==================== traffic_phase_sched
Figure 1. Signal wires on met2 (traffic_phase_sched).
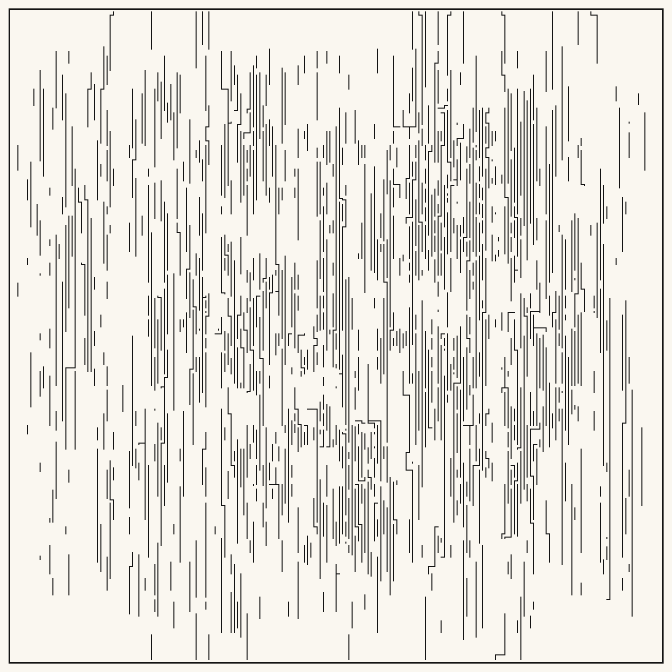

[config.mk]
export PLATFORM = sky130hd
export DESIGN_NAME = traffic_phase_sched
export DESIGN_NICKNAME = d
export VERILOG_FILES = /design/src/rtl/traffic_phase_sched.sv
export SDC_FILE = /design/constraint.sdc
export NUM_CORES = 1
export LEC_CHECK = 0
export CAP_MARGIN = 40
export CORE_MARGIN = 2
export CORE_UTILIZATION = 62
export CTS_CLUSTER_DIAMETER = 100
export DETAILED_ROUTE_END_ITERATION = 10
export PLACE_DENSITY_LB_ADDON = 0.25
export SYNTH_ARGS = -nofsm -noshare
export SYNTH_HDL_FRONTEND = slang
export SYNTH_SLANG_ARGS = --single-unit
[constraint.sdc]
create_clock -name clk -period 6.94 [get_ports clk]
set_clock_uncertainty 0.1 [all_clocks]
set_input_delay 1.735 -clock clk [delete_from_list [all_inputs] [get_ports clk]]
set_output_delay 1.735 -clock clk [all_outputs]
set_load 0.02 [all_outputs]
[src/rtl/traffic_phase_sched.sv]
// traffic_phase_sched: two-approach intersection phase scheduler.
// Sequences G/Y/all-red intervals for approach 1 (N/S) and approach 2 (E/W)
// from runtime-programmable tick counts, serves vehicle and latched
// pedestrian requests, and drives the lamp and walk outputs.
// Optional build macro: TRAFFIC_FLASH_EN adds a 'flash' input and a
// flashing-yellow FLASH mode (reported as phase 0 with an internal flag).
module traffic_phase_sched #(
   parameter int TW         = 8,
   parameter int DEF_GREEN  = 20,
   parameter int DEF_YELLOW = 4,
   parameter int DEF_ALLRED = 2,
   parameter int DEF_WALK   = 10
) (
   input  logic          clk,
   input  logic          rst,
`ifdef TRAFFIC_FLASH_EN
   input  logic          flash,
`endif
   input  logic          cfg_load,
   input  logic [TW-1:0] Tgreen,
   input  logic [TW-1:0] Tyellow,
   input  logic [TW-1:0] Tallred,
   input  logic [TW-1:0] Twalk,
   input  logic          req1,
   input  logic          req2,
   input  logic          ped_req,
   output logic          R1,
   output logic          Y1,
   output logic          G1,
   output logic          R2,
   output logic          Y2,
   output logic          G2,
   output logic          walk,
   output logic          ped_pending,
   output logic [2:0]    phase
);

   localparam logic [2:0] S_INIT = 3'd0;
   localparam logic [2:0] S_G1   = 3'd1;
   localparam logic [2:0] S_Y1   = 3'd2;
   localparam logic [2:0] S_AR1  = 3'd3;
   localparam logic [2:0] S_G2   = 3'd4;
   localparam logic [2:0] S_Y2   = 3'd5;
   localparam logic [2:0] S_AR2  = 3'd6;
   localparam logic [2:0] S_WALK = 3'd7;

   // Lamp pattern {R1,Y1,G1,R2,Y2,G2} while all approaches are held red.
   localparam logic [5:0] L_ALLRED = 6'b100100;

   // Last counter value of an interval of programmed length t (0 acts as 1).
   function automatic logic [TW-1:0] f_last(input logic [TW-1:0] t);
      return (t == '0) ? '0 : t - TW'(1);
   endfunction

   // Lamp decode {R1,Y1,G1,R2,Y2,G2} for a sequencing state.
   function automatic logic [5:0] f_lamps(input logic [2:0] s);
      case (s)
         S_G1:    return 6'b001100;
         S_Y1:    return 6'b010100;
         S_G2:    return 6'b100001;
         S_Y2:    return 6'b100010;
         default: return L_ALLRED;
      endcase
   endfunction

   logic [2:0]    r_state;
   logic [TW-1:0] r_cnt;
   logic [TW-1:0] r_sh_green, r_sh_yellow, r_sh_allred, r_sh_walk;
   logic [TW-1:0] r_act_green, r_act_yellow, r_act_allred, r_act_walk;
   logic          r_last_dir;   // 0: approach 1 had green last, 1: approach 2
   logic          r_ped;
   logic [5:0]    r_lamps;
   logic          r_walk;
`ifdef TRAFFIC_FLASH_EN
   logic          r_flash;
   logic          r_fy;
   logic          w_nxt_flash;
   logic          w_nxt_fy;
`endif

   logic [2:0]    w_nxt_state;
   logic          w_restart;
   logic          w_load;
   logic          w_g_rdy1;
   logic          w_g_rdy2;
   logic          w_ped_clr;
   logic          w_ped_set;

   // Next-state selection, counter restart and active-timing reload decision.
   always_comb begin
      w_nxt_state = r_state;
      w_g_rdy1    = (r_cnt >= f_last(r_act_green)) && (req2 || r_ped);
      w_g_rdy2    = (r_cnt >= f_last(r_act_green)) && (req1 || r_ped);
      case (r_state)
         S_INIT: if (r_cnt == f_last(r_act_allred)) w_nxt_state = S_G1;
         S_G1:   if (w_g_rdy1) w_nxt_state = S_Y1;
         S_Y1:   if (r_cnt == f_last(r_act_yellow)) w_nxt_state = S_AR1;
         S_AR1:  if (r_cnt == f_last(r_act_allred)) w_nxt_state = r_ped ? S_WALK : S_G2;
         S_G2:   if (w_g_rdy2) w_nxt_state = S_Y2;
         S_Y2:   if (r_cnt == f_last(r_act_yellow)) w_nxt_state = S_AR2;
         S_AR2:  if (r_cnt == f_last(r_act_allred)) w_nxt_state = r_ped ? S_WALK : S_G1;
         S_WALK: if (r_cnt == f_last(r_act_walk)) w_nxt_state = r_last_dir ? S_G1 : S_G2;
         default: w_nxt_state = S_INIT;
      endcase
      w_restart = (w_nxt_state != r_state);
      w_ped_clr = w_restart && (w_nxt_state == S_WALK);
      w_ped_set = ped_req && (r_state != S_WALK);
`ifdef TRAFFIC_FLASH_EN
      // Flash overrides sequencing; the yellow blink reuses the interval
      // counter against the active yellow time.
      w_nxt_flash = 1'b0;
      w_nxt_fy    = r_fy;
      if (flash) begin
         w_nxt_flash = 1'b1;
         w_nxt_state = S_INIT;
         if (!r_flash) begin
            w_nxt_fy  = 1'b1;
            w_restart = 1'b1;
         end else if (r_cnt == f_last(r_act_yellow)) begin
            w_nxt_fy  = ~r_fy;
            w_restart = 1'b1;
         end else begin
            w_restart = 1'b0;
         end
      end else if (r_flash) begin
         w_nxt_state = S_INIT;
         w_nxt_fy    = 1'b0;
         w_restart   = 1'b1;
      end
      w_ped_clr = w_ped_clr || w_nxt_flash;
      w_ped_set = w_ped_set && !r_flash;
`endif
      w_load = w_restart && ((w_nxt_state == S_INIT) || (w_nxt_state == S_AR1) ||
                             (w_nxt_state == S_AR2));
`ifdef TRAFFIC_FLASH_EN
      w_load = w_load && !w_nxt_flash;
`endif
   end

   // State register and interval counter (saturates while a green rests).
   always_ff @(posedge clk or posedge rst) begin
      if (rst) begin
         r_state <= S_INIT;
         r_cnt   <= '0;
      end else begin
         r_state <= w_nxt_state;
         if (w_restart)
            r_cnt <= '0;
         else if (r_cnt != '1)
            r_cnt <= r_cnt + TW'(1);
      end
   end

`ifdef TRAFFIC_FLASH_EN
   // Flash mode flag and blinking-yellow phase.
   always_ff @(posedge clk or posedge rst) begin
      if (rst) begin
         r_flash <= 1'b0;
         r_fy    <= 1'b0;
      end else begin
         r_flash <= w_nxt_flash;
         r_fy    <= w_nxt_fy;
      end
   end
`endif

   // Remembers which approach last had green, for the exit from WALK.
   always_ff @(posedge clk or posedge rst) begin
      if (rst)
         r_last_dir <= 1'b0;
      else if (w_restart && (w_nxt_state == S_AR1))
         r_last_dir <= 1'b0;
      else if (w_restart && (w_nxt_state == S_AR2))
         r_last_dir <= 1'b1;
   end

   // Latched pedestrian request; cleared when WALK is entered.
   always_ff @(posedge clk or posedge rst) begin
      if (rst)
         r_ped <= 1'b0;
      else if (w_ped_clr)
         r_ped <= 1'b0;
      else if (w_ped_set)
         r_ped <= 1'b1;
   end

   // Shadow timing registers written by the configuration strobe.
   always_ff @(posedge clk or posedge rst) begin
      if (rst) begin
         r_sh_green  <= TW'(DEF_GREEN);
         r_sh_yellow <= TW'(DEF_YELLOW);
         r_sh_allred <= TW'(DEF_ALLRED);
         r_sh_walk   <= TW'(DEF_WALK);
      end else if (cfg_load) begin
         r_sh_green  <= Tgreen;
         r_sh_yellow <= Tyellow;
         r_sh_allred <= Tallred;
         r_sh_walk   <= Twalk;
      end
   end

   // Active timing, refreshed only at INIT/all-red entry so a running
   // interval always finishes with the length it started with.
   always_ff @(posedge clk or posedge rst) begin
      if (rst) begin
         r_act_green  <= TW'(DEF_GREEN);
         r_act_yellow <= TW'(DEF_YELLOW);
         r_act_allred <= TW'(DEF_ALLRED);
         r_act_walk   <= TW'(DEF_WALK);
      end else if (w_load) begin
         r_act_green  <= r_sh_green;
         r_act_yellow <= r_sh_yellow;
         r_act_allred <= r_sh_allred;
         r_act_walk   <= r_sh_walk;
      end
   end

   // Registered lamp outputs, decoded from the next state so they change
   // on the same edge as the state register.
   always_ff @(posedge clk or posedge rst) begin
      if (rst) begin
         r_lamps <= L_ALLRED;
         r_walk  <= 1'b0;
      end else begin
         r_lamps <= f_lamps(w_nxt_state);
         r_walk  <= (w_nxt_state == S_WALK);
`ifdef TRAFFIC_FLASH_EN
         if (w_nxt_flash) begin
            r_lamps <= {1'b0, w_nxt_fy, 1'b0, 1'b0, w_nxt_fy, 1'b0};
            r_walk  <= 1'b0;
         end
`endif
      end
   end

   assign {R1, Y1, G1, R2, Y2, G2} = r_lamps;
   assign walk        = r_walk;
   assign ped_pending = r_ped;
   assign phase       = r_state;

endmodule

==================== spi_master
### src/rtl/spi_master.sv
// rtl/spi_master.sv - SPI initiator: 10-bit command frames out on MOSI, 8-bit read replies in from MISO
module spi_master #(
  parameter int FRAME_W  = 10,
  parameter int DATA_W   = 8,
  parameter int TURN_CYC = 2,
  parameter int GAP_CYC  = 1
) (
  input  logic              clk,
  input  logic              rst_n,
  input  logic              req_valid,
  output logic              req_ready,
  input  logic [1:0]        req_cmd,
  input  logic [DATA_W-1:0] req_data,
  output logic              rsp_valid,
  output logic [DATA_W-1:0] rsp_data,
  output logic              seq_err,
  output logic              busy,
  output logic              SS_n,
  output logic              MOSI,
  input  logic              MISO
);

  typedef enum logic [2:0] {IDLE, START, SHIFT, TURN, CAPTURE, STOP} state_t;

  state_t              state, state_nx;
  logic [3:0]          cnt, cnt_nx;
  logic [FRAME_W-1:0]  frame;
  logic [DATA_W-1:0]   cap;
  logic                rd_pending;
  logic                mosi_nx;
  logic                ss_n_nx;
  logic                accept;
  logic                is_rd_data;

  assign req_ready  = (state == IDLE);
  assign busy       = (state != IDLE);
  assign accept     = req_ready && req_valid;
  assign is_rd_data = (frame[FRAME_W-1 -: 2] == 2'b11);

  always_comb begin
    state_nx = state;
    cnt_nx   = cnt;
    case (state)
      IDLE:    if (req_valid) state_nx = START;
      START: begin
        state_nx = SHIFT;
        cnt_nx   = 4'(FRAME_W - 1);
      end
      SHIFT: begin
        if (cnt == 4'd0) begin
          if (is_rd_data) begin
            state_nx = TURN;
            cnt_nx   = 4'(TURN_CYC - 1);
          end else begin
            state_nx = STOP;
            cnt_nx   = 4'(GAP_CYC - 1);
          end
        end else begin
          cnt_nx = cnt - 4'd1;
        end
      end
      TURN: begin
        if (cnt == 4'd0) begin
          state_nx = CAPTURE;
          cnt_nx   = 4'(DATA_W - 1);
        end else begin
          cnt_nx = cnt - 4'd1;
        end
      end
      CAPTURE: begin
        if (cnt == 4'd0) begin
          state_nx = STOP;
          cnt_nx   = 4'(GAP_CYC - 1);
        end else begin
          cnt_nx = cnt - 4'd1;
        end
      end
      STOP: begin
        if (cnt == 4'd0) state_nx = IDLE;
        else             cnt_nx = cnt - 4'd1;
      end
      default: state_nx = IDLE;
    endcase
  end

  // SS_n/MOSI are registered, so they are derived from the state being entered.
  always_comb begin
    mosi_nx = 1'b0;
    ss_n_nx = 1'b1;
    case (state_nx)
      START: begin
        ss_n_nx = 1'b0;
        mosi_nx = req_cmd[1];
      end
      SHIFT: begin
        ss_n_nx = 1'b0;
        mosi_nx = frame[cnt_nx];
      end
      TURN, CAPTURE: ss_n_nx = 1'b0;
      default: ss_n_nx = 1'b1;
    endcase
  end

  always_ff @(posedge clk or negedge rst_n) begin
    if (!rst_n) begin
      state      <= IDLE;
      cnt        <= 4'd0;
      frame      <= '0;
      cap        <= '0;
      rd_pending <= 1'b0;
      rsp_valid  <= 1'b0;
      rsp_data   <= '0;
      seq_err    <= 1'b0;
      SS_n       <= 1'b1;
      MOSI       <= 1'b0;
    end else begin
      state     <= state_nx;
      cnt       <= cnt_nx;
      SS_n      <= ss_n_nx;
      MOSI      <= mosi_nx;
      rsp_valid <= 1'b0;
      seq_err   <= accept && (req_cmd == 2'b11) && !rd_pending;
      if (accept) frame <= {req_cmd, req_data};
      if (state == SHIFT && cnt == 4'd0 && frame[FRAME_W-1 -: 2] == 2'b10)
        rd_pending <= 1'b1;
      if (state == CAPTURE) begin
        cap <= {cap[DATA_W-2:0], MISO};
        if (cnt == 4'd0) begin
          rsp_data   <= {cap[DATA_W-2:0], MISO};
          rsp_valid  <= 1'b1;
          rd_pending <= 1'b0;
        end
      end
    end
  end

endmodule
### config.mk
export PLATFORM = sky130hd
export DESIGN_NAME = spi_master
export DESIGN_NICKNAME = d
export VERILOG_FILES = /design/src/rtl/spi_master.sv
export SDC_FILE = /design/constraint.sdc
export NUM_CORES = 1
export LEC_CHECK = 0
export ABC_AREA = 1
export CORE_MARGIN = 3
export CORE_UTILIZATION = 45
export CTS_CLUSTER_SIZE = 16
export DETAILED_ROUTE_END_ITERATION = 8
export PLACE_DENSITY = 0.65
export SYNTH_ARGS = -nofsm -noshare
export SYNTH_HDL_FRONTEND = slang
export SYNTH_SLANG_ARGS = --single-unit
export TNS_END_PERCENT = 50
### constraint.sdc
create_clock -name clk -period 2.4 [get_ports clk]
set_clock_uncertainty 0.1 [all_clocks]
set_input_delay 0.36 -clock clk [delete_from_list [all_inputs] [get_ports clk]]
set_output_delay 0.36 -clock clk [all_outputs]
set_load 0.05 [all_outputs]
==================== unified_mem_arbiter
===== config.mk =====
export PLATFORM = sky130hd
export DESIGN_NAME = unified_mem_arbiter
export DESIGN_NICKNAME = d
export VERILOG_FILES = /design/src/rtl/mem_arb_pkg.sv /design/src/rtl/arb_perf_counters.sv /design/src/rtl/unified_mem_arbiter.sv
export SDC_FILE = /design/constraint.sdc
export NUM_CORES = 1
export LEC_CHECK = 0
export CAP_MARGIN = 40
export CORE_AREA = 2 2 104 106
export CTS_CLUSTER_SIZE = 8
export DETAILED_ROUTE_END_ITERATION = 7
export DIE_AREA = 0 0 106 108
export GPL_TIMING_DRIVEN = 0
export SLEW_MARGIN = 25
export SYNTH_ARGS = -nofsm -noshare
export SYNTH_HDL_FRONTEND = slang
export SYNTH_HIERARCHICAL = 1
export SYNTH_SLANG_ARGS = --single-unit

===== constraint.sdc =====
create_clock -name clk -period 1.75 [get_ports clk]
set_input_delay 0.2625 -clock clk [delete_from_list [all_inputs] [get_ports clk]]
set_output_delay 0.2625 -clock clk [all_outputs]
set_load 0.02 [all_outputs]

===== src/rtl/mem_arb_pkg.sv =====
// Shared types and constants for the unified instruction/data memory arbiter.
package mem_arb_pkg;

  localparam int unsigned STREAK_W = 4;

  typedef enum logic [1:0] {
    OWN_NONE = 2'd0,
    OWN_IF   = 2'd1,
    OWN_D    = 2'd2
  } resp_owner_t;

endpackage : mem_arb_pkg


===== src/rtl/arb_perf_counters.sv =====
// Wrapping event counters for arbiter contention and per-port wait cycles.
module arb_perf_counters
  import mem_arb_pkg::*;
(
  input  logic        clk,
  input  logic        rst_n,
  input  logic        conflict_i,
  input  logic        if_wait_i,
  input  logic        d_wait_i,
  output logic [31:0] perf_conflicts_o,
  output logic [31:0] perf_if_wait_o,
  output logic [31:0] perf_d_wait_o
);

  localparam int unsigned CNT_W = 32;

  logic [CNT_W-1:0] conflicts_q, conflicts_d;
  logic [CNT_W-1:0] if_wait_q, if_wait_d;
  logic [CNT_W-1:0] d_wait_q, d_wait_d;

  always_comb begin
    conflicts_d = conflicts_q;
    if_wait_d   = if_wait_q;
    d_wait_d    = d_wait_q;
    if (conflict_i) conflicts_d = conflicts_q + CNT_W'(1);
    if (if_wait_i)  if_wait_d   = if_wait_q + CNT_W'(1);
    if (d_wait_i)   d_wait_d    = d_wait_q + CNT_W'(1);
  end

  always_ff @(posedge clk) begin
    if (!rst_n) begin
      conflicts_q <= '0;
      if_wait_q   <= '0;
      d_wait_q    <= '0;
    end else begin
      conflicts_q <= conflicts_d;
      if_wait_q   <= if_wait_d;
      d_wait_q    <= d_wait_d;
    end
  end

  assign perf_conflicts_o = conflicts_q;
  assign perf_if_wait_o   = if_wait_q;
  assign perf_d_wait_o    = d_wait_q;

endmodule : arb_perf_counters


===== src/rtl/unified_mem_arbiter.sv =====
// Arbitrates fetch and data ports onto one single-port SRAM and routes read responses.
// Define ARB_PERF_CNT_EN to add the perf_* contention/wait counters.
module unified_mem_arbiter
  import mem_arb_pkg::*;
#(
  parameter int unsigned ADDR_W       = 32,
  parameter int unsigned DATA_W       = 32,
  parameter int unsigned MASK_W       = 2,
  parameter int unsigned STARVE_LIMIT = 4
) (
  input  logic              clk,
  input  logic              rst_n,
  input  logic              if_req,
  input  logic [ADDR_W-1:0] if_addr,
  output logic              if_gnt,
  output logic              if_rvalid,
  output logic [DATA_W-1:0] if_rdata,
  input  logic              d_req,
  input  logic              d_we,
  input  logic [ADDR_W-1:0] d_addr,
  input  logic [DATA_W-1:0] d_wdata,
  input  logic [MASK_W-1:0] d_mask,
  output logic              d_gnt,
  output logic              d_rvalid,
  output logic [DATA_W-1:0] d_rdata,
  output logic              mem_en,
  output logic              mem_we,
  output logic [ADDR_W-1:0] mem_addr,
  output logic [DATA_W-1:0] mem_wdata,
  output logic [MASK_W-1:0] mem_mask,
  input  logic [DATA_W-1:0] mem_rdata
`ifdef ARB_PERF_CNT_EN
  ,
  output logic [31:0]       perf_conflicts,
  output logic [31:0]       perf_if_wait,
  output logic [31:0]       perf_d_wait
`endif
);

  resp_owner_t         owner_q, owner_d;
  logic [STREAK_W-1:0] streak_q, streak_d;
  logic                contested_c;
  logic                fetch_turn_c;

  assign contested_c  = if_req & d_req;
  assign fetch_turn_c = (streak_q == STREAK_W'(STARVE_LIMIT));

  // Data normally wins a tie; fetch wins once data has starved it long enough.
  always_comb begin
    if_gnt = 1'b0;
    d_gnt  = 1'b0;
    if (rst_n) begin
      if_gnt = if_req & (~d_req | fetch_turn_c);
      d_gnt  = d_req & (~if_req | ~fetch_turn_c);
    end
  end

  always_comb begin
    mem_en    = if_gnt | d_gnt;
    mem_we    = 1'b0;
    mem_addr  = '0;
    mem_wdata = '0;
    mem_mask  = '0;
    if (if_gnt) begin
      mem_addr = if_addr;
    end else if (d_gnt) begin
      mem_we    = d_we;
      mem_addr  = d_addr;
      mem_wdata = d_wdata;
      mem_mask  = d_mask;
    end
  end

  // Next owner of the memory read response and next starvation streak.
  always_comb begin
    owner_d  = OWN_NONE;
    streak_d = streak_q;
    if (if_gnt) begin
      owner_d = OWN_IF;
    end else if (d_gnt && !d_we) begin
      owner_d = OWN_D;
    end
    if (!if_req || if_gnt) begin
      streak_d = '0;
    end else if (contested_c && d_gnt && !fetch_turn_c) begin
      streak_d = streak_q + STREAK_W'(1);
    end
  end

  always_ff @(posedge clk) begin
    if (!rst_n) begin
      owner_q  <= OWN_NONE;
      streak_q <= '0;
    end else begin
      owner_q  <= owner_d;
      streak_q <= streak_d;
    end
  end

  // Response is dropped while reset is asserted so no stale data escapes.
  assign if_rvalid = rst_n & (owner_q == OWN_IF);
  assign d_rvalid  = rst_n & (owner_q == OWN_D);
  assign if_rdata  = if_rvalid ? mem_rdata : '0;
  assign d_rdata   = d_rvalid ? mem_rdata : '0;

`ifdef ARB_PERF_CNT_EN
  arb_perf_counters u_perf (
    .clk              (clk),
    .rst_n            (rst_n),
    .conflict_i       (contested_c),
    .if_wait_i        (if_req & ~if_gnt),
    .d_wait_i         (d_req & ~d_gnt),
    .perf_conflicts_o (perf_conflicts),
    .perf_if_wait_o   (perf_if_wait),
    .perf_d_wait_o    (perf_d_wait)
  );
`endif

endmodule : unified_mem_arbiter

Figure 2. Sizing map (spi_master).
Bar = 20 um.
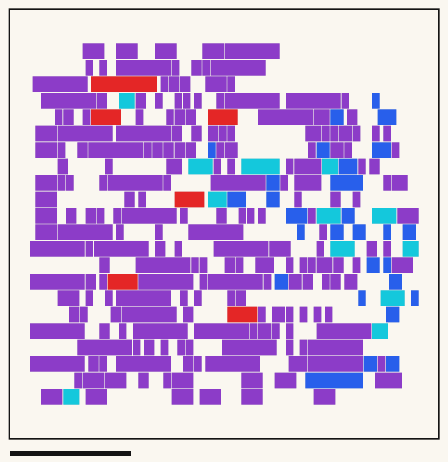
[x6 and larger] red | cells: 6
[x3 and x4] cyan | cells: 12
[x2] blue | cells: 28
[x1 and smaller] purple | cells: 214

==> impl_metrics.toml, spi_master <==
# generated from flow reports
[synthesis]
yosys_area_um2 = 1887
syn_nets = 243
ys_seq_share_pct = 49.14
ys_warn_count = 0
yosysMostFrequentCell = "nand2_1"

[critical_path]
crit_path_top_delay_cell = "clkdlybuf4s50_1"
r2r_end = "MOSI$_DFF_PN0_"
path_buffers = 1

[die]
die_x_um = 70.75
rows = 22

[global_route]
grt-ovfl-total = 0
grt_max_degree = 38
grt_pass1_vias = 1494

[final_timing]
timing.final.ws_setup_ns = 0.1795
worst_pin_slew_ns = 0.5190
timing.fmax_mhz = 450.3
slew_headroom_pct = 65.29

[placement]
dpl_cell_area_um2 = 2221
finalWeightedCongestion = 0.8040

[power]
ir_worst_vdd_uv = 689.7
power_leader = "combinational cells"
p_leak_nw = 1.139
p_int_w = 0.001901

[run_status]
status = "completed"

[finish]
fin_util_pct = 60.58
layout.nets = 277

[cts]
cts.clk_slew.worst_paths_ns = 0.07
## spi_master: cell type report
cell class / count / area [um2]
well taps: 48 / 60.06
flip-flops and latches: 37 / 927.1
clock inverters: 2 / 38.79
inverters: 40 / 150.1
fillers: 354 / 1519
repair buffers: 31 / 297.8
multi-input cells: 144 / 788.3
clock buffers: 6 / 72.57
## spi_master: per-layer routing
layer / up-vias / global-route usage, % / routed length (um)
li1: 782 / - / -
met1: 677 / 21.88 / 1727
met2: 20 / 26.47 / 1743
met3: 6 / 3.835 / 120
met4: 0 / 5.010 / 53
met5: - / 0 / 0
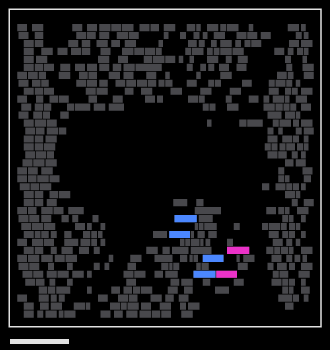
Figure 3: unified_mem_arbiter, where the registers sit.
Bar = 20 um. Other cells in gray.
[`owner_q`] magenta | placed flops: 2
[`streak_q`] blue | placed flops: 4 | where: bottom center
Final Util: 42.72%
Flop area: 123.9 um2
Seq area share: 2.834%

==> impl_metrics.toml, unified_mem_arbiter <==
# generated from flow reports
[global_route]
grtUsageMet3_pct = 3.617
grt-ovfl-total = 0
grt_pass1_wl_mm = 11.80

[critical_path]
r2r_end = "owner_q[1]$_SDFF_PP0_"
crit_fanout = 10
crit_path_top_delay_cell = "dfxtp_2"
cp_common_cell = "buf_8"
crit_type = "flop to primary output"

[final_timing]
timing.final.ws_setup_ns = -0.2655
rsz0062_at_grt = "true"
finalSetupViolCount = 68

[synthesis]
ys_seq_share_pct = 9.458
topCellsByArea = "and2_1 49%, a22o_1 22%, dfxtp_1 9.5%, clkbuf_1 3.3%, ha_1 2.0%"

[die]
n_tap_cell = 136
rows = 37

[run_status]
violations = "negative setup slack"
status = "finished, violations left"

[cts]
htreeDepth = 1

[drt]
ant_nets = 0

[finish]
final_cells = 605
mostFrequentLayoutCell = "clkdlybuf4s50_1"

[power]
p_per_area_nw_per_um2 = 277.4

[job]
warnings = 29
-- unified_mem_arbiter: metrics by stage --
step	setup TNS [ns]	utilization (%)	instance area [um2]
after global routing	-17.02	42.72	4370
final	-13.72	42.72	4370
after CTS	-11.34	41.07	4202
after floorplan	0	-	1271
after global placement	-107.25	40.50	4144
after detailed placement	-108.15	40.50	4144
-- unified_mem_arbiter: tightest hold or removal path, stage by stage --
cell	delay (ns)
dlymetal6s2s_1	0.15
nand2_2	0.09
buf_4	0.14
nor3_1	0.04
Figure 4. The clock network (traffic_phase_sched).
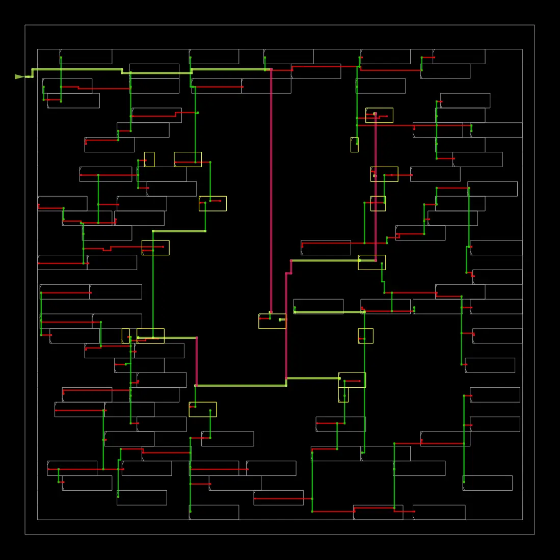
clk pwr: 0.000311 W
Num Clock Sinks: 84

About Figure 1:
nets with wire on the layer: 521
longest straight run: 43.5 um
share of all routed wire: 49%

==> impl_metrics.toml, traffic_phase_sched <==
# generated from flow reports
[global_route]
grt_pass1_wl_mm = 18.46
grt_use_total_pct = 26.52

[job]
warnings = 29

[critical_path]
crit_fanout = 6
startpoint = "r_act_green[0]$_DFFE_PP0P_"

[drt]
vias_per_cell = 6.335
wl_per_cell_um = 17.50

[power]
p_leak_nw = 2.432
comb_power_w = 0.00161

[run_status]
status = "completed"

[final_timing]
timing.final.ws_setup_ns = 2.434
finalHoldViolCount = 0
whs_ns = 0.4053

[synthesis]
ys_types = 69

[cts]
clockRootBuffer = "clkbuf_8"
cts_tree = "done"
-- traffic_phase_sched: logic make-up after synthesis --
| kind of cell | after synthesis |
|---|---|
| muxes | 69 |
| AOI/OAI and AO/OA | 99 |
| buffers and inverters | 41 |
| adders and majority gates | 16 |
| DFF | 84 |
| and+or+nand+nor | 154 |
| xor gates and xnor gates | 18 |
-- traffic_phase_sched: metal layers --
metal	wire, um	GRT usage [%]
met1	4738	35.02
met2	5423	43.63
met3	678	4.414
met4	169	10.39
met5	0	0

==================== icache_direct
Figure 5. Clock network drawn from the DEF (icache_direct).
Bar = 200 um.
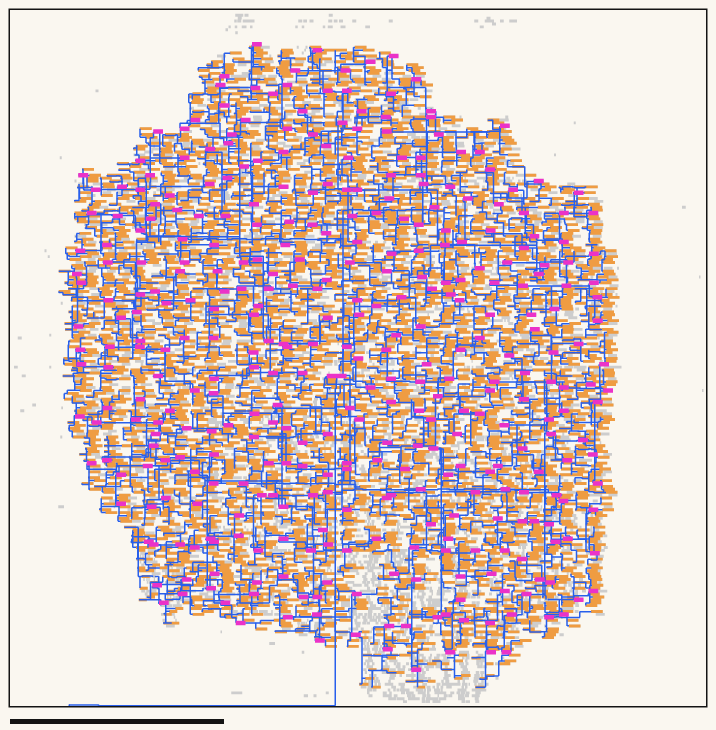

$ cat src/rtl/icache_direct_pkg.sv
// Shared definitions for the direct-mapped instruction cache: default geometry
// and FSM state encodings.
package icache_direct_pkg;

    localparam int ICACHE_INDEX_BITS = 6;

    typedef enum logic [1:0] {
        IC_IDLE = 2'd0,
        IC_MISS = 2'd1,
        IC_COOL = 2'd2
    } ic_state_t;

endpackage

$ cat src/rtl/icache_line_array.sv
// Valid/tag/data storage for the direct-mapped instruction cache: combinational
// read by index, synchronous single write port; reset clears only the valid bits.
module icache_line_array
    import icache_direct_pkg::*;
#(
    parameter int INDEX_BITS = ICACHE_INDEX_BITS,
    parameter int TAG_BITS   = 30 - INDEX_BITS
) (
    input  logic                  clk,
    input  logic                  rst,
    input  logic [INDEX_BITS-1:0] rindex,
    output logic                  rvalid,
    output logic [TAG_BITS-1:0]   rtag,
    output logic [31:0]           rdata,
    input  logic                  we,
    input  logic [INDEX_BITS-1:0] windex,
    input  logic [TAG_BITS-1:0]   wtag,
    input  logic [31:0]           wdata
);

    localparam int LINES = 1 << INDEX_BITS;

    logic [LINES-1:0]    valid_r;
    logic [TAG_BITS-1:0] tag_r  [LINES];
    logic [31:0]         data_r [LINES];

    assign rvalid = valid_r[rindex];
    assign rtag   = tag_r[rindex];
    assign rdata  = data_r[rindex];

    // Valid bits: cleared by reset, set by a fill.
    always_ff @(posedge clk) begin
        if (rst) begin
            valid_r <= '0;
        end else if (we) begin
            valid_r[windex] <= 1'b1;
        end
    end

    // Tag and data payload; never reset, qualified by the valid bit.
    always_ff @(posedge clk) begin
        if (we) begin
            tag_r[windex]  <= wtag;
            data_r[windex] <= wdata;
        end
    end

endmodule

$ cat src/rtl/icache_direct.sv
// Direct-mapped instruction cache: same-cycle hits, single-word miss fill from
// the memory controller. Optional hit/miss counters under ICACHE_PERF_COUNTER_EN.
module icache_direct
    import icache_direct_pkg::*;
#(
    parameter int INDEX_BITS = ICACHE_INDEX_BITS
) (
    input  logic        clk,
    input  logic        rst,
    input  logic        rdy,
    input  logic        fetch_req,
    input  logic [31:0] fetch_pc,
    input  logic        flush,
    output logic        inst_valid,
    output logic [31:0] inst_data,
    output logic        mc_req,
    output logic [31:0] mc_addr,
    input  logic [31:0] mc_data,
    input  logic        mc_done
`ifdef ICACHE_PERF_COUNTER_EN
    ,
    output logic [31:0] hit_cnt,
    output logic [31:0] miss_cnt
`endif
);

    localparam int TAG_BITS = 30 - INDEX_BITS;

    ic_state_t           state_r;
    logic [29:0]         miss_word_r;
    logic [INDEX_BITS-1:0] index_s;
    logic [TAG_BITS-1:0] tag_s;
    logic                line_valid_s;
    logic [TAG_BITS-1:0] line_tag_s;
    logic [31:0]         line_data_s;
    logic                hit_s;
    logic                inst_valid_s;
    logic                miss_s;
    logic                fill_we_s;
    logic                mc_req_s;
    logic                unused_ok_s;

    assign index_s     = fetch_pc[INDEX_BITS+1:2];
    assign tag_s       = fetch_pc[31:INDEX_BITS+2];
    assign unused_ok_s = ^fetch_pc[1:0];

    icache_line_array #(
        .INDEX_BITS (INDEX_BITS),
        .TAG_BITS   (TAG_BITS)
    ) u_lines (
        .clk    (clk),
        .rst    (rst),
        .rindex (index_s),
        .rvalid (line_valid_s),
        .rtag   (line_tag_s),
        .rdata  (line_data_s),
        .we     (fill_we_s),
        .windex (miss_word_r[INDEX_BITS-1:0]),
        .wtag   (miss_word_r[29:INDEX_BITS]),
        .wdata  (mc_data)
    );

    // Hit/miss decode and controller handshake; everything is gated by rdy.
    always_comb begin
        hit_s        = line_valid_s && (line_tag_s == tag_s);
        inst_valid_s = 1'b0;
        miss_s       = 1'b0;
        if (rdy && (state_r == IC_IDLE) && fetch_req && !flush) begin
            inst_valid_s = hit_s;
            miss_s       = !hit_s;
        end else begin
            inst_valid_s = 1'b0;
            miss_s       = 1'b0;
        end
        mc_req_s  = rdy && (state_r == IC_MISS);
        fill_we_s = mc_req_s && mc_done;
    end

    // Output drive; data and address are forced to zero when not qualified.
    always_comb begin
        inst_valid = inst_valid_s;
        mc_req     = mc_req_s;
        if (inst_valid_s) begin
            inst_data = line_data_s;
        end else begin
            inst_data = 32'd0;
        end
        if (mc_req_s) begin
            mc_addr = {miss_word_r, 2'b00};
        end else begin
            mc_addr = 32'd0;
        end
    end

    // Miss FSM; a flush in MISS does not cancel the in-flight word.
    always_ff @(posedge clk) begin
        if (rst) begin
            state_r     <= IC_IDLE;
            miss_word_r <= 30'd0;
        end else if (rdy) begin
            case (state_r)
                IC_IDLE: begin
                    if (miss_s) begin
                        miss_word_r <= fetch_pc[31:2];
                        state_r     <= IC_MISS;
                    end
                end
                IC_MISS: begin
                    if (mc_done) begin
                        state_r <= IC_COOL;
                    end
                end
                IC_COOL: begin
                    state_r <= IC_IDLE;
                end
                default: begin
                    state_r <= IC_IDLE;
                end
            endcase
        end
    end

`ifdef ICACHE_PERF_COUNTER_EN
    logic [31:0] hit_cnt_r;
    logic [31:0] miss_cnt_r;

    // Free-running wrap-around counters, frozen with rdy via the gated strobes.
    always_ff @(posedge clk) begin
        if (rst) begin
            hit_cnt_r  <= 32'd0;
            miss_cnt_r <= 32'd0;
        end else begin
            if (inst_valid_s) begin
                hit_cnt_r <= hit_cnt_r + 32'd1;
            end
            if (miss_s) begin
                miss_cnt_r <= miss_cnt_r + 32'd1;
            end
        end
    end

    assign hit_cnt  = hit_cnt_r;
    assign miss_cnt = miss_cnt_r;
`endif

endmodule

$ cat config.mk
export PLATFORM = sky130hd
export DESIGN_NAME = icache_direct
export DESIGN_NICKNAME = d
export VERILOG_FILES = /design/src/rtl/icache_direct_pkg.sv /design/src/rtl/icache_line_array.sv /design/src/rtl/icache_direct.sv
export SDC_FILE = /design/constraint.sdc
export NUM_CORES = 2
export LEC_CHECK = 0
export CAP_MARGIN = 15
export CORE_MARGIN = 2
export CORE_UTILIZATION = 34
export CTS_CLUSTER_SIZE = 40
export DETAILED_ROUTE_END_ITERATION = 8
export HOLD_SLACK_MARGIN = 0.08
export SLEW_MARGIN = 20
export SYNTH_ARGS = -nofsm -noshare
export SYNTH_HDL_FRONTEND = slang
export SYNTH_SLANG_ARGS = --single-unit
$ cat constraint.sdc
create_clock -name clk -period 16.6 [get_ports clk]
set_input_delay 3.32 -clock clk [delete_from_list [all_inputs] [get_ports clk]]
set_output_delay 3.32 -clock clk [all_outputs]
set_load 0.01 [all_outputs]
==================== fifo18_to_gmii
[src/rtl/fifo18_to_gmii.sv]
// Drains 18-bit frame words from a FWFT FIFO onto GMII TX: header -> preamble/SFD, IFG, underrun abort.
// Optional TIMED_LAUNCH_EN: hold each frame in WAIT until global_counter >= header timestamp.
module fifo18_to_gmii #(
   parameter logic [3:0] IFG_CYCLES = 4'd12
) (
   input  logic        gmii_tx_clk,
   input  logic        sys_rst_n,
   input  logic [63:0] global_counter,
   input  logic [17:0] dout,
   input  logic        empty,
   output logic        rd_en,
   output logic        rd_clk,
   output logic        gmii_tx_en,
   output logic        gmii_tx_er,
   output logic [7:0]  gmii_txd,
   output logic [7:0]  tx_count,
   output logic [7:0]  underrun_count
);

   typedef enum logic [2:0] {IDLE, HDR, WAIT, PRE, DATAH, DATAL, DRAIN, IFG} state_t;

   localparam logic [3:0] IFG_LOAD = (IFG_CYCLES > 4'd1) ? IFG_CYCLES - 4'd1 : 4'd0;

   state_t      state, state_d;
   logic [1:0]  hdr_idx, hdr_idx_d;
   logic [2:0]  pre_cnt, pre_cnt_d;
   logic [3:0]  ifg_cnt, ifg_cnt_d;
   logic        tx_en_p0, tx_er_p0;
   logic [7:0]  txd_p0;
   logic        inc_tx, inc_ur;
   logic        launch_ok;
   logic [1:0]  code;

   assign code   = dout[17:16];
   assign rd_clk = gmii_tx_clk;

`ifdef TIMED_LAUNCH_EN
   logic [63:0] launch_ts;

   // header word n carries ts[16n+7:16n] in the hi byte and ts[16n+15:16n+8] in the lo byte
   always_ff @(posedge gmii_tx_clk or negedge sys_rst_n) begin
      if (!sys_rst_n)
         launch_ts <= '0;
      else if (state == HDR && !empty && code == 2'b11)
         launch_ts[{hdr_idx, 4'd0} +: 16] <= {dout[7:0], dout[15:8]};
   end

   assign launch_ok = (global_counter >= launch_ts);
`else
   logic unused_gc;
   assign unused_gc = ^global_counter;
   assign launch_ok = 1'b1;
`endif

   always_comb begin
      state_d   = state;
      hdr_idx_d = hdr_idx;
      pre_cnt_d = pre_cnt;
      ifg_cnt_d = ifg_cnt;
      rd_en     = 1'b0;
      tx_en_p0  = 1'b0;
      tx_er_p0  = 1'b0;
      txd_p0    = 8'h00;
      inc_tx    = 1'b0;
      inc_ur    = 1'b0;
      case (state)
         IDLE: begin
            if (!empty) begin
               state_d   = HDR;
               hdr_idx_d = 2'd0;
            end
         end
         HDR: begin
            // words without code 11 are stray and get dropped without advancing
            if (!empty) begin
               rd_en = 1'b1;
               if (code == 2'b11) begin
                  hdr_idx_d = hdr_idx + 2'd1;
                  if (hdr_idx == 2'd3) state_d = WAIT;
               end
            end
         end
         WAIT: begin
            if (!empty && launch_ok) begin
               state_d   = PRE;
               pre_cnt_d = 3'd0;
            end
         end
         PRE: begin
            tx_en_p0  = 1'b1;
            txd_p0    = (pre_cnt == 3'd7) ? 8'hD5 : 8'h55;
            pre_cnt_d = pre_cnt + 3'd1;
            if (pre_cnt == 3'd7) state_d = DATAH;
         end
         DATAH: begin
            if (empty) begin
               tx_en_p0 = 1'b1;
               tx_er_p0 = 1'b1;
               inc_ur   = 1'b1;
               state_d  = DRAIN;
            end else if (code == 2'b11) begin
               tx_en_p0 = 1'b1;
               txd_p0   = dout[15:8];
               state_d  = DATAL;
            end else if (code == 2'b10) begin
               tx_en_p0 = 1'b1;
               txd_p0   = dout[15:8];
               rd_en    = 1'b1;
            end else begin
               rd_en     = 1'b1;
               inc_tx    = 1'b1;
               ifg_cnt_d = IFG_LOAD;
               state_d   = IFG;
            end
         end
         DATAL: begin
            tx_en_p0 = 1'b1;
            txd_p0   = dout[7:0];
            rd_en    = !empty;
            state_d  = DATAH;
         end
         DRAIN: begin
            if (!empty) begin
               rd_en = 1'b1;
               if (code == 2'b00) begin
                  ifg_cnt_d = IFG_LOAD;
                  state_d   = IFG;
               end
            end
         end
         IFG: begin
            if (ifg_cnt == 4'd0) state_d = IDLE;
            else                 ifg_cnt_d = ifg_cnt - 4'd1;
         end
         default: state_d = IDLE;
      endcase
   end

   // stage boundary: state and GMII outputs register together
   always_ff @(posedge gmii_tx_clk or negedge sys_rst_n) begin
      if (!sys_rst_n) begin
         state          <= IDLE;
         hdr_idx        <= 2'd0;
         pre_cnt        <= 3'd0;
         ifg_cnt        <= 4'd0;
         gmii_tx_en     <= 1'b0;
         gmii_tx_er     <= 1'b0;
         gmii_txd       <= 8'h00;
         tx_count       <= 8'd0;
         underrun_count <= 8'd0;
      end else begin
         state      <= state_d;
         hdr_idx    <= hdr_idx_d;
         pre_cnt    <= pre_cnt_d;
         ifg_cnt    <= ifg_cnt_d;
         gmii_tx_en <= tx_en_p0;
         gmii_tx_er <= tx_er_p0;
         gmii_txd   <= txd_p0;
         if (inc_tx) tx_count <= tx_count + 8'd1;
         if (inc_ur && underrun_count != 8'hFF) underrun_count <= underrun_count + 8'd1;
      end
   end

endmodule

[config.mk]
export PLATFORM = sky130hd
export DESIGN_NAME = fifo18_to_gmii
export DESIGN_NICKNAME = d
export VERILOG_FILES = /design/src/rtl/fifo18_to_gmii.sv
export SDC_FILE = /design/constraint.sdc
export NUM_CORES = 1
export LEC_CHECK = 0
export CAP_MARGIN = 25
export CORE_UTILIZATION = 40
export CTS_CLUSTER_DIAMETER = 30
export CTS_CLUSTER_SIZE = 40
export DETAILED_ROUTE_END_ITERATION = 8
export PLACE_DENSITY = 0.86
export REMOVE_ABC_BUFFERS = 1
export SLEW_MARGIN = 20
export SYNTH_ARGS = -nofsm -noshare
export SYNTH_HDL_FRONTEND = slang
export SYNTH_SLANG_ARGS = --single-unit
[constraint.sdc]
create_clock -name gmii_tx_clk -period 3 [get_ports gmii_tx_clk]
set_input_delay 0.6 -clock gmii_tx_clk [delete_from_list [all_inputs] [get_ports gmii_tx_clk]]
set_output_delay 0.6 -clock gmii_tx_clk [all_outputs]
set_load 0.02 [all_outputs]
==================== mult_pipe_post
[config.mk]
export PLATFORM = sky130hd
export DESIGN_NAME = mult_pipe_post
export DESIGN_NICKNAME = d
export VERILOG_FILES = /design/src/rtl/mult_pipe_pkg.sv /design/src/rtl/mult_round_sat.sv /design/src/rtl/mult_pipe_post.sv
export SDC_FILE = /design/constraint.sdc
export NUM_CORES = 1
export LEC_CHECK = 0
export CAP_MARGIN = 5
export CORE_ASPECT_RATIO = 0.7
export CORE_MARGIN = 10
export CORE_UTILIZATION = 45
export DETAILED_ROUTE_END_ITERATION = 10
export PLACE_DENSITY = 0.82
export SLEW_MARGIN = 20
export SYNTH_ARGS = -nofsm -noshare
export SYNTH_HDL_FRONTEND = slang
export SYNTH_HIERARCHICAL = 1
export SYNTH_SLANG_ARGS = --single-unit
export TNS_END_PERCENT = 30
[constraint.sdc]
create_clock -name clk -period 1.87 [get_ports clk]
set_input_delay 0.374 -clock clk [delete_from_list [all_inputs] [get_ports clk]]
set_output_delay 0.374 -clock clk [all_outputs]
set_load 0.1 [all_outputs]
[src/rtl/mult_pipe_pkg.sv]
// Shared definitions for the pipelined shift-add multiplier: sign-pair encoding
// and a generic signed clipping helper used by the output stage.
package mult_pipe_pkg;

  // Bit positions inside the {sign_a, sign_b} pair captured at multiplier entry.
  localparam int SIGN_A_BIT = 1;
  localparam int SIGN_B_BIT = 0;

  // Working width for the clipping helper; callers sign-extend into it.
  localparam int SAT_W = 64;

  typedef struct packed {
    logic [SAT_W-1:0] val;
    logic             sat;
  } sat_res_t;

  // Clip a signed value to the range of an out_w-bit two's-complement number.
  function automatic sat_res_t sat_signed(input logic signed [SAT_W-1:0] value,
                                          input int out_w);
    logic signed [SAT_W-1:0] hi;
    logic signed [SAT_W-1:0] lo;
    sat_res_t                res;
    hi = (64'sd1 <<< (out_w - 1)) - 64'sd1;
    lo = -(64'sd1 <<< (out_w - 1));
    if (value > hi) begin
      res.val = hi;
      res.sat = 1'b1;
    end else if (value < lo) begin
      res.val = lo;
      res.sat = 1'b1;
    end else begin
      res.val = value;
      res.sat = 1'b0;
    end
    return res;
  endfunction

endpackage

[src/rtl/mult_round_sat.sv]
// Combinational round-half-up right shift followed by signed saturation to OUT_W.
module mult_round_sat
  import mult_pipe_pkg::*;
#(
  parameter int IN_W  = 10,
  parameter int SHIFT = 0,
  parameter int OUT_W = 8
) (
  input  logic signed [IN_W-1:0]  din,
  output logic signed [OUT_W-1:0] dout,
  output logic                    sat
);

  // Half an output LSB; zero when no bits are discarded, so the add is a no-op.
  localparam logic signed [IN_W:0] HALF = (IN_W+1)'((1 << SHIFT) >> 1);

  function automatic logic signed [IN_W:0] round_half_up(input logic signed [IN_W-1:0] x);
    logic signed [IN_W:0] ext;
    ext = {x[IN_W-1], x};
    return (ext + HALF) >>> SHIFT;
  endfunction

  logic signed [IN_W:0]       rnd;
  logic signed [SAT_W-1:0]    wide;
  sat_res_t                   res;

  always_comb begin
    rnd  = round_half_up(din);
    wide = {{(SAT_W-IN_W-1){rnd[IN_W]}}, rnd};
    res  = sat_signed(wide, OUT_W);
    dout = OUT_W'(res.val);
    sat  = res.sat;
  end

endmodule

[src/rtl/mult_pipe_post.sv]
// Output stage of the shift-add multiplier: restores sign, rounds, saturates and
// counts clipped samples. Two register stages, no backpressure.
module mult_pipe_post
  import mult_pipe_pkg::*;
#(
  parameter int M     = 5,
  parameter int N     = 4,
  parameter int SHIFT = 0,
  parameter int OUT_W = 8,
  parameter int CNT_W = 16
) (
  input  logic                    clk,
  input  logic                    rst,
  input  logic                    mult_in_valid,
  input  logic [1:0]              sign_in,
  input  logic [M+N-1:0]          mult_in_acc,
  input  logic                    sat_clr,
  output logic                    mult_out_valid,
  output logic signed [OUT_W-1:0] mult_out_data,
  output logic                    mult_out_sat,
  output logic [CNT_W-1:0]        sat_cnt
);

  localparam int W = M + N;

  logic                    neg;
  logic signed [W:0]       mag;
  logic signed [W:0]       s1;

  logic                    vld_p1;
  logic signed [W:0]       s1_p1;

  logic signed [OUT_W-1:0] rs_data;
  logic                    rs_sat;

  logic                    vld_p2;
  logic signed [OUT_W-1:0] data_p2;
  logic                    sat_p2;
  logic [CNT_W-1:0]        cnt;

  // Stage 1: sign restore at W+1 bits so even the largest magnitude negates cleanly.
  always_comb begin
    neg = sign_in[SIGN_A_BIT] ^ sign_in[SIGN_B_BIT];
    mag = {1'b0, mult_in_acc};
    s1  = neg ? -mag : mag;
  end

  always_ff @(posedge clk) begin
    if (rst) begin
      vld_p1 <= 1'b0;
      s1_p1  <= '0;
    end else begin
      vld_p1 <= mult_in_valid;
      if (mult_in_valid) s1_p1 <= s1;
    end
  end

  // Stage 2: round and saturate, result held across valid gaps.
  mult_round_sat #(
    .IN_W  (W + 1),
    .SHIFT (SHIFT),
    .OUT_W (OUT_W)
  ) u_round_sat (
    .din  (s1_p1),
    .dout (rs_data),
    .sat  (rs_sat)
  );

  always_ff @(posedge clk) begin
    if (rst) begin
      vld_p2  <= 1'b0;
      data_p2 <= '0;
      sat_p2  <= 1'b0;
    end else begin
      vld_p2 <= vld_p1;
      if (vld_p1) begin
        data_p2 <= rs_data;
        sat_p2  <= rs_sat;
      end
    end
  end

  // Counts clipped output samples; clear takes priority and the count never wraps.
  always_ff @(posedge clk) begin
    if (rst || sat_clr) begin
      cnt <= '0;
    end else if (vld_p2 && sat_p2 && (cnt != '1)) begin
      cnt <= cnt + 1'b1;
    end
  end

  assign mult_out_valid = vld_p2;
  assign mult_out_data  = data_p2;
  assign mult_out_sat   = sat_p2;
  assign sat_cnt        = cnt;

endmodule

==================== teclado_cursor
<file path="config.mk">
export PLATFORM = sky130hd
export DESIGN_NAME = teclado_cursor
export DESIGN_NICKNAME = d
export VERILOG_FILES = /design/src/rtl/teclado_cursor.sv
export SDC_FILE = /design/constraint.sdc
export NUM_CORES = 1
export LEC_CHECK = 0
export CORE_ASPECT_RATIO = 1.1
export CORE_MARGIN = 5
export CORE_UTILIZATION = 50
export DETAILED_ROUTE_END_ITERATION = 8
export DONT_BUFFER_PORTS = 1
export MAX_ROUTING_LAYER = met4
export PLACE_DENSITY = 0.77
export SYNTH_ARGS = -nofsm -noshare
export SYNTH_HDL_FRONTEND = slang
export SYNTH_SLANG_ARGS = --single-unit
</file>
<file path="constraint.sdc">
create_clock -name CLK -period 2.49 [get_ports CLK]
set_clock_uncertainty 0.2 [all_clocks]
set_input_delay 0.6225 -clock CLK [delete_from_list [all_inputs] [get_ports CLK]]
set_output_delay 0.6225 -clock CLK [all_outputs]
set_load 0.02 [all_outputs]
</file>
<file path="src/rtl/teclado_cursor.sv">
// Button front-end for the VGA calculator: synchronise and debounce five buttons,
// steer a cursor over a 4x4 keypad and edit a 10-digit nibble display buffer.
module teclado_cursor #(
    parameter int         DEB_CYCLES = 250000,
    parameter logic [3:0] BLANK      = 4'hF
) (
    input  logic        CLK,
    input  logic        RESET,
    input  logic        BTN_UP,
    input  logic        BTN_DOWN,
    input  logic        BTN_LEFT,
    input  logic        BTN_RIGHT,
    input  logic        BTN_SEL,
    output logic [4:0]  POS,
    output logic [39:0] numeros,
    output logic        CMD_VALID,
    output logic [1:0]  CMD,
    output logic [3:0]  DIG_COUNT
);

    localparam int              CW        = $clog2(DEB_CYCLES + 1);
    localparam logic [CW-1:0]   CNT_MAX   = CW'(DEB_CYCLES - 1);
    localparam logic [39:0]     ALL_BLANK = {10{BLANK}};

    // Button bit order: 4 SEL, 3 UP, 2 DOWN, 1 LEFT, 0 RIGHT (also the priority order)
    logic [4:0]    raw;
    logic [4:0]    sync1_q, sync2_q, deb_q, deb_prev_q, press_q;
    logic [CW-1:0] cnt_q [5];

    assign raw = {BTN_SEL, BTN_UP, BTN_DOWN, BTN_LEFT, BTN_RIGHT};

    always_ff @(posedge CLK or negedge RESET) begin
        if (!RESET) begin
            sync1_q    <= '0;
            sync2_q    <= '0;
            deb_q      <= '0;
            deb_prev_q <= '0;
            press_q    <= '0;
            for (int i = 0; i < 5; i++) cnt_q[i] <= '0;
        end else begin
            sync1_q    <= raw;
            sync2_q    <= sync1_q;
            deb_prev_q <= deb_q;
            press_q    <= deb_q & ~deb_prev_q;
            for (int i = 0; i < 5; i++) begin
                if (sync2_q[i] == deb_q[i]) begin
                    cnt_q[i] <= '0;
                end else if (cnt_q[i] == CNT_MAX) begin
                    deb_q[i] <= sync2_q[i];
                    cnt_q[i] <= '0;
                end else begin
                    cnt_q[i] <= cnt_q[i] + CW'(1);
                end
            end
        end
    end

    logic [3:0]  pos_q;
    logic [39:0] num_q;
    logic [3:0]  dig_q;
    logic        fresh_q;
    logic        cmd_valid_q;
    logic [1:0]  cmd_q;
    logic [1:0]  row, col;

    assign row = pos_q[3:2];
    assign col = pos_q[1:0];

    // FRESH marks that the buffer still shows the operand just handed to the
    // arithmetic stage; the next digit starts a new number instead of appending.
    always_ff @(posedge CLK or negedge RESET) begin
        if (!RESET) begin
            pos_q       <= '0;
            num_q       <= ALL_BLANK;
            dig_q       <= '0;
            fresh_q     <= 1'b0;
            cmd_valid_q <= 1'b0;
            cmd_q       <= '0;
        end else begin
            cmd_valid_q <= 1'b0;
            if (press_q[4]) begin
                if (pos_q <= 4'd9) begin
                    if (fresh_q) begin
                        num_q   <= {{9{BLANK}}, pos_q};
                        dig_q   <= 4'd1;
                        fresh_q <= 1'b0;
                    end else if (dig_q < 4'd10) begin
                        num_q <= {num_q[35:0], pos_q};
                        dig_q <= dig_q + 4'd1;
                    end
                end else if (pos_q <= 4'd13) begin
                    cmd_valid_q <= 1'b1;
                    cmd_q       <= pos_q[1:0] - 2'd2;
                    fresh_q     <= 1'b1;
                end else if (pos_q == 4'd14) begin
                    num_q   <= ALL_BLANK;
                    dig_q   <= '0;
                    fresh_q <= 1'b0;
                end else if (!fresh_q && dig_q != 4'd0) begin
                    num_q <= {BLANK, num_q[39:4]};
                    dig_q <= dig_q - 4'd1;
                end
            end else if (press_q[3]) begin
                pos_q <= {row - 2'd1, col};
            end else if (press_q[2]) begin
                pos_q <= {row + 2'd1, col};
            end else if (press_q[1]) begin
                pos_q <= {row, col - 2'd1};
            end else if (press_q[0]) begin
                pos_q <= {row, col + 2'd1};
            end
        end
    end

    assign POS       = {1'b0, pos_q};
    assign numeros   = num_q;
    assign CMD_VALID = cmd_valid_q;
    assign CMD       = cmd_q;
    assign DIG_COUNT = dig_q;

endmodule

</file>
==================== intr_arbiter
`src/rtl/intr_arbiter.sv`:
```
// -----------------------------------------------------------------------------
// intr_arbiter
//
// Multi-source interrupt controller placed in front of the CPU's single
// INT/Inta pair. Rising edges on the device request lines are latched as
// pending. Pending sources are masked and prioritised, and a single registered
// interrupt request is raised to the CPU. On acknowledge, the winning source
// number is captured in `vector`. Further requests are held off until software
// writes end-of-interrupt (EOI).
//
// Optional build macro:
//   INTR_RR_EN  - round-robin priority using a rotating pointer (last granted
//                 index + 1). When undefined, the lowest index wins and no
//                 pointer register exists.
//
// Parameters:
//   N_SRC  number of sources (2..32)
//   VW     vector width, clog2(N_SRC)
//
// Ports:
//   clk     system clock, rising edge
//   clrn    asynchronous active-low reset
//   irq     device request lines; a 0->1 transition posts a request
//   int_o   registered interrupt request to the CPU
//   inta    CPU acknowledge, one-cycle pulse
//   vector  registered number of the source in service
//   sel     register bank select
//   we      write strobe, qualified by sel
//   addr    word address: 0 MASK, 1 PENDING (W1C), 2 STATUS, 3 EOI
//   wdata   write data
//   rdata   combinational read data
// -----------------------------------------------------------------------------
module intr_arbiter #(
    parameter int N_SRC = 8,
    parameter int VW    = 3
) (
    input  logic             clk,
    input  logic             clrn,
    input  logic [N_SRC-1:0] irq,
    output logic             int_o,
    input  logic             inta,
    output logic [VW-1:0]    vector,
    input  logic             sel,
    input  logic             we,
    input  logic [1:0]       addr,
    input  logic [31:0]      wdata,
    output logic [31:0]      rdata
);

    typedef enum logic [1:0] {
        S_IDLE    = 2'b00,
        S_REQ     = 2'b01,
        S_SERVICE = 2'b10
    } state_t;

    state_t             state_q, state_d;
    logic [N_SRC-1:0]   mask_q, mask_d;
    logic [N_SRC-1:0]   pend_q, pend_d;
    logic [N_SRC-1:0]   irq_q;
    logic               in_svc_q, in_svc_d;
    logic               int_q, int_d;
    logic [VW-1:0]      vec_q, vec_d;

    logic               wr_mask, wr_pend, wr_eoi;
    logic [N_SRC-1:0]   edges, enabled, w1c, grant_clr;
    logic               any_en;
    logic [VW-1:0]      winner;

    // Only the low N_SRC bits of wdata are meaningful.
    logic               unused_wdata;
    assign unused_wdata = ^wdata;

    assign wr_mask = sel && we && (addr == 2'd0);
    assign wr_pend = sel && we && (addr == 2'd1);
    assign wr_eoi  = sel && we && (addr == 2'd3);

    assign edges   = irq & ~irq_q;
    assign enabled = pend_q & mask_q;
    assign any_en  = |enabled;
    assign w1c     = wr_pend ? wdata[N_SRC-1:0] : '0;

`ifdef INTR_RR_EN
    logic [VW-1:0] rr_ptr_q, rr_ptr_d;
    int            rr_idx;
    logic          rr_found;

    // Search starts at the pointer and wraps back to index 0.
    always_comb begin
        winner   = '0;
        rr_found = 1'b0;
        rr_idx   = 0;
        for (int k = 0; k < N_SRC; k++) begin
            rr_idx = (int'(rr_ptr_q) + k) % N_SRC;
            if (!rr_found && enabled[rr_idx]) begin
                winner   = VW'(rr_idx);
                rr_found = 1'b1;
            end
        end
    end
`else
    // Descending scan so the lowest set index is the last one assigned.
    always_comb begin
        winner = '0;
        for (int i = N_SRC - 1; i >= 0; i--) begin
            if (enabled[i]) begin
                winner = VW'(i);
            end
        end
    end
`endif

    always_comb begin
        state_d   = state_q;
        int_d     = int_q;
        vec_d     = vec_q;
        in_svc_d  = in_svc_q;
        grant_clr = '0;
`ifdef INTR_RR_EN
        rr_ptr_d  = rr_ptr_q;
`endif
        unique case (state_q)
            S_IDLE: begin
                if (any_en) begin
                    state_d = S_REQ;
                    int_d   = 1'b1;
                end
            end
            S_REQ: begin
                // A grant needs a live winner; with nothing enabled the
                // request is withdrawn and a late acknowledge is ignored.
                if (inta && any_en) begin
                    state_d           = S_SERVICE;
                    int_d             = 1'b0;
                    vec_d             = winner;
                    in_svc_d          = 1'b1;
                    grant_clr[winner] = 1'b1;
`ifdef INTR_RR_EN
                    rr_ptr_d = VW'((int'(winner) + 1) % N_SRC);
`endif
                end else if (!any_en) begin
                    state_d = S_IDLE;
                    int_d   = 1'b0;
                end
            end
            S_SERVICE: begin
                if (wr_eoi) begin
                    state_d  = S_IDLE;
                    in_svc_d = 1'b0;
                    vec_d    = '0;
                end
            end
            default: begin
                state_d = S_IDLE;
                int_d   = 1'b0;
            end
        endcase
    end

    // New edges are OR'd in last so they survive both a W1C write and a
    // grant-clear on the same bit in the same cycle.
    assign pend_d = (pend_q & ~w1c & ~grant_clr) | edges;
    assign mask_d = wr_mask ? wdata[N_SRC-1:0] : mask_q;

    always_ff @(posedge clk or negedge clrn) begin
        if (!clrn) begin
            state_q  <= S_IDLE;
            mask_q   <= '0;
            pend_q   <= '0;
            irq_q    <= '0;
            in_svc_q <= 1'b0;
            int_q    <= 1'b0;
            vec_q    <= '0;
        end else begin
            state_q  <= state_d;
            mask_q   <= mask_d;
            pend_q   <= pend_d;
            irq_q    <= irq;
            in_svc_q <= in_svc_d;
            int_q    <= int_d;
            vec_q    <= vec_d;
        end
    end

`ifdef INTR_RR_EN
    always_ff @(posedge clk or negedge clrn) begin
        if (!clrn) begin
            rr_ptr_q <= '0;
        end else begin
            rr_ptr_q <= rr_ptr_d;
        end
    end
`endif

    assign int_o  = int_q;
    assign vector = vec_q;

    always_comb begin
        rdata = '0;
        case (addr)
            2'd0: rdata[N_SRC-1:0] = mask_q;
            2'd1: rdata[N_SRC-1:0] = pend_q;
            2'd2: begin
                rdata[31]     = in_svc_q;
                rdata[9:8]    = state_q;
                rdata[VW-1:0] = vec_q;
            end
            default: rdata = '0;
        endcase
    end

endmodule

```
`config.mk`:
```
export PLATFORM = sky130hd
export DESIGN_NAME = intr_arbiter
export DESIGN_NICKNAME = d
export VERILOG_FILES = /design/src/rtl/intr_arbiter.sv
export SDC_FILE = /design/constraint.sdc
export NUM_CORES = 1
export LEC_CHECK = 0
export CORE_UTILIZATION = 43
export DETAILED_ROUTE_END_ITERATION = 16
export PLACE_DENSITY = 0.95
export SYNTH_ARGS = -nofsm -noshare
export SYNTH_HDL_FRONTEND = slang
export SYNTH_SLANG_ARGS = --single-unit
```
`constraint.sdc`:
```
create_clock -name clk -period 2.54 [get_ports clk]
set_input_delay 0.254 -clock clk [delete_from_list [all_inputs] [get_ports clk]]
set_output_delay 0.254 -clock clk [all_outputs]
set_load 0.01 [all_outputs]
```
Figure 6. Close-up of the layout (fifo18_to_gmii).
Window x 37 to 67, y 2 to 32 um. Cells in gray, sequential cells in the stronger gray; small squares are vias.
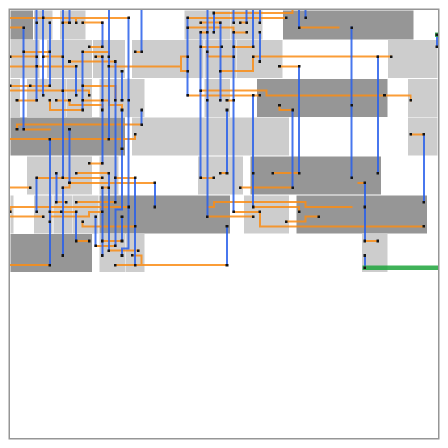
[M2] blue
[M1] orange
[M3] green
cells with their middle in the window: 35
netlist names of flops here include: `underrun_count` (4), `ifg_cnt` (3)
sequential cells in the window: 7
most frequent: dfrtp_1 (7)

==> impl_metrics.toml, fifo18_to_gmii <==
# generated from flow reports
[run_status]
status = "completed"

[critical_path]
cp_common_cell = "clkbuf_8"
r2r_slack_ns = 1.14
crit_fanout = 2
rr_startpoint = "ifg_cnt[0]$_DFFE_PN0P_"

[die]
die_area_um2 = 4899
core_area_um2 = 4384

[finish]
comb_area_share_pct = 32.70
layout.nets = 320
mostFrequentLayoutCell = "clkdlybuf4s50_1"
signal_buffers = 52

[synthesis]
edf_count = 0
syn_area_per_cell_um2 = 10.57
ys_seq_share_pct = 51.42
yosys_cells = 175
ys_warn_count = 0

[placement]
dpl_cell_area_um2 = 2381

[final_timing]
maxSlewViolCount = 0
==> fifo18_to_gmii: registers in the layout, indices dropped and copies added, names as in the netlist <==
name            flops
gmii_tx_er          1
pre_cnt             3
state               3
tx_count            8
ifg_cnt             4
underrun_count      8
hdr_idx             2
gmii_tx_en          1
gmii_txd            8
==> fifo18_to_gmii: per-layer routing <==
layer | vias up | share of wire [%] | global-route usage [%]
met2 | 36 | 49 | 27.24
li1 | 736 | - | -
met4 | 0 | 0.97 | 5.556
met5 | - | 0 | 0
met3 | 5 | 4.8 | 5.628
met1 | 745 | 45 | 20.04
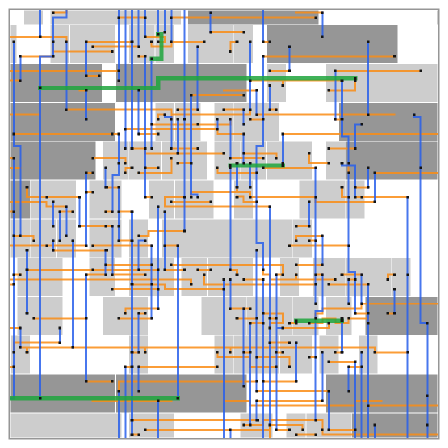
Figure 7: teclado_cursor, close-up of the layout.
Window x 80 to 110, y 20 to 50 um. Cells in gray, sequential cells in the stronger gray; small squares are vias.
[M1] orange
[M2] blue
[M3] green
cells with their middle in the window: 71
sequential cells in the window: 12
netlist names of flops here include: `cnt_q` (12)
most frequent: nor2_1 (14), dfrtp_1 (12)

==> impl_metrics.toml, teclado_cursor <==
# generated from flow reports
[die]
core_area_um2 = 14940

[final_timing]
finalHoldViolCount = 166
maxSlewViolCount = 0
slew_headroom_pct = 63.95
whs_ns = -0.3034
finalSetupViolCount = 0
timing.final.ws_setup_ns = 0.1318
worst_pin_slew_ns = 0.5394

[finish]
seq_cells = 167
mostFrequentLayoutCell = "dfrtp_1"

[synthesis]
ys_seq_share_pct = 55.92
yosys_area_um2 = 7562
syn_inst = 737
simple_gate_area_share_pct = 19.77
common_cells = "127 x dfrtp_1, 110 x nor2_1, 81 x nand2_1, 50 x xor2_1, 40 x dfstp_2"

[drt]
drc_errors = 0
ant_nets = 0

[critical_path]
crit_path_end_kind = "flop"
reg2regPathDepth = 7
startpoint = "pos_q[2]$_DFFE_PN0P_"

[run_status]
status = "finished, violations left"
violations = "negative hold slack"

[power]
p_seq_w = 0.00277
teclado_cursor: critical path, stage by stage (launching register included):
cell,delay (ns)
dfrtp_1,0.41
inv_1,0.07
ha_1,0.28
a21boi_1,0.16
o221a_2,0.31
a211o_4,0.45
buf_12,0.21
o21ai_0,0.18
teclado_cursor: routing by layer:
layer	part of all wire [%]	GRT usage (%)	routed length, um	up-vias
li1	-	-	-	2555
met1	45	20.88	6275	2484
met2	48	26.37	6699	88
met3	5.9	5.008	831	14
met4	1.4	5.759	193	0
met5	0	-	0	-
Figure 8. Clock network drawn from the DEF (mult_pipe_post).
Bar = 20 um.
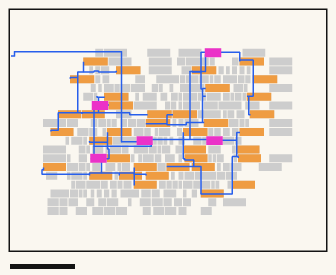
[clock wires] blue | length: 456 um
[flip-flops] orange | count: 37
[clock-net drivers] magenta | count: 5
routed clock nets: 6
Layout Skew: 0.004704 ns
Skew-Pair Late Insertion Delay: 0.29 ns
clk pwr: 0.000527 W
power share of the clock group: 29.6%

==> impl_metrics.toml, mult_pipe_post <==
# generated from flow reports
[run_status]
status = "completed"

[power]
ir_worst_vdd_uv = 491.5
power_w = 0.001778
switching_share_pct = 29.55
p_leak_nw = 1.045

[worst_hold_path]
worstHoldEndpoint = "s1_p1[2]$_SDFFE_PP0P_"
min_from = "s1_p1[2]$_SDFFE_PP0P_"

[cts]
clockRootBuffer = "clkbuf_8"

[synthesis]
topCellsByArea = "dfxtp_1 39%, nor2_1 7.1%, mux2i_1 5.3%, a21oi_1 2.6%, a311oi_1 2.3%"
ys_seq_share_pct = 38.90
yosysMostFrequentCell = "dfxtp_1"
synth-adder-area-share_pct = 1.314
mux_area_share_pct = 5.256
edf_count = 0

[final_timing]
slew_headroom_pct = 56.28
fin_crit_sh_pct = 96.56
setup_tns_ns = 0
min_period_ns = 1.806

[drt]
drt-initial-drc-count = 157
ant_nets = 0

[job]
max_cap_viol_count = 0

[critical_path]
crit_type = "input pin to flop"

[placement]
hpwl_mm = 3.763
dp_cells = 317

[finish]
mostFrequentLayoutCell = "nor2_1"
[mult_pipe_post: final cells by class]
type / count / share of cell area (%)
multi-input combinational: 168 / 39.91
sequential: 37 / 27.29
timing repair buffer: 53 / 26.67
clock buffer: 8 / 2.864
tap: 52 / 2.327
inverter: 7 / 0.9396
[mult_pipe_post: repair_timing]
action                                  CTS  global route
resized                                   0             5
endpoints found under the setup margin    0             5
setup buffers                             0             0
[mult_pipe_post: critical path, cell delays in order]
cell and delay, ns:
clkdlybuf4s50_1 0.42, or4_4 0.55, or4b_1 0.47, nand3_1 0.10
a21oi_1 0.06
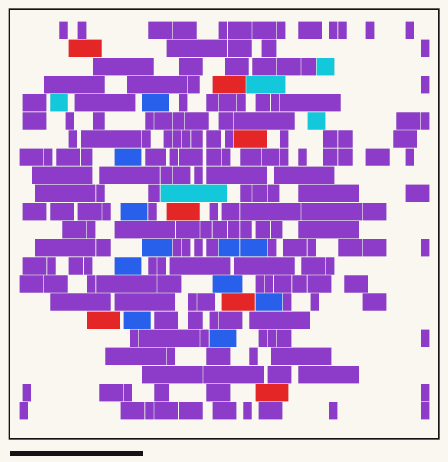
Figure 9: intr_arbiter, sizing map.
Bar = 20 um.
[x2] blue | cells: 11
[x3 and x4] cyan | cells: 5
[x6 and larger] red | cells: 7
[x1 and smaller] purple | cells: 190

==> impl_metrics.toml, intr_arbiter <==
# generated from flow reports
[critical_path]
rr_startpoint = "pend_q[3]$_DFF_PN0_"
max_stage_delay_ns = 0.59
crit_path_top_delay_cell = "clkdlybuf4s50_1"
r2r_end = "pend_q[4]$_DFF_PN0_"
crit_fanout = 4
path_buffers = 2

[run_status]
status = "completed"

[global_route]
grt_pass1_vias = 1244
grt_antenna_before_repair = 0

[cts]
cts.clk_slew.worst_paths_ns = 0.06
cts.sink_count = 31

[power]
power_w = 0.001692
power_leader = "sequential cells"

[final_timing]
fin_crit_sh_pct = 83.60

[finish]
reg_top3 = "irq_q: 8 flops, mask_q: 8 flops, pend_q: 8 flops"
nNonClkInverters = 8
antenna_cells = 0
nMultiInputCombCells = 126
signal_buffers = 40

[die]
ios = 83
initCoreUtil_pct = 45.18
die_area_um2 = 4129

[synthesis]
common_cells = "31 x dfrtp_1, 31 x nand2_1, 21 x buf_4"
topCellsByArea = "dfrtp_1 47%, buf_4 9.5%, nand2_1 7.0%, mux2_2 5.4%, mux2i_1 4.8%"
simple_gate_area_share_pct = 18.77
-- intr_arbiter: metal layers --
metal | routed length, um | vias up | GRT usage, %
met5 | 0 | - | 0
met4 | 102 | 0 | 10.56
met3 | 184 | 12 | 5.536
met2 | 1669 | 50 | 30.39
met1 | 1459 | 609 | 20.77
li1 | - | 627 | -
-- intr_arbiter: metrics by stage --
step	hold slack, ns	util [%]	setup WS, ns
finish	0.3572	57.53	0.4166
global route	0.3891	57.53	0.3374
CTS	0.3644	57.53	0.4479
detailed placement	0.4114	54.82	0.4626
global placement	0.4027	54.82	0.4663
floorplan	-0.04159	-	1.187
Figure 10. Close-up of the layout (icache_direct).
Window x 473 to 503, y 148 to 178 um. Cells in gray, sequential cells in the stronger gray; small squares are vias.
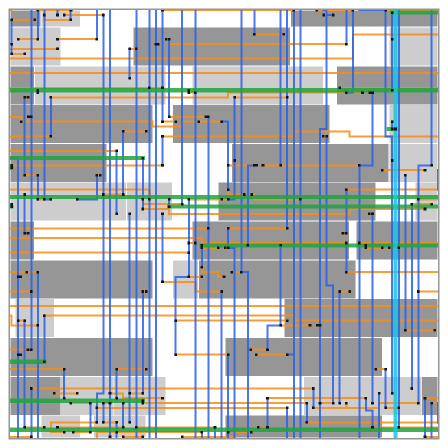
[M4] cyan
[M2] blue
[M1] orange
[M3] green
sequential cells in the window: 15
most frequent: edfxtp_1 (15), mux2i_1 (3)
cells with their middle in the window: 27
netlist names of flops here include: `u_lines.tag_r` (15)

## Picture notes: Figure 5
[clock-net drivers] magenta | count: 367
[clock wires] blue | length: 41.3 mm
[flip-flops] orange | count: 3680
routed clock nets: 368

==> impl_metrics.toml, icache_direct <==
# generated from flow reports
[cts]
htreeDepth = 5
cts_resized = 0

[drt]
ant_nets = 0
drc_errors = 0
wl_met3_mm = 33.32

[finish]
logic_area_um2 = 31420
dominant_cells = "registers"

[final_timing]
maxSlewViolCount = 0
worst_pin_slew_ns = 1.185
fin_skew_ns = 0.04454

[power]
p_leak_nw = 49.59

[worst_hold_path]
hold_class = "flop to flop"

[synthesis]
ys_ff = 3680
yosysMostFrequentCell = "edfxtp_1"
synth.top_cell.area_share_pct = 75.64
yosysTopAreaCell = "edfxtp_1"

[critical_path]
crit_type = "input pin to primary output"
r2r_end = "u_lines.tag_r[61][14]$_DFFE_PP_"

[run_status]
status = "completed"

[global_route]
gr-usage-met2_pct = 33.29

[die]
rows = 237
==> icache_direct: power breakdown <==
group	leakage (nW)	switching, W	internal [W]
combinational	11.7	0.000518	0.000329
sequential	32.2	0.0000414	0.0102
clock	5.68	0.00350	0.00466
==> icache_direct: stage by stage <==
step	area (um2)	worst slack [ns]	hold slack [ns]	cells	util [%]
5_1_grt	162700	2.918	0.4835	12503	39.06
3_3_place_gp	150900	2.936	0.4558	11826	36.22
4_1_cts	162600	2.994	0.4704	12492	39.03
6_report	162800	3.008	0.4720	12509	39.06
2_1_floorplan	142300	6.604	0.4348	6335	-
3_5_place_dp	151000	2.992	0.4562	11829	36.24

==> gallery <==
The clock network.
(a)
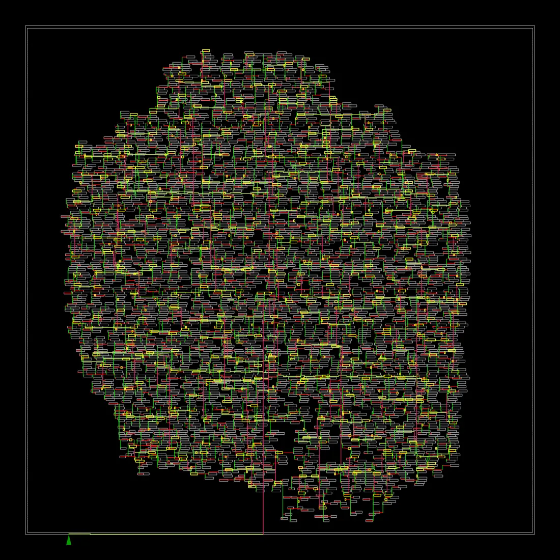
(b)
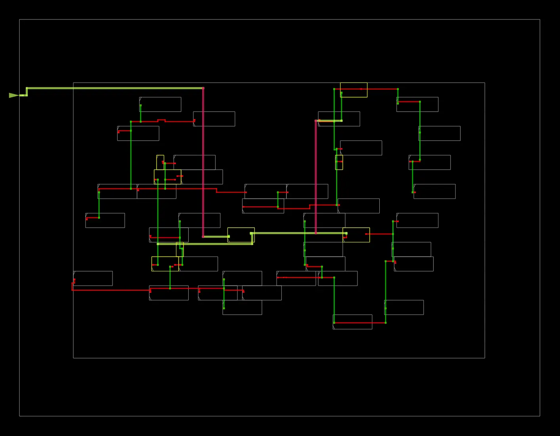
(c)
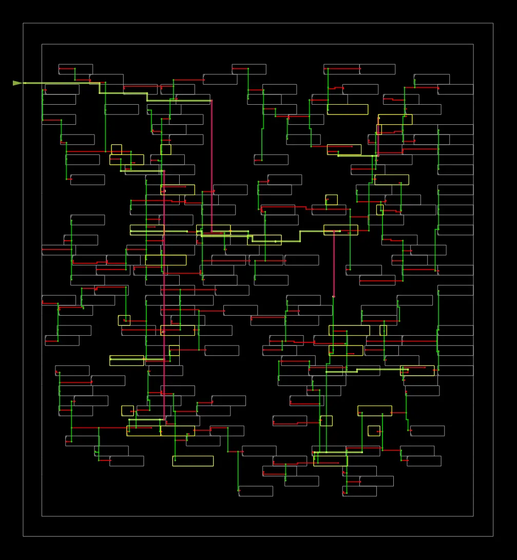
(d)
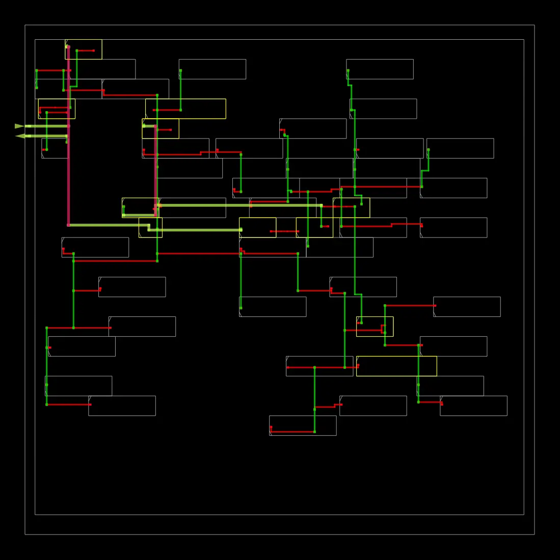
(e)
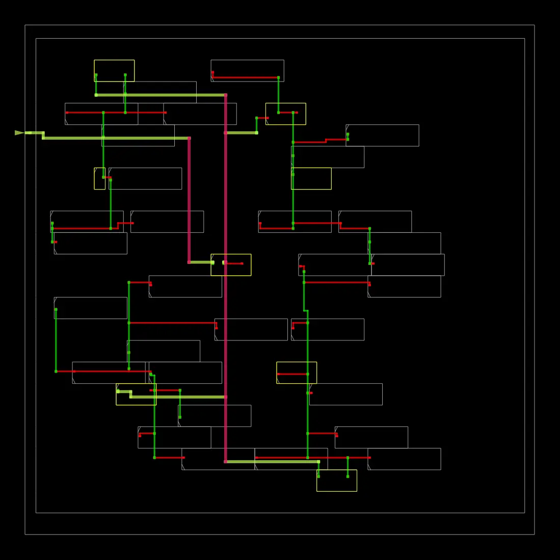
(c): teclado_cursor
(e): intr_arbiter
(a): icache_direct
(d): fifo18_to_gmii
(b): mult_pipe_post
- most sequential cells: (a)
- most clock buffers: (a)


==================== muntjac_redirect_ctrl
Figure 11. Clock network drawn from the DEF (muntjac_redirect_ctrl).
Bar = 50 um.
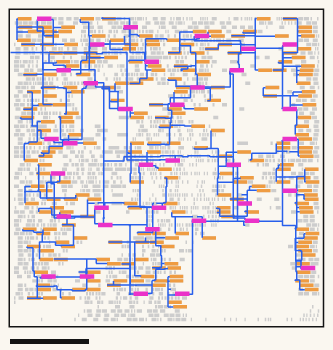

$ cat config.mk
export PLATFORM = sky130hd
export DESIGN_NAME = muntjac_redirect_ctrl
export DESIGN_NICKNAME = d
export VERILOG_FILES = /design/src/rtl/muntjac_pkg.sv /design/src/rtl/muntjac_redirect_perf.sv /design/src/rtl/muntjac_redirect_ctrl.sv
export SDC_FILE = /design/constraint.sdc
export NUM_CORES = 1
export LEC_CHECK = 0
export ABC_AREA = 1
export CORE_AREA = 2 2 196 198
export CTS_CLUSTER_DIAMETER = 50
export CTS_CLUSTER_SIZE = 40
export DETAILED_ROUTE_END_ITERATION = 8
export DIE_AREA = 0 0 198 200
export PLACE_DENSITY = 0.67
export SYNTH_ARGS = -nofsm -noshare
export SYNTH_HDL_FRONTEND = slang
export SYNTH_SLANG_ARGS = --single-unit
$ cat constraint.sdc
create_clock -name clk_i -period 2.3 [get_ports clk_i]
set_input_delay 0.46 -clock clk_i [delete_from_list [all_inputs] [get_ports clk_i]]
set_output_delay 0.46 -clock clk_i [all_outputs]
set_load 0.02 [all_outputs]
$ cat src/rtl/muntjac_pkg.sv
// Shared muntjac types used by the fetch redirect controller and frontend.
package muntjac_pkg;

  typedef enum logic {
    FENCE_KIND_I   = 1'b0,
    FENCE_KIND_VMA = 1'b1
  } fence_kind_e;

  typedef enum logic [1:0] {
    RDR_IDLE  = 2'd0,
    RDR_DRAIN = 2'd1,
    RDR_ISSUE = 2'd2
  } redirect_state_e;

  typedef enum logic [3:0] {
    IF_PREFETCH     = 4'd0,
    IF_MISPREDICT   = 4'd1,
    IF_FENCE_I      = 4'd2,
    IF_SATP_CHANGED = 4'd3,
    IF_TRAP         = 4'd4
  } if_reason_e;

  typedef enum logic [2:0] {
    BRANCH_NONE    = 3'd0,
    BRANCH_JUMP    = 3'd1,
    BRANCH_CALL    = 3'd2,
    BRANCH_RET     = 3'd3,
    BRANCH_UNTAKEN = 3'd4,
    BRANCH_TAKEN   = 3'd5
  } branch_type_e;

  typedef struct packed {
    branch_type_e branch_type;
    logic [63:0]  pc;
    logic         compressed;
  } branch_info_t;

  // Slot of each source inside the 3x32 perf counter vector.
  localparam int unsigned PerfSrcTrap    = 2;
  localparam int unsigned PerfSrcFence   = 1;
  localparam int unsigned PerfSrcMispred = 0;

endpackage

$ cat src/rtl/muntjac_redirect_perf.sv
// Per-source redirect counters; present only when MUNTJAC_REDIRECT_PERF_EN is defined.
module muntjac_redirect_perf (
  input  logic             clk_i,
  input  logic             rst_ni,
  input  logic [2:0]       inc_i,
  output logic [2:0][31:0] cnt_o
);

`ifdef MUNTJAC_REDIRECT_PERF_EN
  logic [2:0][31:0] cnt_p1;

  always_ff @(posedge clk_i or negedge rst_ni) begin
    if (!rst_ni) begin
      cnt_p1 <= '0;
    end else begin
      for (int i = 0; i < 3; i++) begin
        if (inc_i[i]) cnt_p1[i] <= cnt_p1[i] + 32'd1;
      end
    end
  end

  assign cnt_o = cnt_p1;
`else
  logic unused_perf;
  assign unused_perf = ^{clk_i, rst_ni, inc_i};
  assign cnt_o = '0;
`endif

endmodule

$ cat src/rtl/muntjac_redirect_ctrl.sv
// Arbitrates trap / fence / mispredict redirects into one registered pulse for the frontend.
// Optional perf counters: define MUNTJAC_REDIRECT_PERF_EN.
module muntjac_redirect_ctrl
  import muntjac_pkg::*;
#(
  parameter int unsigned DrainTimeout = 1024
) (
  input  logic             clk_i,
  input  logic             rst_ni,
  input  logic             trap_valid_i,
  input  logic [63:0]      trap_pc_i,
  input  logic             fence_valid_i,
  input  fence_kind_e      fence_kind_i,
  input  logic [63:0]      fence_pc_i,
  input  logic             mispred_valid_i,
  input  logic [63:0]      mispred_pc_i,
  input  branch_info_t     branch_info_i,
  input  logic             dcache_idle_i,
  output logic             busy_o,
  output logic             redirect_valid_o,
  output if_reason_e       redirect_reason_o,
  output logic [63:0]      redirect_pc_o,
  output branch_info_t     branch_info_o,
  output logic             drain_timeout_o,
  output logic [2:0][31:0] perf_cnt_o
);

  localparam logic [31:0] TimeoutW  = 32'(DrainTimeout);
  localparam logic        TimeoutEn = (DrainTimeout != 0);

  function automatic logic [31:0] sat_inc(input logic [31:0] v);
    return (v == 32'hFFFF_FFFF) ? v : v + 32'd1;
  endfunction

  redirect_state_e state_q, state_d;

  logic         trap_acc, fence_issue, mis_acc, drain_enter;
  logic         vld_p0;
  if_reason_e   reason_p0;
  logic [63:0]  pc_p0;
  branch_info_t bi_p0;
  logic [31:0]  wdog_d;

  logic         vld_p1;
  if_reason_e   reason_p1;
  logic [63:0]  pc_p1;
  branch_info_t bi_p1;
  logic         busy_p1;
  logic         timeout_p1;
  logic [63:0]  fence_pc_q;
  logic [31:0]  wdog_q;

  always_ff @(posedge clk_i or negedge rst_ni) begin
    if (!rst_ni) state_q <= RDR_IDLE;
    else         state_q <= state_d;
  end

  always_comb begin
    state_d = state_q;
    unique case (state_q)
      RDR_IDLE: begin
        if (!trap_valid_i && fence_valid_i && fence_kind_i == FENCE_KIND_I && !dcache_idle_i)
          state_d = RDR_DRAIN;
      end
      RDR_DRAIN: begin
        if (trap_valid_i)       state_d = RDR_IDLE;
        else if (dcache_idle_i) state_d = RDR_ISSUE;
      end
      RDR_ISSUE: state_d = RDR_IDLE;
      default:   state_d = RDR_IDLE;
    endcase
  end

  // Stage p0: arbitration and next output values
  always_comb begin
    vld_p0      = 1'b0;
    reason_p0   = reason_p1;
    pc_p0       = pc_p1;
    trap_acc    = 1'b0;
    fence_issue = 1'b0;
    mis_acc     = 1'b0;
    drain_enter = 1'b0;
    unique case (state_q)
      RDR_IDLE: begin
        if (trap_valid_i) begin
          trap_acc  = 1'b1;
          vld_p0    = 1'b1;
          reason_p0 = IF_TRAP;
          pc_p0     = trap_pc_i;
        end else if (fence_valid_i) begin
          if (fence_kind_i == FENCE_KIND_VMA) begin
            fence_issue = 1'b1;
            vld_p0      = 1'b1;
            reason_p0   = IF_SATP_CHANGED;
            pc_p0       = fence_pc_i;
          end else if (dcache_idle_i) begin
            fence_issue = 1'b1;
            vld_p0      = 1'b1;
            reason_p0   = IF_FENCE_I;
            pc_p0       = fence_pc_i;
          end else begin
            drain_enter = 1'b1;
          end
        end else if (mispred_valid_i) begin
          mis_acc   = 1'b1;
          vld_p0    = 1'b1;
          reason_p0 = IF_MISPREDICT;
          pc_p0     = mispred_pc_i;
        end
      end
      RDR_DRAIN: begin
        if (trap_valid_i) begin
          trap_acc  = 1'b1;
          vld_p0    = 1'b1;
          reason_p0 = IF_TRAP;
          pc_p0     = trap_pc_i;
        end
      end
      RDR_ISSUE: begin
        fence_issue = 1'b1;
        vld_p0      = 1'b1;
        reason_p0   = IF_FENCE_I;
        pc_p0       = fence_pc_q;
      end
      default: ;
    endcase
  end

  // Dropped mispredicts and accepted traps must not train the predictors.
  always_comb begin
    bi_p0 = branch_info_i;
    if (trap_acc || (mispred_valid_i && !mis_acc)) bi_p0.branch_type = BRANCH_NONE;
  end

  assign wdog_d = sat_inc(wdog_q);

  // Stage p1: registered outputs
  always_ff @(posedge clk_i or negedge rst_ni) begin
    if (!rst_ni) begin
      vld_p1     <= 1'b0;
      reason_p1  <= IF_PREFETCH;
      pc_p1      <= '0;
      bi_p1      <= '{branch_type: BRANCH_NONE, pc: '0, compressed: 1'b0};
      busy_p1    <= 1'b0;
      timeout_p1 <= 1'b0;
      fence_pc_q <= '0;
      wdog_q     <= '0;
    end else begin
      vld_p1    <= vld_p0;
      reason_p1 <= reason_p0;
      pc_p1     <= pc_p0 & ~64'd1;
      bi_p1     <= bi_p0;
      // Held through the redirect cycle so issue resumes only behind the new PC.
      busy_p1   <= (state_q != RDR_IDLE) || (state_d != RDR_IDLE);
      if (drain_enter) begin
        fence_pc_q <= fence_pc_i;
        wdog_q     <= '0;
      end else if (state_q == RDR_DRAIN) begin
        wdog_q <= wdog_d;
        if (TimeoutEn && wdog_d >= TimeoutW) timeout_p1 <= 1'b1;
      end
    end
  end

  logic [2:0] perf_inc;
  always_comb begin
    perf_inc                 = '0;
    perf_inc[PerfSrcTrap]    = trap_acc;
    perf_inc[PerfSrcFence]   = fence_issue;
    perf_inc[PerfSrcMispred] = mis_acc;
  end

  muntjac_redirect_perf u_perf (
    .clk_i  (clk_i),
    .rst_ni (rst_ni),
    .inc_i  (perf_inc),
    .cnt_o  (perf_cnt_o)
  );

  assign redirect_valid_o  = vld_p1;
  assign redirect_reason_o = reason_p1;
  assign redirect_pc_o     = pc_p1;
  assign branch_info_o     = bi_p1;
  assign busy_o            = busy_p1;
  assign drain_timeout_o   = timeout_p1;

endmodule

==================== ins_mem_loader
**src/rtl/ins_mem_loader.sv**
```systemverilog
// Purpose : packs a big-endian byte stream (16-bit word count header + data) into 32-bit
//           instruction-memory writes; holds the CPU off via Busy while a load runs.
// Latency : one write strobe per 4 accepted data bytes; 5 cycles per word minimum.
// Backpr. : ByteReady=0 in IDLE/WRITE/FIN/ERR; an offered byte is held by the source until taken.
//
// Ports:
//   CLK, Reset            rising-edge clock, synchronous active-high reset
//   Start                 1-cycle pulse starting a load (ignored while Busy)
//   ByteIn/ByteValid/     byte stream in; a transfer happens when ByteValid & ByteReady
//   ByteReady               are both high at the clock edge
//   IAddr/IDataIn/RW      InsMemory write port (RW=1 is a one-cycle write strobe)
//   Busy                  load in progress
//   Done / Err            sticky completion / rejection (count > MAX_WORDS) flags
//   WordsDone             words written in the current or last load
module ins_mem_loader #(
   parameter logic [31:0] BASE_ADDR = 32'h0000_0000,
   parameter int          MAX_WORDS = 64
) (
   input  logic        CLK,
   input  logic        Reset,
   input  logic        Start,
   input  logic [7:0]  ByteIn,
   input  logic        ByteValid,
   output logic        ByteReady,
   output logic [31:0] IAddr,
   output logic [31:0] IDataIn,
   output logic        RW,
   output logic        Busy,
   output logic        Done,
   output logic        Err,
   output logic [15:0] WordsDone
);

   localparam logic [15:0] MaxN = 16'(MAX_WORDS);

   typedef enum logic [2:0] {
      IDLE,
      LEN_HI,
      LEN_LO,
      DATA,
      WRITE,
      FIN,
      ERR
   } state_t;

   state_t      state;
   logic [7:0]  lenHi;
   logic [15:0] nWords;
   logic [1:0]  byteCnt;
   logic [23:0] shiftReg;   // first three bytes of the word being assembled

   wire         xfer    = ByteValid & ByteReady;
   wire  [15:0] lenFull = {lenHi, ByteIn};
   wire  [15:0] wordsNx = WordsDone + 16'd1;

   always_ff @(posedge CLK) begin
      if (Reset) begin
         state     <= IDLE;
         lenHi     <= 8'd0;
         nWords    <= 16'd0;
         byteCnt   <= 2'd0;
         shiftReg  <= 24'd0;
         ByteReady <= 1'b0;
         IAddr     <= BASE_ADDR;
         IDataIn   <= 32'd0;
         RW        <= 1'b0;
         Busy      <= 1'b0;
         Done      <= 1'b0;
         Err       <= 1'b0;
         WordsDone <= 16'd0;
      end else begin
         case (state)
            IDLE: begin
               if (Start) begin
                  state     <= LEN_HI;
                  ByteReady <= 1'b1;
                  Busy      <= 1'b1;
                  Done      <= 1'b0;
                  Err       <= 1'b0;
                  WordsDone <= 16'd0;
                  IAddr     <= BASE_ADDR;
               end
            end

            LEN_HI: begin
               if (xfer) begin
                  lenHi <= ByteIn;
                  state <= LEN_LO;
               end
            end

            LEN_LO: begin
               if (xfer) begin
                  nWords  <= lenFull;
                  byteCnt <= 2'd0;
                  if (lenFull == 16'd0) begin
                     state     <= FIN;
                     ByteReady <= 1'b0;
                  end else if (lenFull > MaxN) begin
                     state     <= ERR;
                     ByteReady <= 1'b0;
                  end else begin
                     state <= DATA;
                  end
               end
            end

            DATA: begin
               if (xfer) begin
                  shiftReg <= {shiftReg[15:0], ByteIn};
                  byteCnt  <= byteCnt + 2'd1;
                  if (byteCnt == 2'd3) begin
                     // Word complete: present it on the write port for the WRITE cycle.
                     state     <= WRITE;
                     ByteReady <= 1'b0;
                     RW        <= 1'b1;
                     IDataIn   <= {shiftReg, ByteIn};
                  end
               end
            end

            WRITE: begin
               RW        <= 1'b0;
               WordsDone <= wordsNx;
               IAddr     <= IAddr + 32'd4;
               byteCnt   <= 2'd0;
               if (wordsNx == nWords) begin
                  state <= FIN;
               end else begin
                  state     <= DATA;
                  ByteReady <= 1'b1;
               end
            end

            FIN: begin
               Done  <= 1'b1;
               Busy  <= 1'b0;
               state <= IDLE;
            end

            ERR: begin
               Err   <= 1'b1;
               Busy  <= 1'b0;
               state <= IDLE;
            end

            default: begin
               state     <= IDLE;
               ByteReady <= 1'b0;
               RW        <= 1'b0;
               Busy      <= 1'b0;
            end
         endcase
      end
   end

endmodule

```
**config.mk**
```make
export PLATFORM = sky130hd
export DESIGN_NAME = ins_mem_loader
export DESIGN_NICKNAME = d
export VERILOG_FILES = /design/src/rtl/ins_mem_loader.sv
export SDC_FILE = /design/constraint.sdc
export NUM_CORES = 1
export LEC_CHECK = 0
export ABC_CLOCK_PERIOD_IN_PS = 6000
export CORE_AREA = 5 5 130 132
export DETAILED_ROUTE_END_ITERATION = 10
export DIE_AREA = 0 0 135 137
export GPL_TIMING_DRIVEN = 0
export PLACE_DENSITY = 0.63
export SYNTH_ARGS = -nofsm -noshare
export SYNTH_HDL_FRONTEND = slang
export SYNTH_SLANG_ARGS = --single-unit
export TNS_END_PERCENT = 10
```
**constraint.sdc**
```tcl
create_clock -name CLK -period 6 [get_ports CLK]
set_input_delay 0.9 -clock CLK [delete_from_list [all_inputs] [get_ports CLK]]
set_output_delay 0.9 -clock CLK [all_outputs]
set_load 0.03 [all_outputs]
```
==================== accel_chip_seq
### config.mk
export PLATFORM = sky130hd
export DESIGN_NAME = accel_chip_seq
export DESIGN_NICKNAME = d
export VERILOG_FILES = /design/src/rtl/accel_chip_seq_pkg.sv /design/src/rtl/accel_chip_sync.sv /design/src/rtl/accel_chip_seq.sv
export SDC_FILE = /design/constraint.sdc
export NUM_CORES = 1
export LEC_CHECK = 0
export CORE_MARGIN = 2
export CORE_UTILIZATION = 42
export CTS_BUF_LIST = sky130_fd_sc_hd__clkbuf_4 sky130_fd_sc_hd__clkbuf_8
export CTS_CLUSTER_DIAMETER = 30
export DETAILED_ROUTE_END_ITERATION = 10
export GPL_ROUTABILITY_DRIVEN = 0
export PLACE_DENSITY = 0.84
export SLEW_MARGIN = 30
export SYNTH_ARGS = -nofsm -noshare
export SYNTH_HDL_FRONTEND = slang
export SYNTH_SLANG_ARGS = --single-unit
### constraint.sdc
create_clock -name clk_sys_in -period 1.2 [get_ports clk_sys_in]
set_input_delay 0.24 -clock clk_sys_in [delete_from_list [all_inputs] [get_ports clk_sys_in]]
set_output_delay 0.24 -clock clk_sys_in [all_outputs]
set_load 0.03 [all_outputs]
### src/rtl/accel_chip_seq_pkg.sv
// ============================================================================
//  Module      : accel_chip_seq_pkg
//  Description : Op encodings, sequencer states and shared helpers for the
//                accelerator chip command sequencer.
//  Revision    : 1.0 - initial release
// ============================================================================
`default_nettype none

package accel_chip_seq_pkg;

    typedef enum logic [1:0] {
        OP_INFER    = 2'b00,
        OP_READ_REG = 2'b01,
        OP_READ_MEM = 2'b10,
        OP_PROG     = 2'b11
    } op_e;

    typedef enum logic [2:0] {
        ST_IDLE   = 3'd0,
        ST_SETUP  = 3'd1,
        ST_PULSE  = 3'd2,
        ST_HOLD   = 3'd3,
        ST_SAMPLE = 3'd4,
        ST_RESP   = 3'd5
    } state_e;

    // Instruction presented to the chip whenever no command is in flight
    localparam op_e c_IDLE_INSTR = OP_READ_REG;

    function automatic int max3(input int a, input int b, input int c);
        int m;
        m = (a > b) ? a : b;
        return (m > c) ? m : c;
    endfunction

endpackage

`default_nettype wire

### src/rtl/accel_chip_sync.sv
// ============================================================================
//  Module      : accel_chip_sync
//  Description : Parametrised-width two-flop synchroniser.
//  Revision    : 1.0 - initial release
// ============================================================================
`default_nettype none

module accel_chip_sync #(
    parameter int WIDTH = 1
) (
    input  logic             clk,
    input  logic             rst,
    input  logic [WIDTH-1:0] i_d,
    output logic [WIDTH-1:0] o_q
);

    logic [WIDTH-1:0] r_meta;
    logic [WIDTH-1:0] r_sync;

    always_ff @(posedge clk) begin
        if (rst) begin
            r_meta <= '0;
            r_sync <= '0;
        end else begin
            r_meta <= i_d;
            r_sync <= r_meta;
        end
    end

    assign o_q = r_sync;

endmodule

`default_nettype wire

### src/rtl/accel_chip_seq.sv
// ============================================================================
//  Module      : accel_chip_seq
//  Description : Command sequencer driving SETUP/PULSE/HOLD/SAMPLE timing on
//                the accelerator chip lines. Define ACCEL_CHIP_SEQ_SYNC_EN to
//                synchronise bit_out through two flops (adds 2 hold cycles).
//  Revision    : 1.0 - initial release
// ============================================================================
`default_nettype none

module accel_chip_seq
    import accel_chip_seq_pkg::*;
#(
    parameter int NARRAY    = 4,
    parameter int ADDR_W    = 5,
    parameter int SETUP_CYC = 2,
    parameter int PULSE_CYC = 4,
    parameter int HOLD_CYC  = 1
) (
    input  logic              clk_sys_in,
    input  logic              rst_sys_in,
    input  logic              cmd_valid,
    output logic              cmd_ready,
    input  logic [1:0]        cmd_op,
    input  logic [ADDR_W-1:0] cmd_col,
    input  logic [ADDR_W-1:0] cmd_row,
    input  logic              cmd_wbit,
    output logic              rsp_valid,
    input  logic              rsp_ready,
    output logic [NARRAY-1:0] rsp_data,
    output logic              busy,
    output logic              CBL,
    output logic              CBLEN,
    output logic              CSL,
    output logic              CWL,
    output logic [1:0]        instructions,
    output logic [ADDR_W-1:0] addr_col,
    output logic [ADDR_W-1:0] addr_row,
    input  logic [NARRAY-1:0] bit_out
);

`ifdef ACCEL_CHIP_SEQ_SYNC_EN
    localparam int c_SYNC_EXTRA = 2;
`else
    localparam int c_SYNC_EXTRA = 0;
`endif

    localparam int c_HOLD_LEN = HOLD_CYC + c_SYNC_EXTRA;
    localparam int c_CNT_MAX  = max3(SETUP_CYC, PULSE_CYC, HOLD_CYC + 2 + c_SYNC_EXTRA);
    localparam int c_CNT_W    = $clog2(c_CNT_MAX + 1);

    // Counter is loaded with (phase length - 1) and counts down to zero
    localparam logic [c_CNT_W-1:0] c_SETUP_LD = c_CNT_W'(SETUP_CYC - 1);
    localparam logic [c_CNT_W-1:0] c_PULSE_LD = c_CNT_W'(PULSE_CYC - 1);
    localparam logic [c_CNT_W-1:0] c_HOLD_LD  = c_CNT_W'((c_HOLD_LEN > 0) ? c_HOLD_LEN - 1 : 0);

    state_e              r_state;
    op_e                 r_op;
    logic [ADDR_W-1:0]   r_col;
    logic [ADDR_W-1:0]   r_row;
    logic                r_wbit;
    logic [c_CNT_W-1:0]  r_cnt;
    logic                r_cbl;
    logic                r_cblen;
    logic                r_csl;
    logic                r_cwl;
    logic                r_rsp_valid;
    logic [NARRAY-1:0]   r_rsp_data;
    logic [NARRAY-1:0]   w_bit_src;

`ifdef ACCEL_CHIP_SEQ_SYNC_EN
    accel_chip_sync #(
        .WIDTH (NARRAY)
    ) u_sync (
        .clk (clk_sys_in),
        .rst (rst_sys_in),
        .i_d (bit_out),
        .o_q (w_bit_src)
    );
`else
    assign w_bit_src = bit_out;
`endif

    always_ff @(posedge clk_sys_in) begin
        if (rst_sys_in) begin
            r_state     <= ST_IDLE;
            r_op        <= c_IDLE_INSTR;
            r_col       <= '0;
            r_row       <= '0;
            r_wbit      <= 1'b0;
            r_cnt       <= '0;
            r_cbl       <= 1'b0;
            r_cblen     <= 1'b0;
            r_csl       <= 1'b0;
            r_cwl       <= 1'b0;
            r_rsp_valid <= 1'b0;
            r_rsp_data  <= '0;
        end else begin
            case (r_state)
                ST_IDLE: begin
                    if (cmd_valid) begin
                        r_op    <= op_e'(cmd_op);
                        r_col   <= cmd_col;
                        r_row   <= cmd_row;
                        r_wbit  <= cmd_wbit;
                        r_cnt   <= c_SETUP_LD;
                        r_state <= ST_SETUP;
                    end
                end
                ST_SETUP: begin
                    if (r_cnt == '0) begin
                        if (r_op != OP_READ_REG) begin
                            r_state <= ST_PULSE;
                            r_cnt   <= c_PULSE_LD;
                            r_csl   <= 1'b1;
                            r_cwl   <= (r_op == OP_PROG) || (r_op == OP_READ_MEM);
                            r_cblen <= (r_op == OP_PROG);
                            r_cbl   <= (r_op == OP_PROG) && r_wbit;
                        end else if (c_HOLD_LEN != 0) begin
                            r_state <= ST_HOLD;
                            r_cnt   <= c_HOLD_LD;
                        end else begin
                            r_state <= ST_SAMPLE;
                        end
                    end else begin
                        r_cnt <= r_cnt - 1'b1;
                    end
                end
                ST_PULSE: begin
                    if (r_cnt == '0) begin
                        r_csl   <= 1'b0;
                        r_cwl   <= 1'b0;
                        r_cblen <= 1'b0;
                        r_cbl   <= 1'b0;
                        if (c_HOLD_LEN != 0) begin
                            r_state <= ST_HOLD;
                            r_cnt   <= c_HOLD_LD;
                        end else begin
                            r_state <= ST_SAMPLE;
                        end
                    end else begin
                        r_cnt <= r_cnt - 1'b1;
                    end
                end
                ST_HOLD: begin
                    if (r_cnt == '0) begin
                        r_state <= ST_SAMPLE;
                    end else begin
                        r_cnt <= r_cnt - 1'b1;
                    end
                end
                ST_SAMPLE: begin
                    // A program operation has nothing to read back
                    r_rsp_data  <= (r_op == OP_PROG) ? '0 : w_bit_src;
                    r_rsp_valid <= 1'b1;
                    r_state     <= ST_RESP;
                end
                ST_RESP: begin
                    if (rsp_ready) begin
                        r_rsp_valid <= 1'b0;
                        r_rsp_data  <= '0;
                        r_op        <= c_IDLE_INSTR;
                        r_col       <= '0;
                        r_row       <= '0;
                        r_state     <= ST_IDLE;
                    end
                end
                default: begin
                    r_state <= ST_IDLE;
                end
            endcase
        end
    end

    assign cmd_ready    = (r_state == ST_IDLE);
    assign busy         = (r_state != ST_IDLE);
    assign rsp_valid    = r_rsp_valid;
    assign rsp_data     = r_rsp_data;
    assign CBL          = r_cbl;
    assign CBLEN        = r_cblen;
    assign CSL          = r_csl;
    assign CWL          = r_cwl;
    assign instructions = r_op;
    assign addr_col     = r_col;
    assign addr_row     = r_row;

endmodule

`default_nettype wire

==================== sync_fifo_rd_streamer
## src/rtl/sync_fifo_rd_streamer.sv

```systemverilog
`default_nettype none
// ============================================================================
// Module      : sync_fifo_rd_streamer
// Description : Drains LEN words per burst from a sync FIFO read port and
//               re-emits them on a valid/ready stream via a 2-entry buffer.
// Revision    : 1.0 - initial release
// ============================================================================
module sync_fifo_rd_streamer #(
    parameter int FIFO_WIDTH = 8,
    parameter int LEN_WIDTH  = 8
) (
    input  logic                  clk_i,
    input  logic                  rst_ni,
    input  logic                  start_i,
    input  logic [LEN_WIDTH-1:0]  len_i,
    output logic                  busy_o,
    output logic                  done_o,
    output logic                  rd_en_o,
    input  logic [FIFO_WIDTH-1:0] data_out_i,
    input  logic                  empty_i,
    output logic [FIFO_WIDTH-1:0] m_data_o,
    output logic                  m_valid_o,
    input  logic                  m_ready_i,
    output logic [LEN_WIDTH-1:0]  xfer_cnt_o
);

    typedef enum logic [1:0] {
        S_IDLE = 2'd0,
        S_RUN  = 2'd1,
        S_DONE = 2'd2
    } state_t;

    state_t                state_q, state_d;
    logic [LEN_WIDTH-1:0]  len_q, len_d;
    logic [LEN_WIDTH-1:0]  issued_q, issued_d;
    logic [LEN_WIDTH-1:0]  xfer_q, xfer_d;
    logic                  inflight_q, inflight_d;
    logic [FIFO_WIDTH-1:0] buf0_q, buf0_d;
    logic [FIFO_WIDTH-1:0] buf1_q, buf1_d;
    logic [1:0]            cnt_q, cnt_d;

    logic                  w_deq;
    logic [2:0]            w_occ;
    logic                  w_rd_en;

    // Credit check: buffered + in-flight words, net of this cycle's dequeue.
    assign w_deq   = (cnt_q != 2'd0) & m_ready_i;
    assign w_occ   = {1'b0, cnt_q} + {2'b00, inflight_q} - {2'b00, w_deq};
    assign w_rd_en = (state_q == S_RUN) & ~empty_i & (issued_q < len_q) & (w_occ < 3'd2);

    assign rd_en_o    = w_rd_en;
    assign m_valid_o  = (cnt_q != 2'd0);
    assign m_data_o   = buf0_q;
    assign busy_o     = (state_q == S_RUN);
    assign done_o     = (state_q == S_DONE);
    assign xfer_cnt_o = xfer_q;

    always_comb begin
        buf0_d     = buf0_q;
        buf1_d     = buf1_q;
        cnt_d      = cnt_q;
        inflight_d = w_rd_en;
        if (w_deq) begin
            buf0_d = buf1_q;
            cnt_d  = cnt_d - 2'd1;
        end
        // Read data from last cycle's issue lands behind whatever remains.
        if (inflight_q) begin
            if (cnt_d == 2'd0) begin
                buf0_d = data_out_i;
            end else begin
                buf1_d = data_out_i;
            end
            cnt_d = cnt_d + 2'd1;
        end
    end

    always_comb begin
        state_d  = state_q;
        len_d    = len_q;
        issued_d = issued_q;
        xfer_d   = xfer_q;
        case (state_q)
            S_IDLE: begin
                if (start_i) begin
                    len_d    = len_i;
                    issued_d = '0;
                    xfer_d   = '0;
                    state_d  = (len_i != '0) ? S_RUN : S_DONE;
                end
            end
            S_RUN: begin
                if (w_rd_en) begin
                    issued_d = issued_q + LEN_WIDTH'(1);
                end
                if (w_deq && (xfer_q < len_q)) begin
                    xfer_d = xfer_q + LEN_WIDTH'(1);
                    if (xfer_q == len_q - LEN_WIDTH'(1)) begin
                        state_d = S_DONE;
                    end
                end
            end
            S_DONE: begin
                state_d = S_IDLE;
            end
            default: begin
                state_d = S_IDLE;
            end
        endcase
    end

    always_ff @(posedge clk_i or negedge rst_ni) begin
        if (!rst_ni) begin
            state_q    <= S_IDLE;
            len_q      <= '0;
            issued_q   <= '0;
            xfer_q     <= '0;
            inflight_q <= 1'b0;
            buf0_q     <= '0;
            buf1_q     <= '0;
            cnt_q      <= 2'd0;
        end else begin
            state_q    <= state_d;
            len_q      <= len_d;
            issued_q   <= issued_d;
            xfer_q     <= xfer_d;
            inflight_q <= inflight_d;
            buf0_q     <= buf0_d;
            buf1_q     <= buf1_d;
            cnt_q      <= cnt_d;
        end
    end

endmodule
`default_nettype wire

```

## config.mk

```make
export PLATFORM = sky130hd
export DESIGN_NAME = sync_fifo_rd_streamer
export DESIGN_NICKNAME = d
export VERILOG_FILES = /design/src/rtl/sync_fifo_rd_streamer.sv
export SDC_FILE = /design/constraint.sdc
export NUM_CORES = 1
export LEC_CHECK = 0
export ABC_CLOCK_PERIOD_IN_PS = 3800
export CAP_MARGIN = 20
export CELL_PAD_IN_SITES_DETAIL_PLACEMENT = 0
export CELL_PAD_IN_SITES_GLOBAL_PLACEMENT = 1
export CORE_ASPECT_RATIO = 1.1
export CORE_MARGIN = 8
export CORE_UTILIZATION = 42
export DETAILED_ROUTE_END_ITERATION = 10
export PLACE_DENSITY_LB_ADDON = 0.25
export SYNTH_ARGS = -nofsm -noshare
export SYNTH_HDL_FRONTEND = slang
export SYNTH_SLANG_ARGS = --single-unit
```

## constraint.sdc

```tcl
create_clock -name clk_i -period 3.8 [get_ports clk_i]
set_input_delay 0.38 -clock clk_i [delete_from_list [all_inputs] [get_ports clk_i]]
set_output_delay 0.38 -clock clk_i [all_outputs]
set_load 0.01 [all_outputs]
```

Figure 12. The clock network (muntjac_redirect_ctrl).
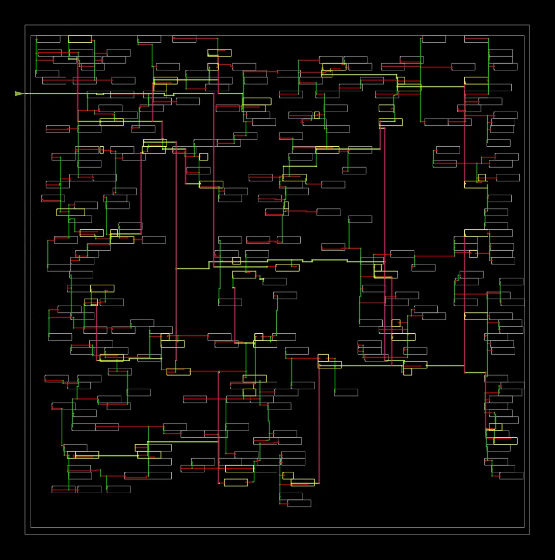
clk pwr: 0.00561 W
Layout Skew: 0.01764 ns
Skew-Pair Late Insertion Delay: 0.54 ns
clkbuf count: 42
Num Clock Sinks: 234

## Picture notes: Figure 11
[flip-flops] orange | count: 234
[clock-net drivers] magenta | count: 35
[clock wires] blue | length: 3800 um
flops lie: widely spread

==> impl_metrics.toml, muntjac_redirect_ctrl <==
# generated from flow reports
[critical_path]
rr_startpoint = "wdog_q[0]$_DFFE_PN0P_"
cp.arrival_ns = 2.57
required_ns = 2.78

[worst_hold_path]
min_from = "branch_info_i[43]"

[finish]
nMultiInputCombCells = 939
logic_area_um2 = 4846
seq_area_um2 = 5856

[cts]
htreeDepth = 2
clockRootBuffer = "clkbuf_16"
cts_buffers = 35

[synthesis]
syn_area_um2 = 11850
xor_share_pct = 0.7391
synthArstFlopShare_pct = 100.0
ys_warn_count = 0
yosysMostFrequentCell = "dfrtp_1"

[run_status]
status = "completed"

[drt]
vias_per_cell = 4.858
wl_per_cell_um = 18.26

[job]
max_cap_viol_count = 0

[placement]
hpwl_mm = 30.09
## muntjac_redirect_ctrl: per-layer routing
metal | GRT usage [%] | part of all wire, %
met1 | 24.87 | 39
met2 | 33.85 | 48
met3 | 6.418 | 9.5
met4 | 9.580 | 3.8
met5 | 0 | 0.031
## muntjac_redirect_ctrl: worst max-delay path: stages (launching register included)
cell,delay [ns]
dfrtp_1,0.44
ha_1,0.22
inv_2,0.06
nor2_4,0.19
nand2_4,0.09
nor2_4,0.20
nand2_4,0.22
nand2_1,0.20
nor2_1,0.06
nand2_1,0.08
nor2_1,0.06
nand3_1,0.07
nand2_1,0.06
nand2_1,0.06
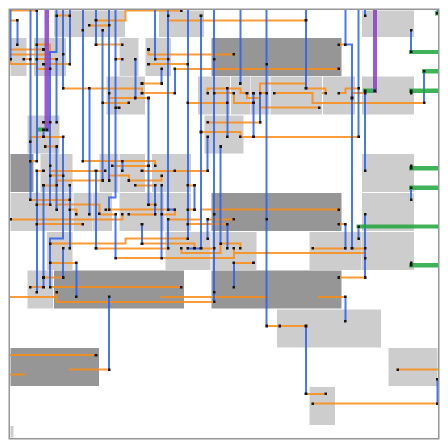
Figure 13: sync_fifo_rd_streamer, close-up of the layout.
Window x 54 to 84, y 10 to 40 um. Cells in gray, sequential cells in the stronger gray; small squares are vias.
[M3] green
[M1] orange
[M4] purple
[M2] blue
netlist names of flops here include: `xfer_cnt_o` (4), `m_data_o` (1)
cells with their middle in the window: 41
most frequent: clkdlybuf4s50_1 (7), dfrtp_1 (5), nand2_1 (3)
sequential cells in the window: 5

Figure 14. Clock network drawn from the DEF (sync_fifo_rd_streamer).
Bar = 20 um.
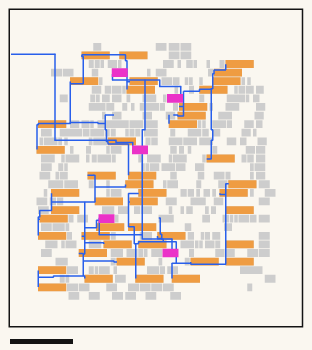
[clock wires] blue | length: 608 um
[flip-flops] orange | count: 45
[clock-net drivers] magenta | count: 5
routed clock nets: 6
power share of the clock group: 17.0%
clk pwr: 0.000326 W
Layout Skew: 0.01172 ns
Skew-Pair Late Insertion Delay: 0.31 ns

==> impl_metrics.toml, sync_fifo_rd_streamer <==
# generated from flow reports
[run_status]
status = "completed"

[power]
power_leader = "combinational cells"
p_seq_w = 0.000786
p_per_area_nw_per_um2 = 576.6

[global_route]
grt_pass1_vias = 2179
grtUsageMet3_pct = 3.211

[synthesis]
simple_gate_area_share_pct = 16.23
yosys_cells = 273

[final_timing]
fin_crit_sh_pct = 92.01

[cts]
clockRootBuffer = "clkbuf_8"
cts_setup_buffers = 0

[die]
die_h_um = 100.1

[placement]
dp_cells = 389

[finish]
nNonClkInverters = 22
sh_seq_area_pct = 33.92

[worst_hold_path]
hold_class = "input pin to asynchronous set/reset pin"
## sync_fifo_rd_streamer: Yosys cell counts, drive strengths merged, types with 4 or more instances
library cell and n:
dfrtp 45, nand2 36, o21ai 23, ha 22, inv 22, mux2i 14
xnor2 13, a21oi 11, nor2 10, mux2 8, clkbuf 7, nand4 7
nand2b 6, nor3 5, nand3 4, nor4 4
## sync_fifo_rd_streamer: state kept, by name, summed over array words and instances, names as in the netlist
| signal | count |
|---|---|
| xfer_cnt_o | 8 |
| cnt_q | 2 |
| len_q | 8 |
| m_data_o | 8 |
| state_q | 2 |
| issued_q | 8 |
| inflight_q | 1 |
| buf1_q | 8 |
Figure 15. Close-up of the layout (ins_mem_loader).
Window x 86 to 116, y 19 to 49 um. Cells in gray, sequential cells in the stronger gray; small squares are vias.
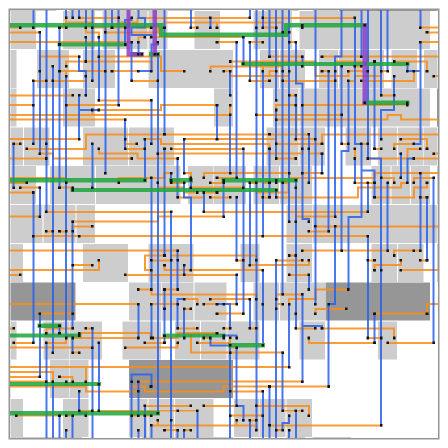
[M4] purple
[M1] orange
[M3] green
[M2] blue
netlist names of flops here include: `WordsDone` (3)
sequential cells in the window: 3
cells with their middle in the window: 74
most frequent: o21ai_0 (9), nand2_1 (9)

==> impl_metrics.toml, ins_mem_loader <==
# generated from flow reports
[critical_path]
path_buffers = 0
crit_family = "simple AND/OR/NAND/NOR gates"
cp.arrival_ns = 2.97
startpoint = "WordsDone[0]$_SDFFE_PP0P_"
cp-endpoint = "ByteReady$_SDFFE_PP0P_"

[synthesis]
synth.top_cell.area_share_pct = 44.46
syn_area_um2 = 6123
mux_area_share_pct = 3.085
syn_inst = 786
syn_area_per_cell_um2 = 7.791

[cts]
cts.sink_count = 136
htreeDepth = 4
cts_buffers = 17

[power]
switching_share_pct = 26.68
pwr-share-clk_pct = 46.0

[placement]
pre_cts_slack_ns = 2.937
dp_cells = 1096

[drt]
ant_nets = 0
dr.pass1.iters = 5
drc_errors = 0

[finish]
antenna_cells = 0
layout_top_cells = "187 x nand2_1, 136 x dfxtp_1, 106 x a21oi_1"

[final_timing]
rsz0062_at_grt = "false"

[run_status]
status = "completed"
==> ins_mem_loader: final cells by class <==
class / count / area [um2]
Clock inverter: 8 / 120.1
Tap cell: 216 / 270.3
Inverter: 5 / 18.77
Timing Repair Buffer: 93 / 930.9
Multi-Input combinational cell: 591 / 3138
Clock buffer: 23 / 478.0
Sequential cell: 136 / 2723
Fill cell: 1542 / 7671
Buffer: 55 / 247.7
==> ins_mem_loader: registers in the layout (all words and copies together), names as in the netlist <==
signal,flops
IDataIn,32
IAddr,30
shiftReg,24
WordsDone,16
nWords,16
lenHi,8
state,3
byteCnt,2
Busy,1
ByteReady,1
Done,1
Err,1
RW,1
Figure 16. Where the registers sit (accel_chip_seq).
Bar = 20 um. Other sequential cells in the stronger gray, the rest of the logic in the fainter gray.
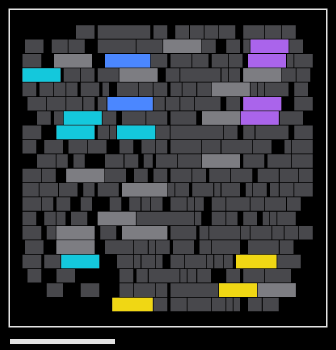
[`instructions`] blue | placed flops: 2
[`rsp_data`] purple | placed flops: 4 | where: upper right
[`addr_col`] cyan | placed flops: 5
[`r_cnt`] yellow | placed flops: 3
not colored: 14
sequential cell power: 0.00135 W
Final Util: 84.04%

Figure 17. Close-up of the layout (accel_chip_seq).
Window x 30 to 60, y 0 to 30 um. Cells in gray, sequential cells in the stronger gray; small squares are vias.
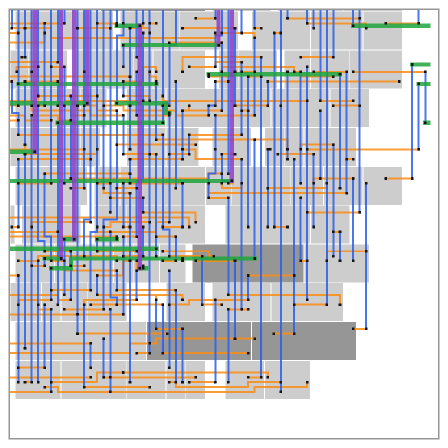
[M3] green
[M2] blue
[M1] orange
[M4] purple
sequential cells in the window: 3
cells with their middle in the window: 68
netlist names of flops here include: `r_cnt` (2), `rsp_valid` (1)
most frequent: buf_4 (18), buf_6 (8), nor2_1 (5)

==> impl_metrics.toml, accel_chip_seq <==
# generated from flow reports
[drt]
drc_errors = 0
met1_length_mm = 1.911
dr.pass1.iters = 4
ant_nets = 0

[final_timing]
timing.final.ws_setup_ns = -0.4403
fin_skew_ns = 0.003375
finalSetupViolCount = 30
min_period_ns = 1.640

[finish]
antenna_cells = 0
final_cell_area_um2 = 2524
sh_seq_area_pct = 22.91
comb_area_share_pct = 36.54

[synthesis]
ys_top_logic_family = "simple AND/OR/NAND/NOR gates"
ys_warn_count = 0
aoi_share_pct = 21.43
edf_count = 0
yosys_area_um2 = 1314
ys_seq_share_pct = 42.67

[die]
die_x_um = 59.93

[placement]
dp_cells = 257

[global_route]
grt_max_degree = 17
gr-max-usage-layer = "met2"

[run_status]
violations = "negative setup slack"
status = "finished, violations left"

[power]
switchingPower_w = 0.002413
p_per_area_nw_per_um2 = 2335

[critical_path]
cp-endpoint = "r_cnt[2]$_SDFFE_PP0P_"

[cts]
cts_resized = 42
## accel_chip_seq: synth_stat cells, drive strengths merged, types with 2 or more instances
cell type  number  area share [%]
nor2b           5             2.4
a21oi           6             3.1
nor2           12             3.4
o22a            2             1.3
a31oi           2            0.95
inv             7             2.0
ha              2             1.9
o21ai          13             5.2
buf             6             4.1
dfxtp          28              43
nand2b         15             7.1
a22o            3             2.0
nor3            7             3.0
a2111oi         2             1.8
a22oi           6             3.4
nand2           8             2.3
clkbuf          4             1.4
nand3          13             5.0

==> notes/layouts.md <==
Pictures saved along the way, in no particular order.

Sizing map.
shot_01.png
Bar = 50 um.
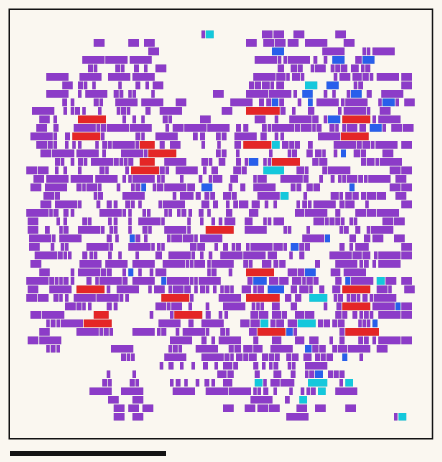
shot_02.png
Bar = 20 um.
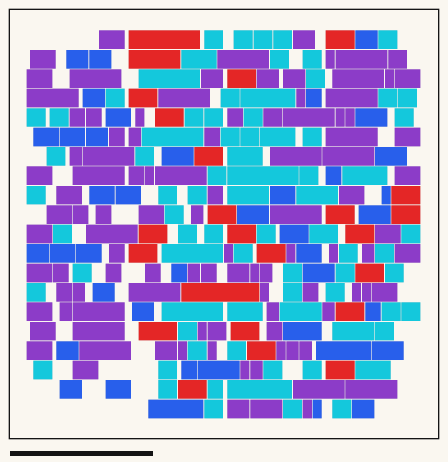
shot_03.png
Bar = 50 um.
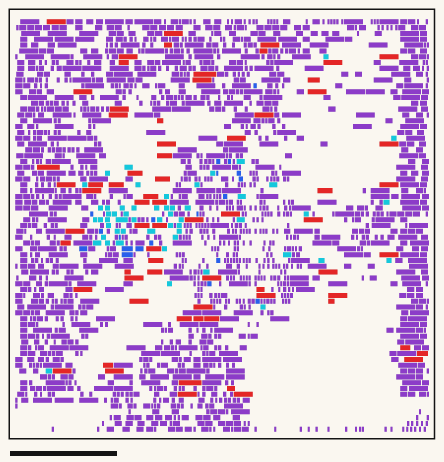
shot_04.png
Bar = 20 um.
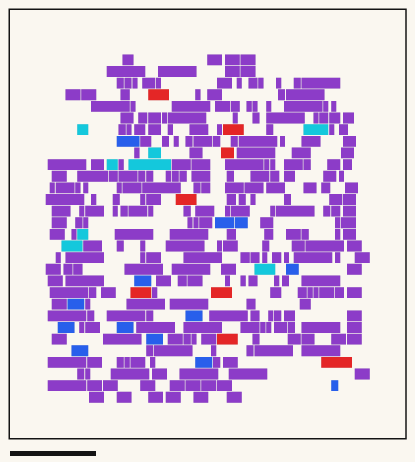
- smallest die: shot_02.png
For ins_mem_loader, see shot_01.png.
For accel_chip_seq, see shot_02.png.
For muntjac_redirect_ctrl, see shot_03.png.
For sync_fifo_rd_streamer, see shot_04.png.



==> screenshots <==
Where the registers sit.
picture 1
Bar = 200 um. Other cells in gray.
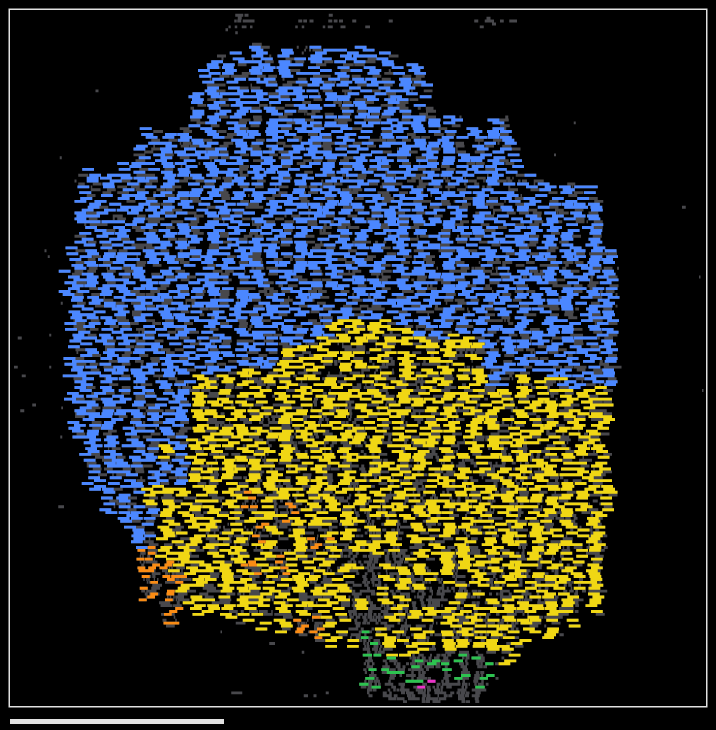
picture 2
Bar = 20 um. Other sequential cells in the stronger gray, the rest of the logic in the fainter gray.
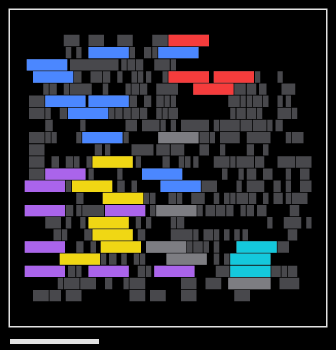
picture 3
Bar = 20 um. Other sequential cells in the stronger gray, the rest of the logic in the fainter gray.
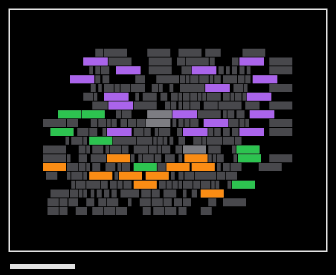
picture 4
Bar = 50 um. Other sequential cells in the stronger gray, the rest of the logic in the fainter gray.
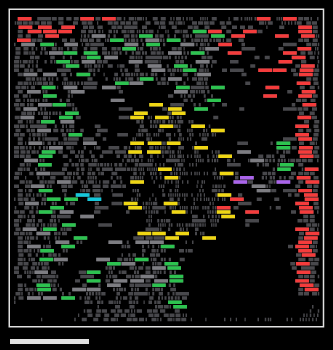
picture 5
Bar = 50 um. Other sequential cells in the stronger gray, the rest of the logic in the fainter gray.
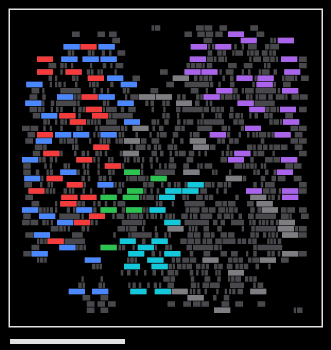
picture 6
Bar = 50 um. Other sequential cells in the stronger gray, the rest of the logic in the fainter gray.
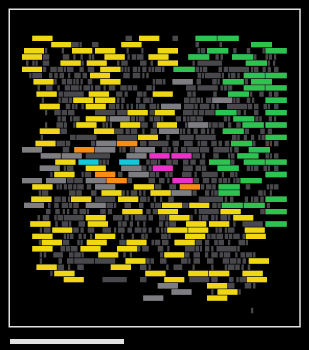
picture 4 -> muntjac_redirect_ctrl
picture 1 -> icache_direct
picture 5 -> ins_mem_loader
picture 3 -> mult_pipe_post
picture 2 -> spi_master
picture 6 -> teclado_cursor

Key to picture 6:
[`cnt_q`] yellow | placed flops: 90 | where: widely spread
[`deb_prev_q`] orange | placed flops: 5
[`pos_q`] magenta | placed flops: 4 | where: center
[`numeros`] green | placed flops: 40
[`CMD`] cyan | placed flops: 2
not colored: 26


==> notes/layouts.md <==
Pictures saved along the way, in no particular order.

Close-up of the layout.
image #1
Window x 56 to 86, y 9 to 39 um. Cells in gray, sequential cells in the stronger gray; small squares are vias.
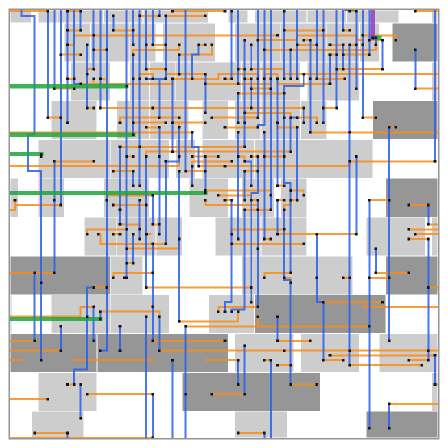
image #2
Window x 33 to 63, y 1 to 31 um. Cells in gray, sequential cells in the stronger gray; small squares are vias.
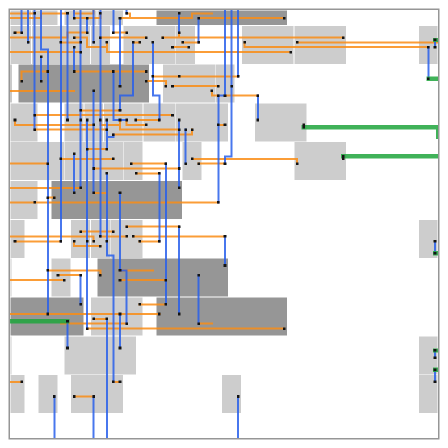
image #3
Window x 58 to 88, y 4 to 34 um. Cells in gray, sequential cells in the stronger gray; small squares are vias.
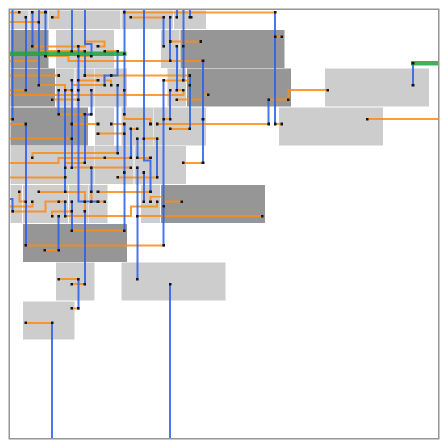
image #4
Window x 64 to 94, y 12 to 42 um. Cells in gray, sequential cells in the stronger gray; small squares are vias.
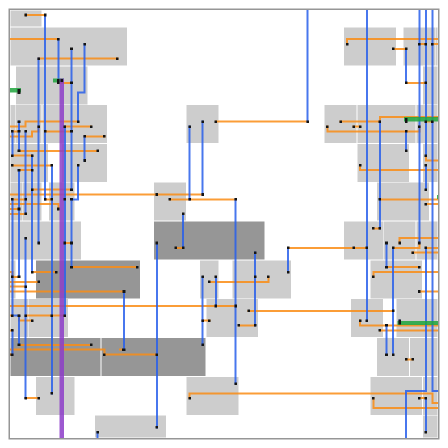
image #5
Window x 38 to 68, y 3 to 33 um. Cells in gray, sequential cells in the stronger gray; small squares are vias.
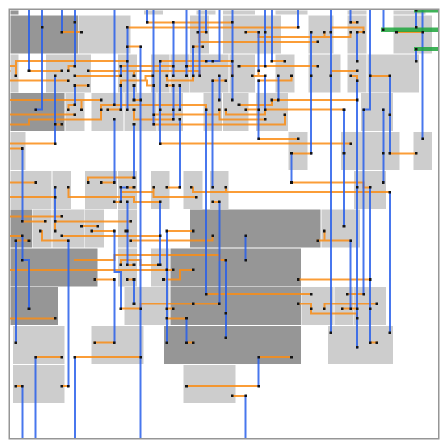
image #1: traffic_phase_sched
image #4: unified_mem_arbiter
image #5: spi_master
image #3: mult_pipe_post
image #2: intr_arbiter

Key to image #5:
[M2] blue
[M3] green
[M1] orange
most frequent: nand2_1 (9), inv_1 (7), clkdlybuf4s50_1 (6)
sequential cells in the window: 6
cells with their middle in the window: 58
netlist names of flops here include: `state` (3)

Power figures rest on the tool's default switching activity, not on a simulated workload.
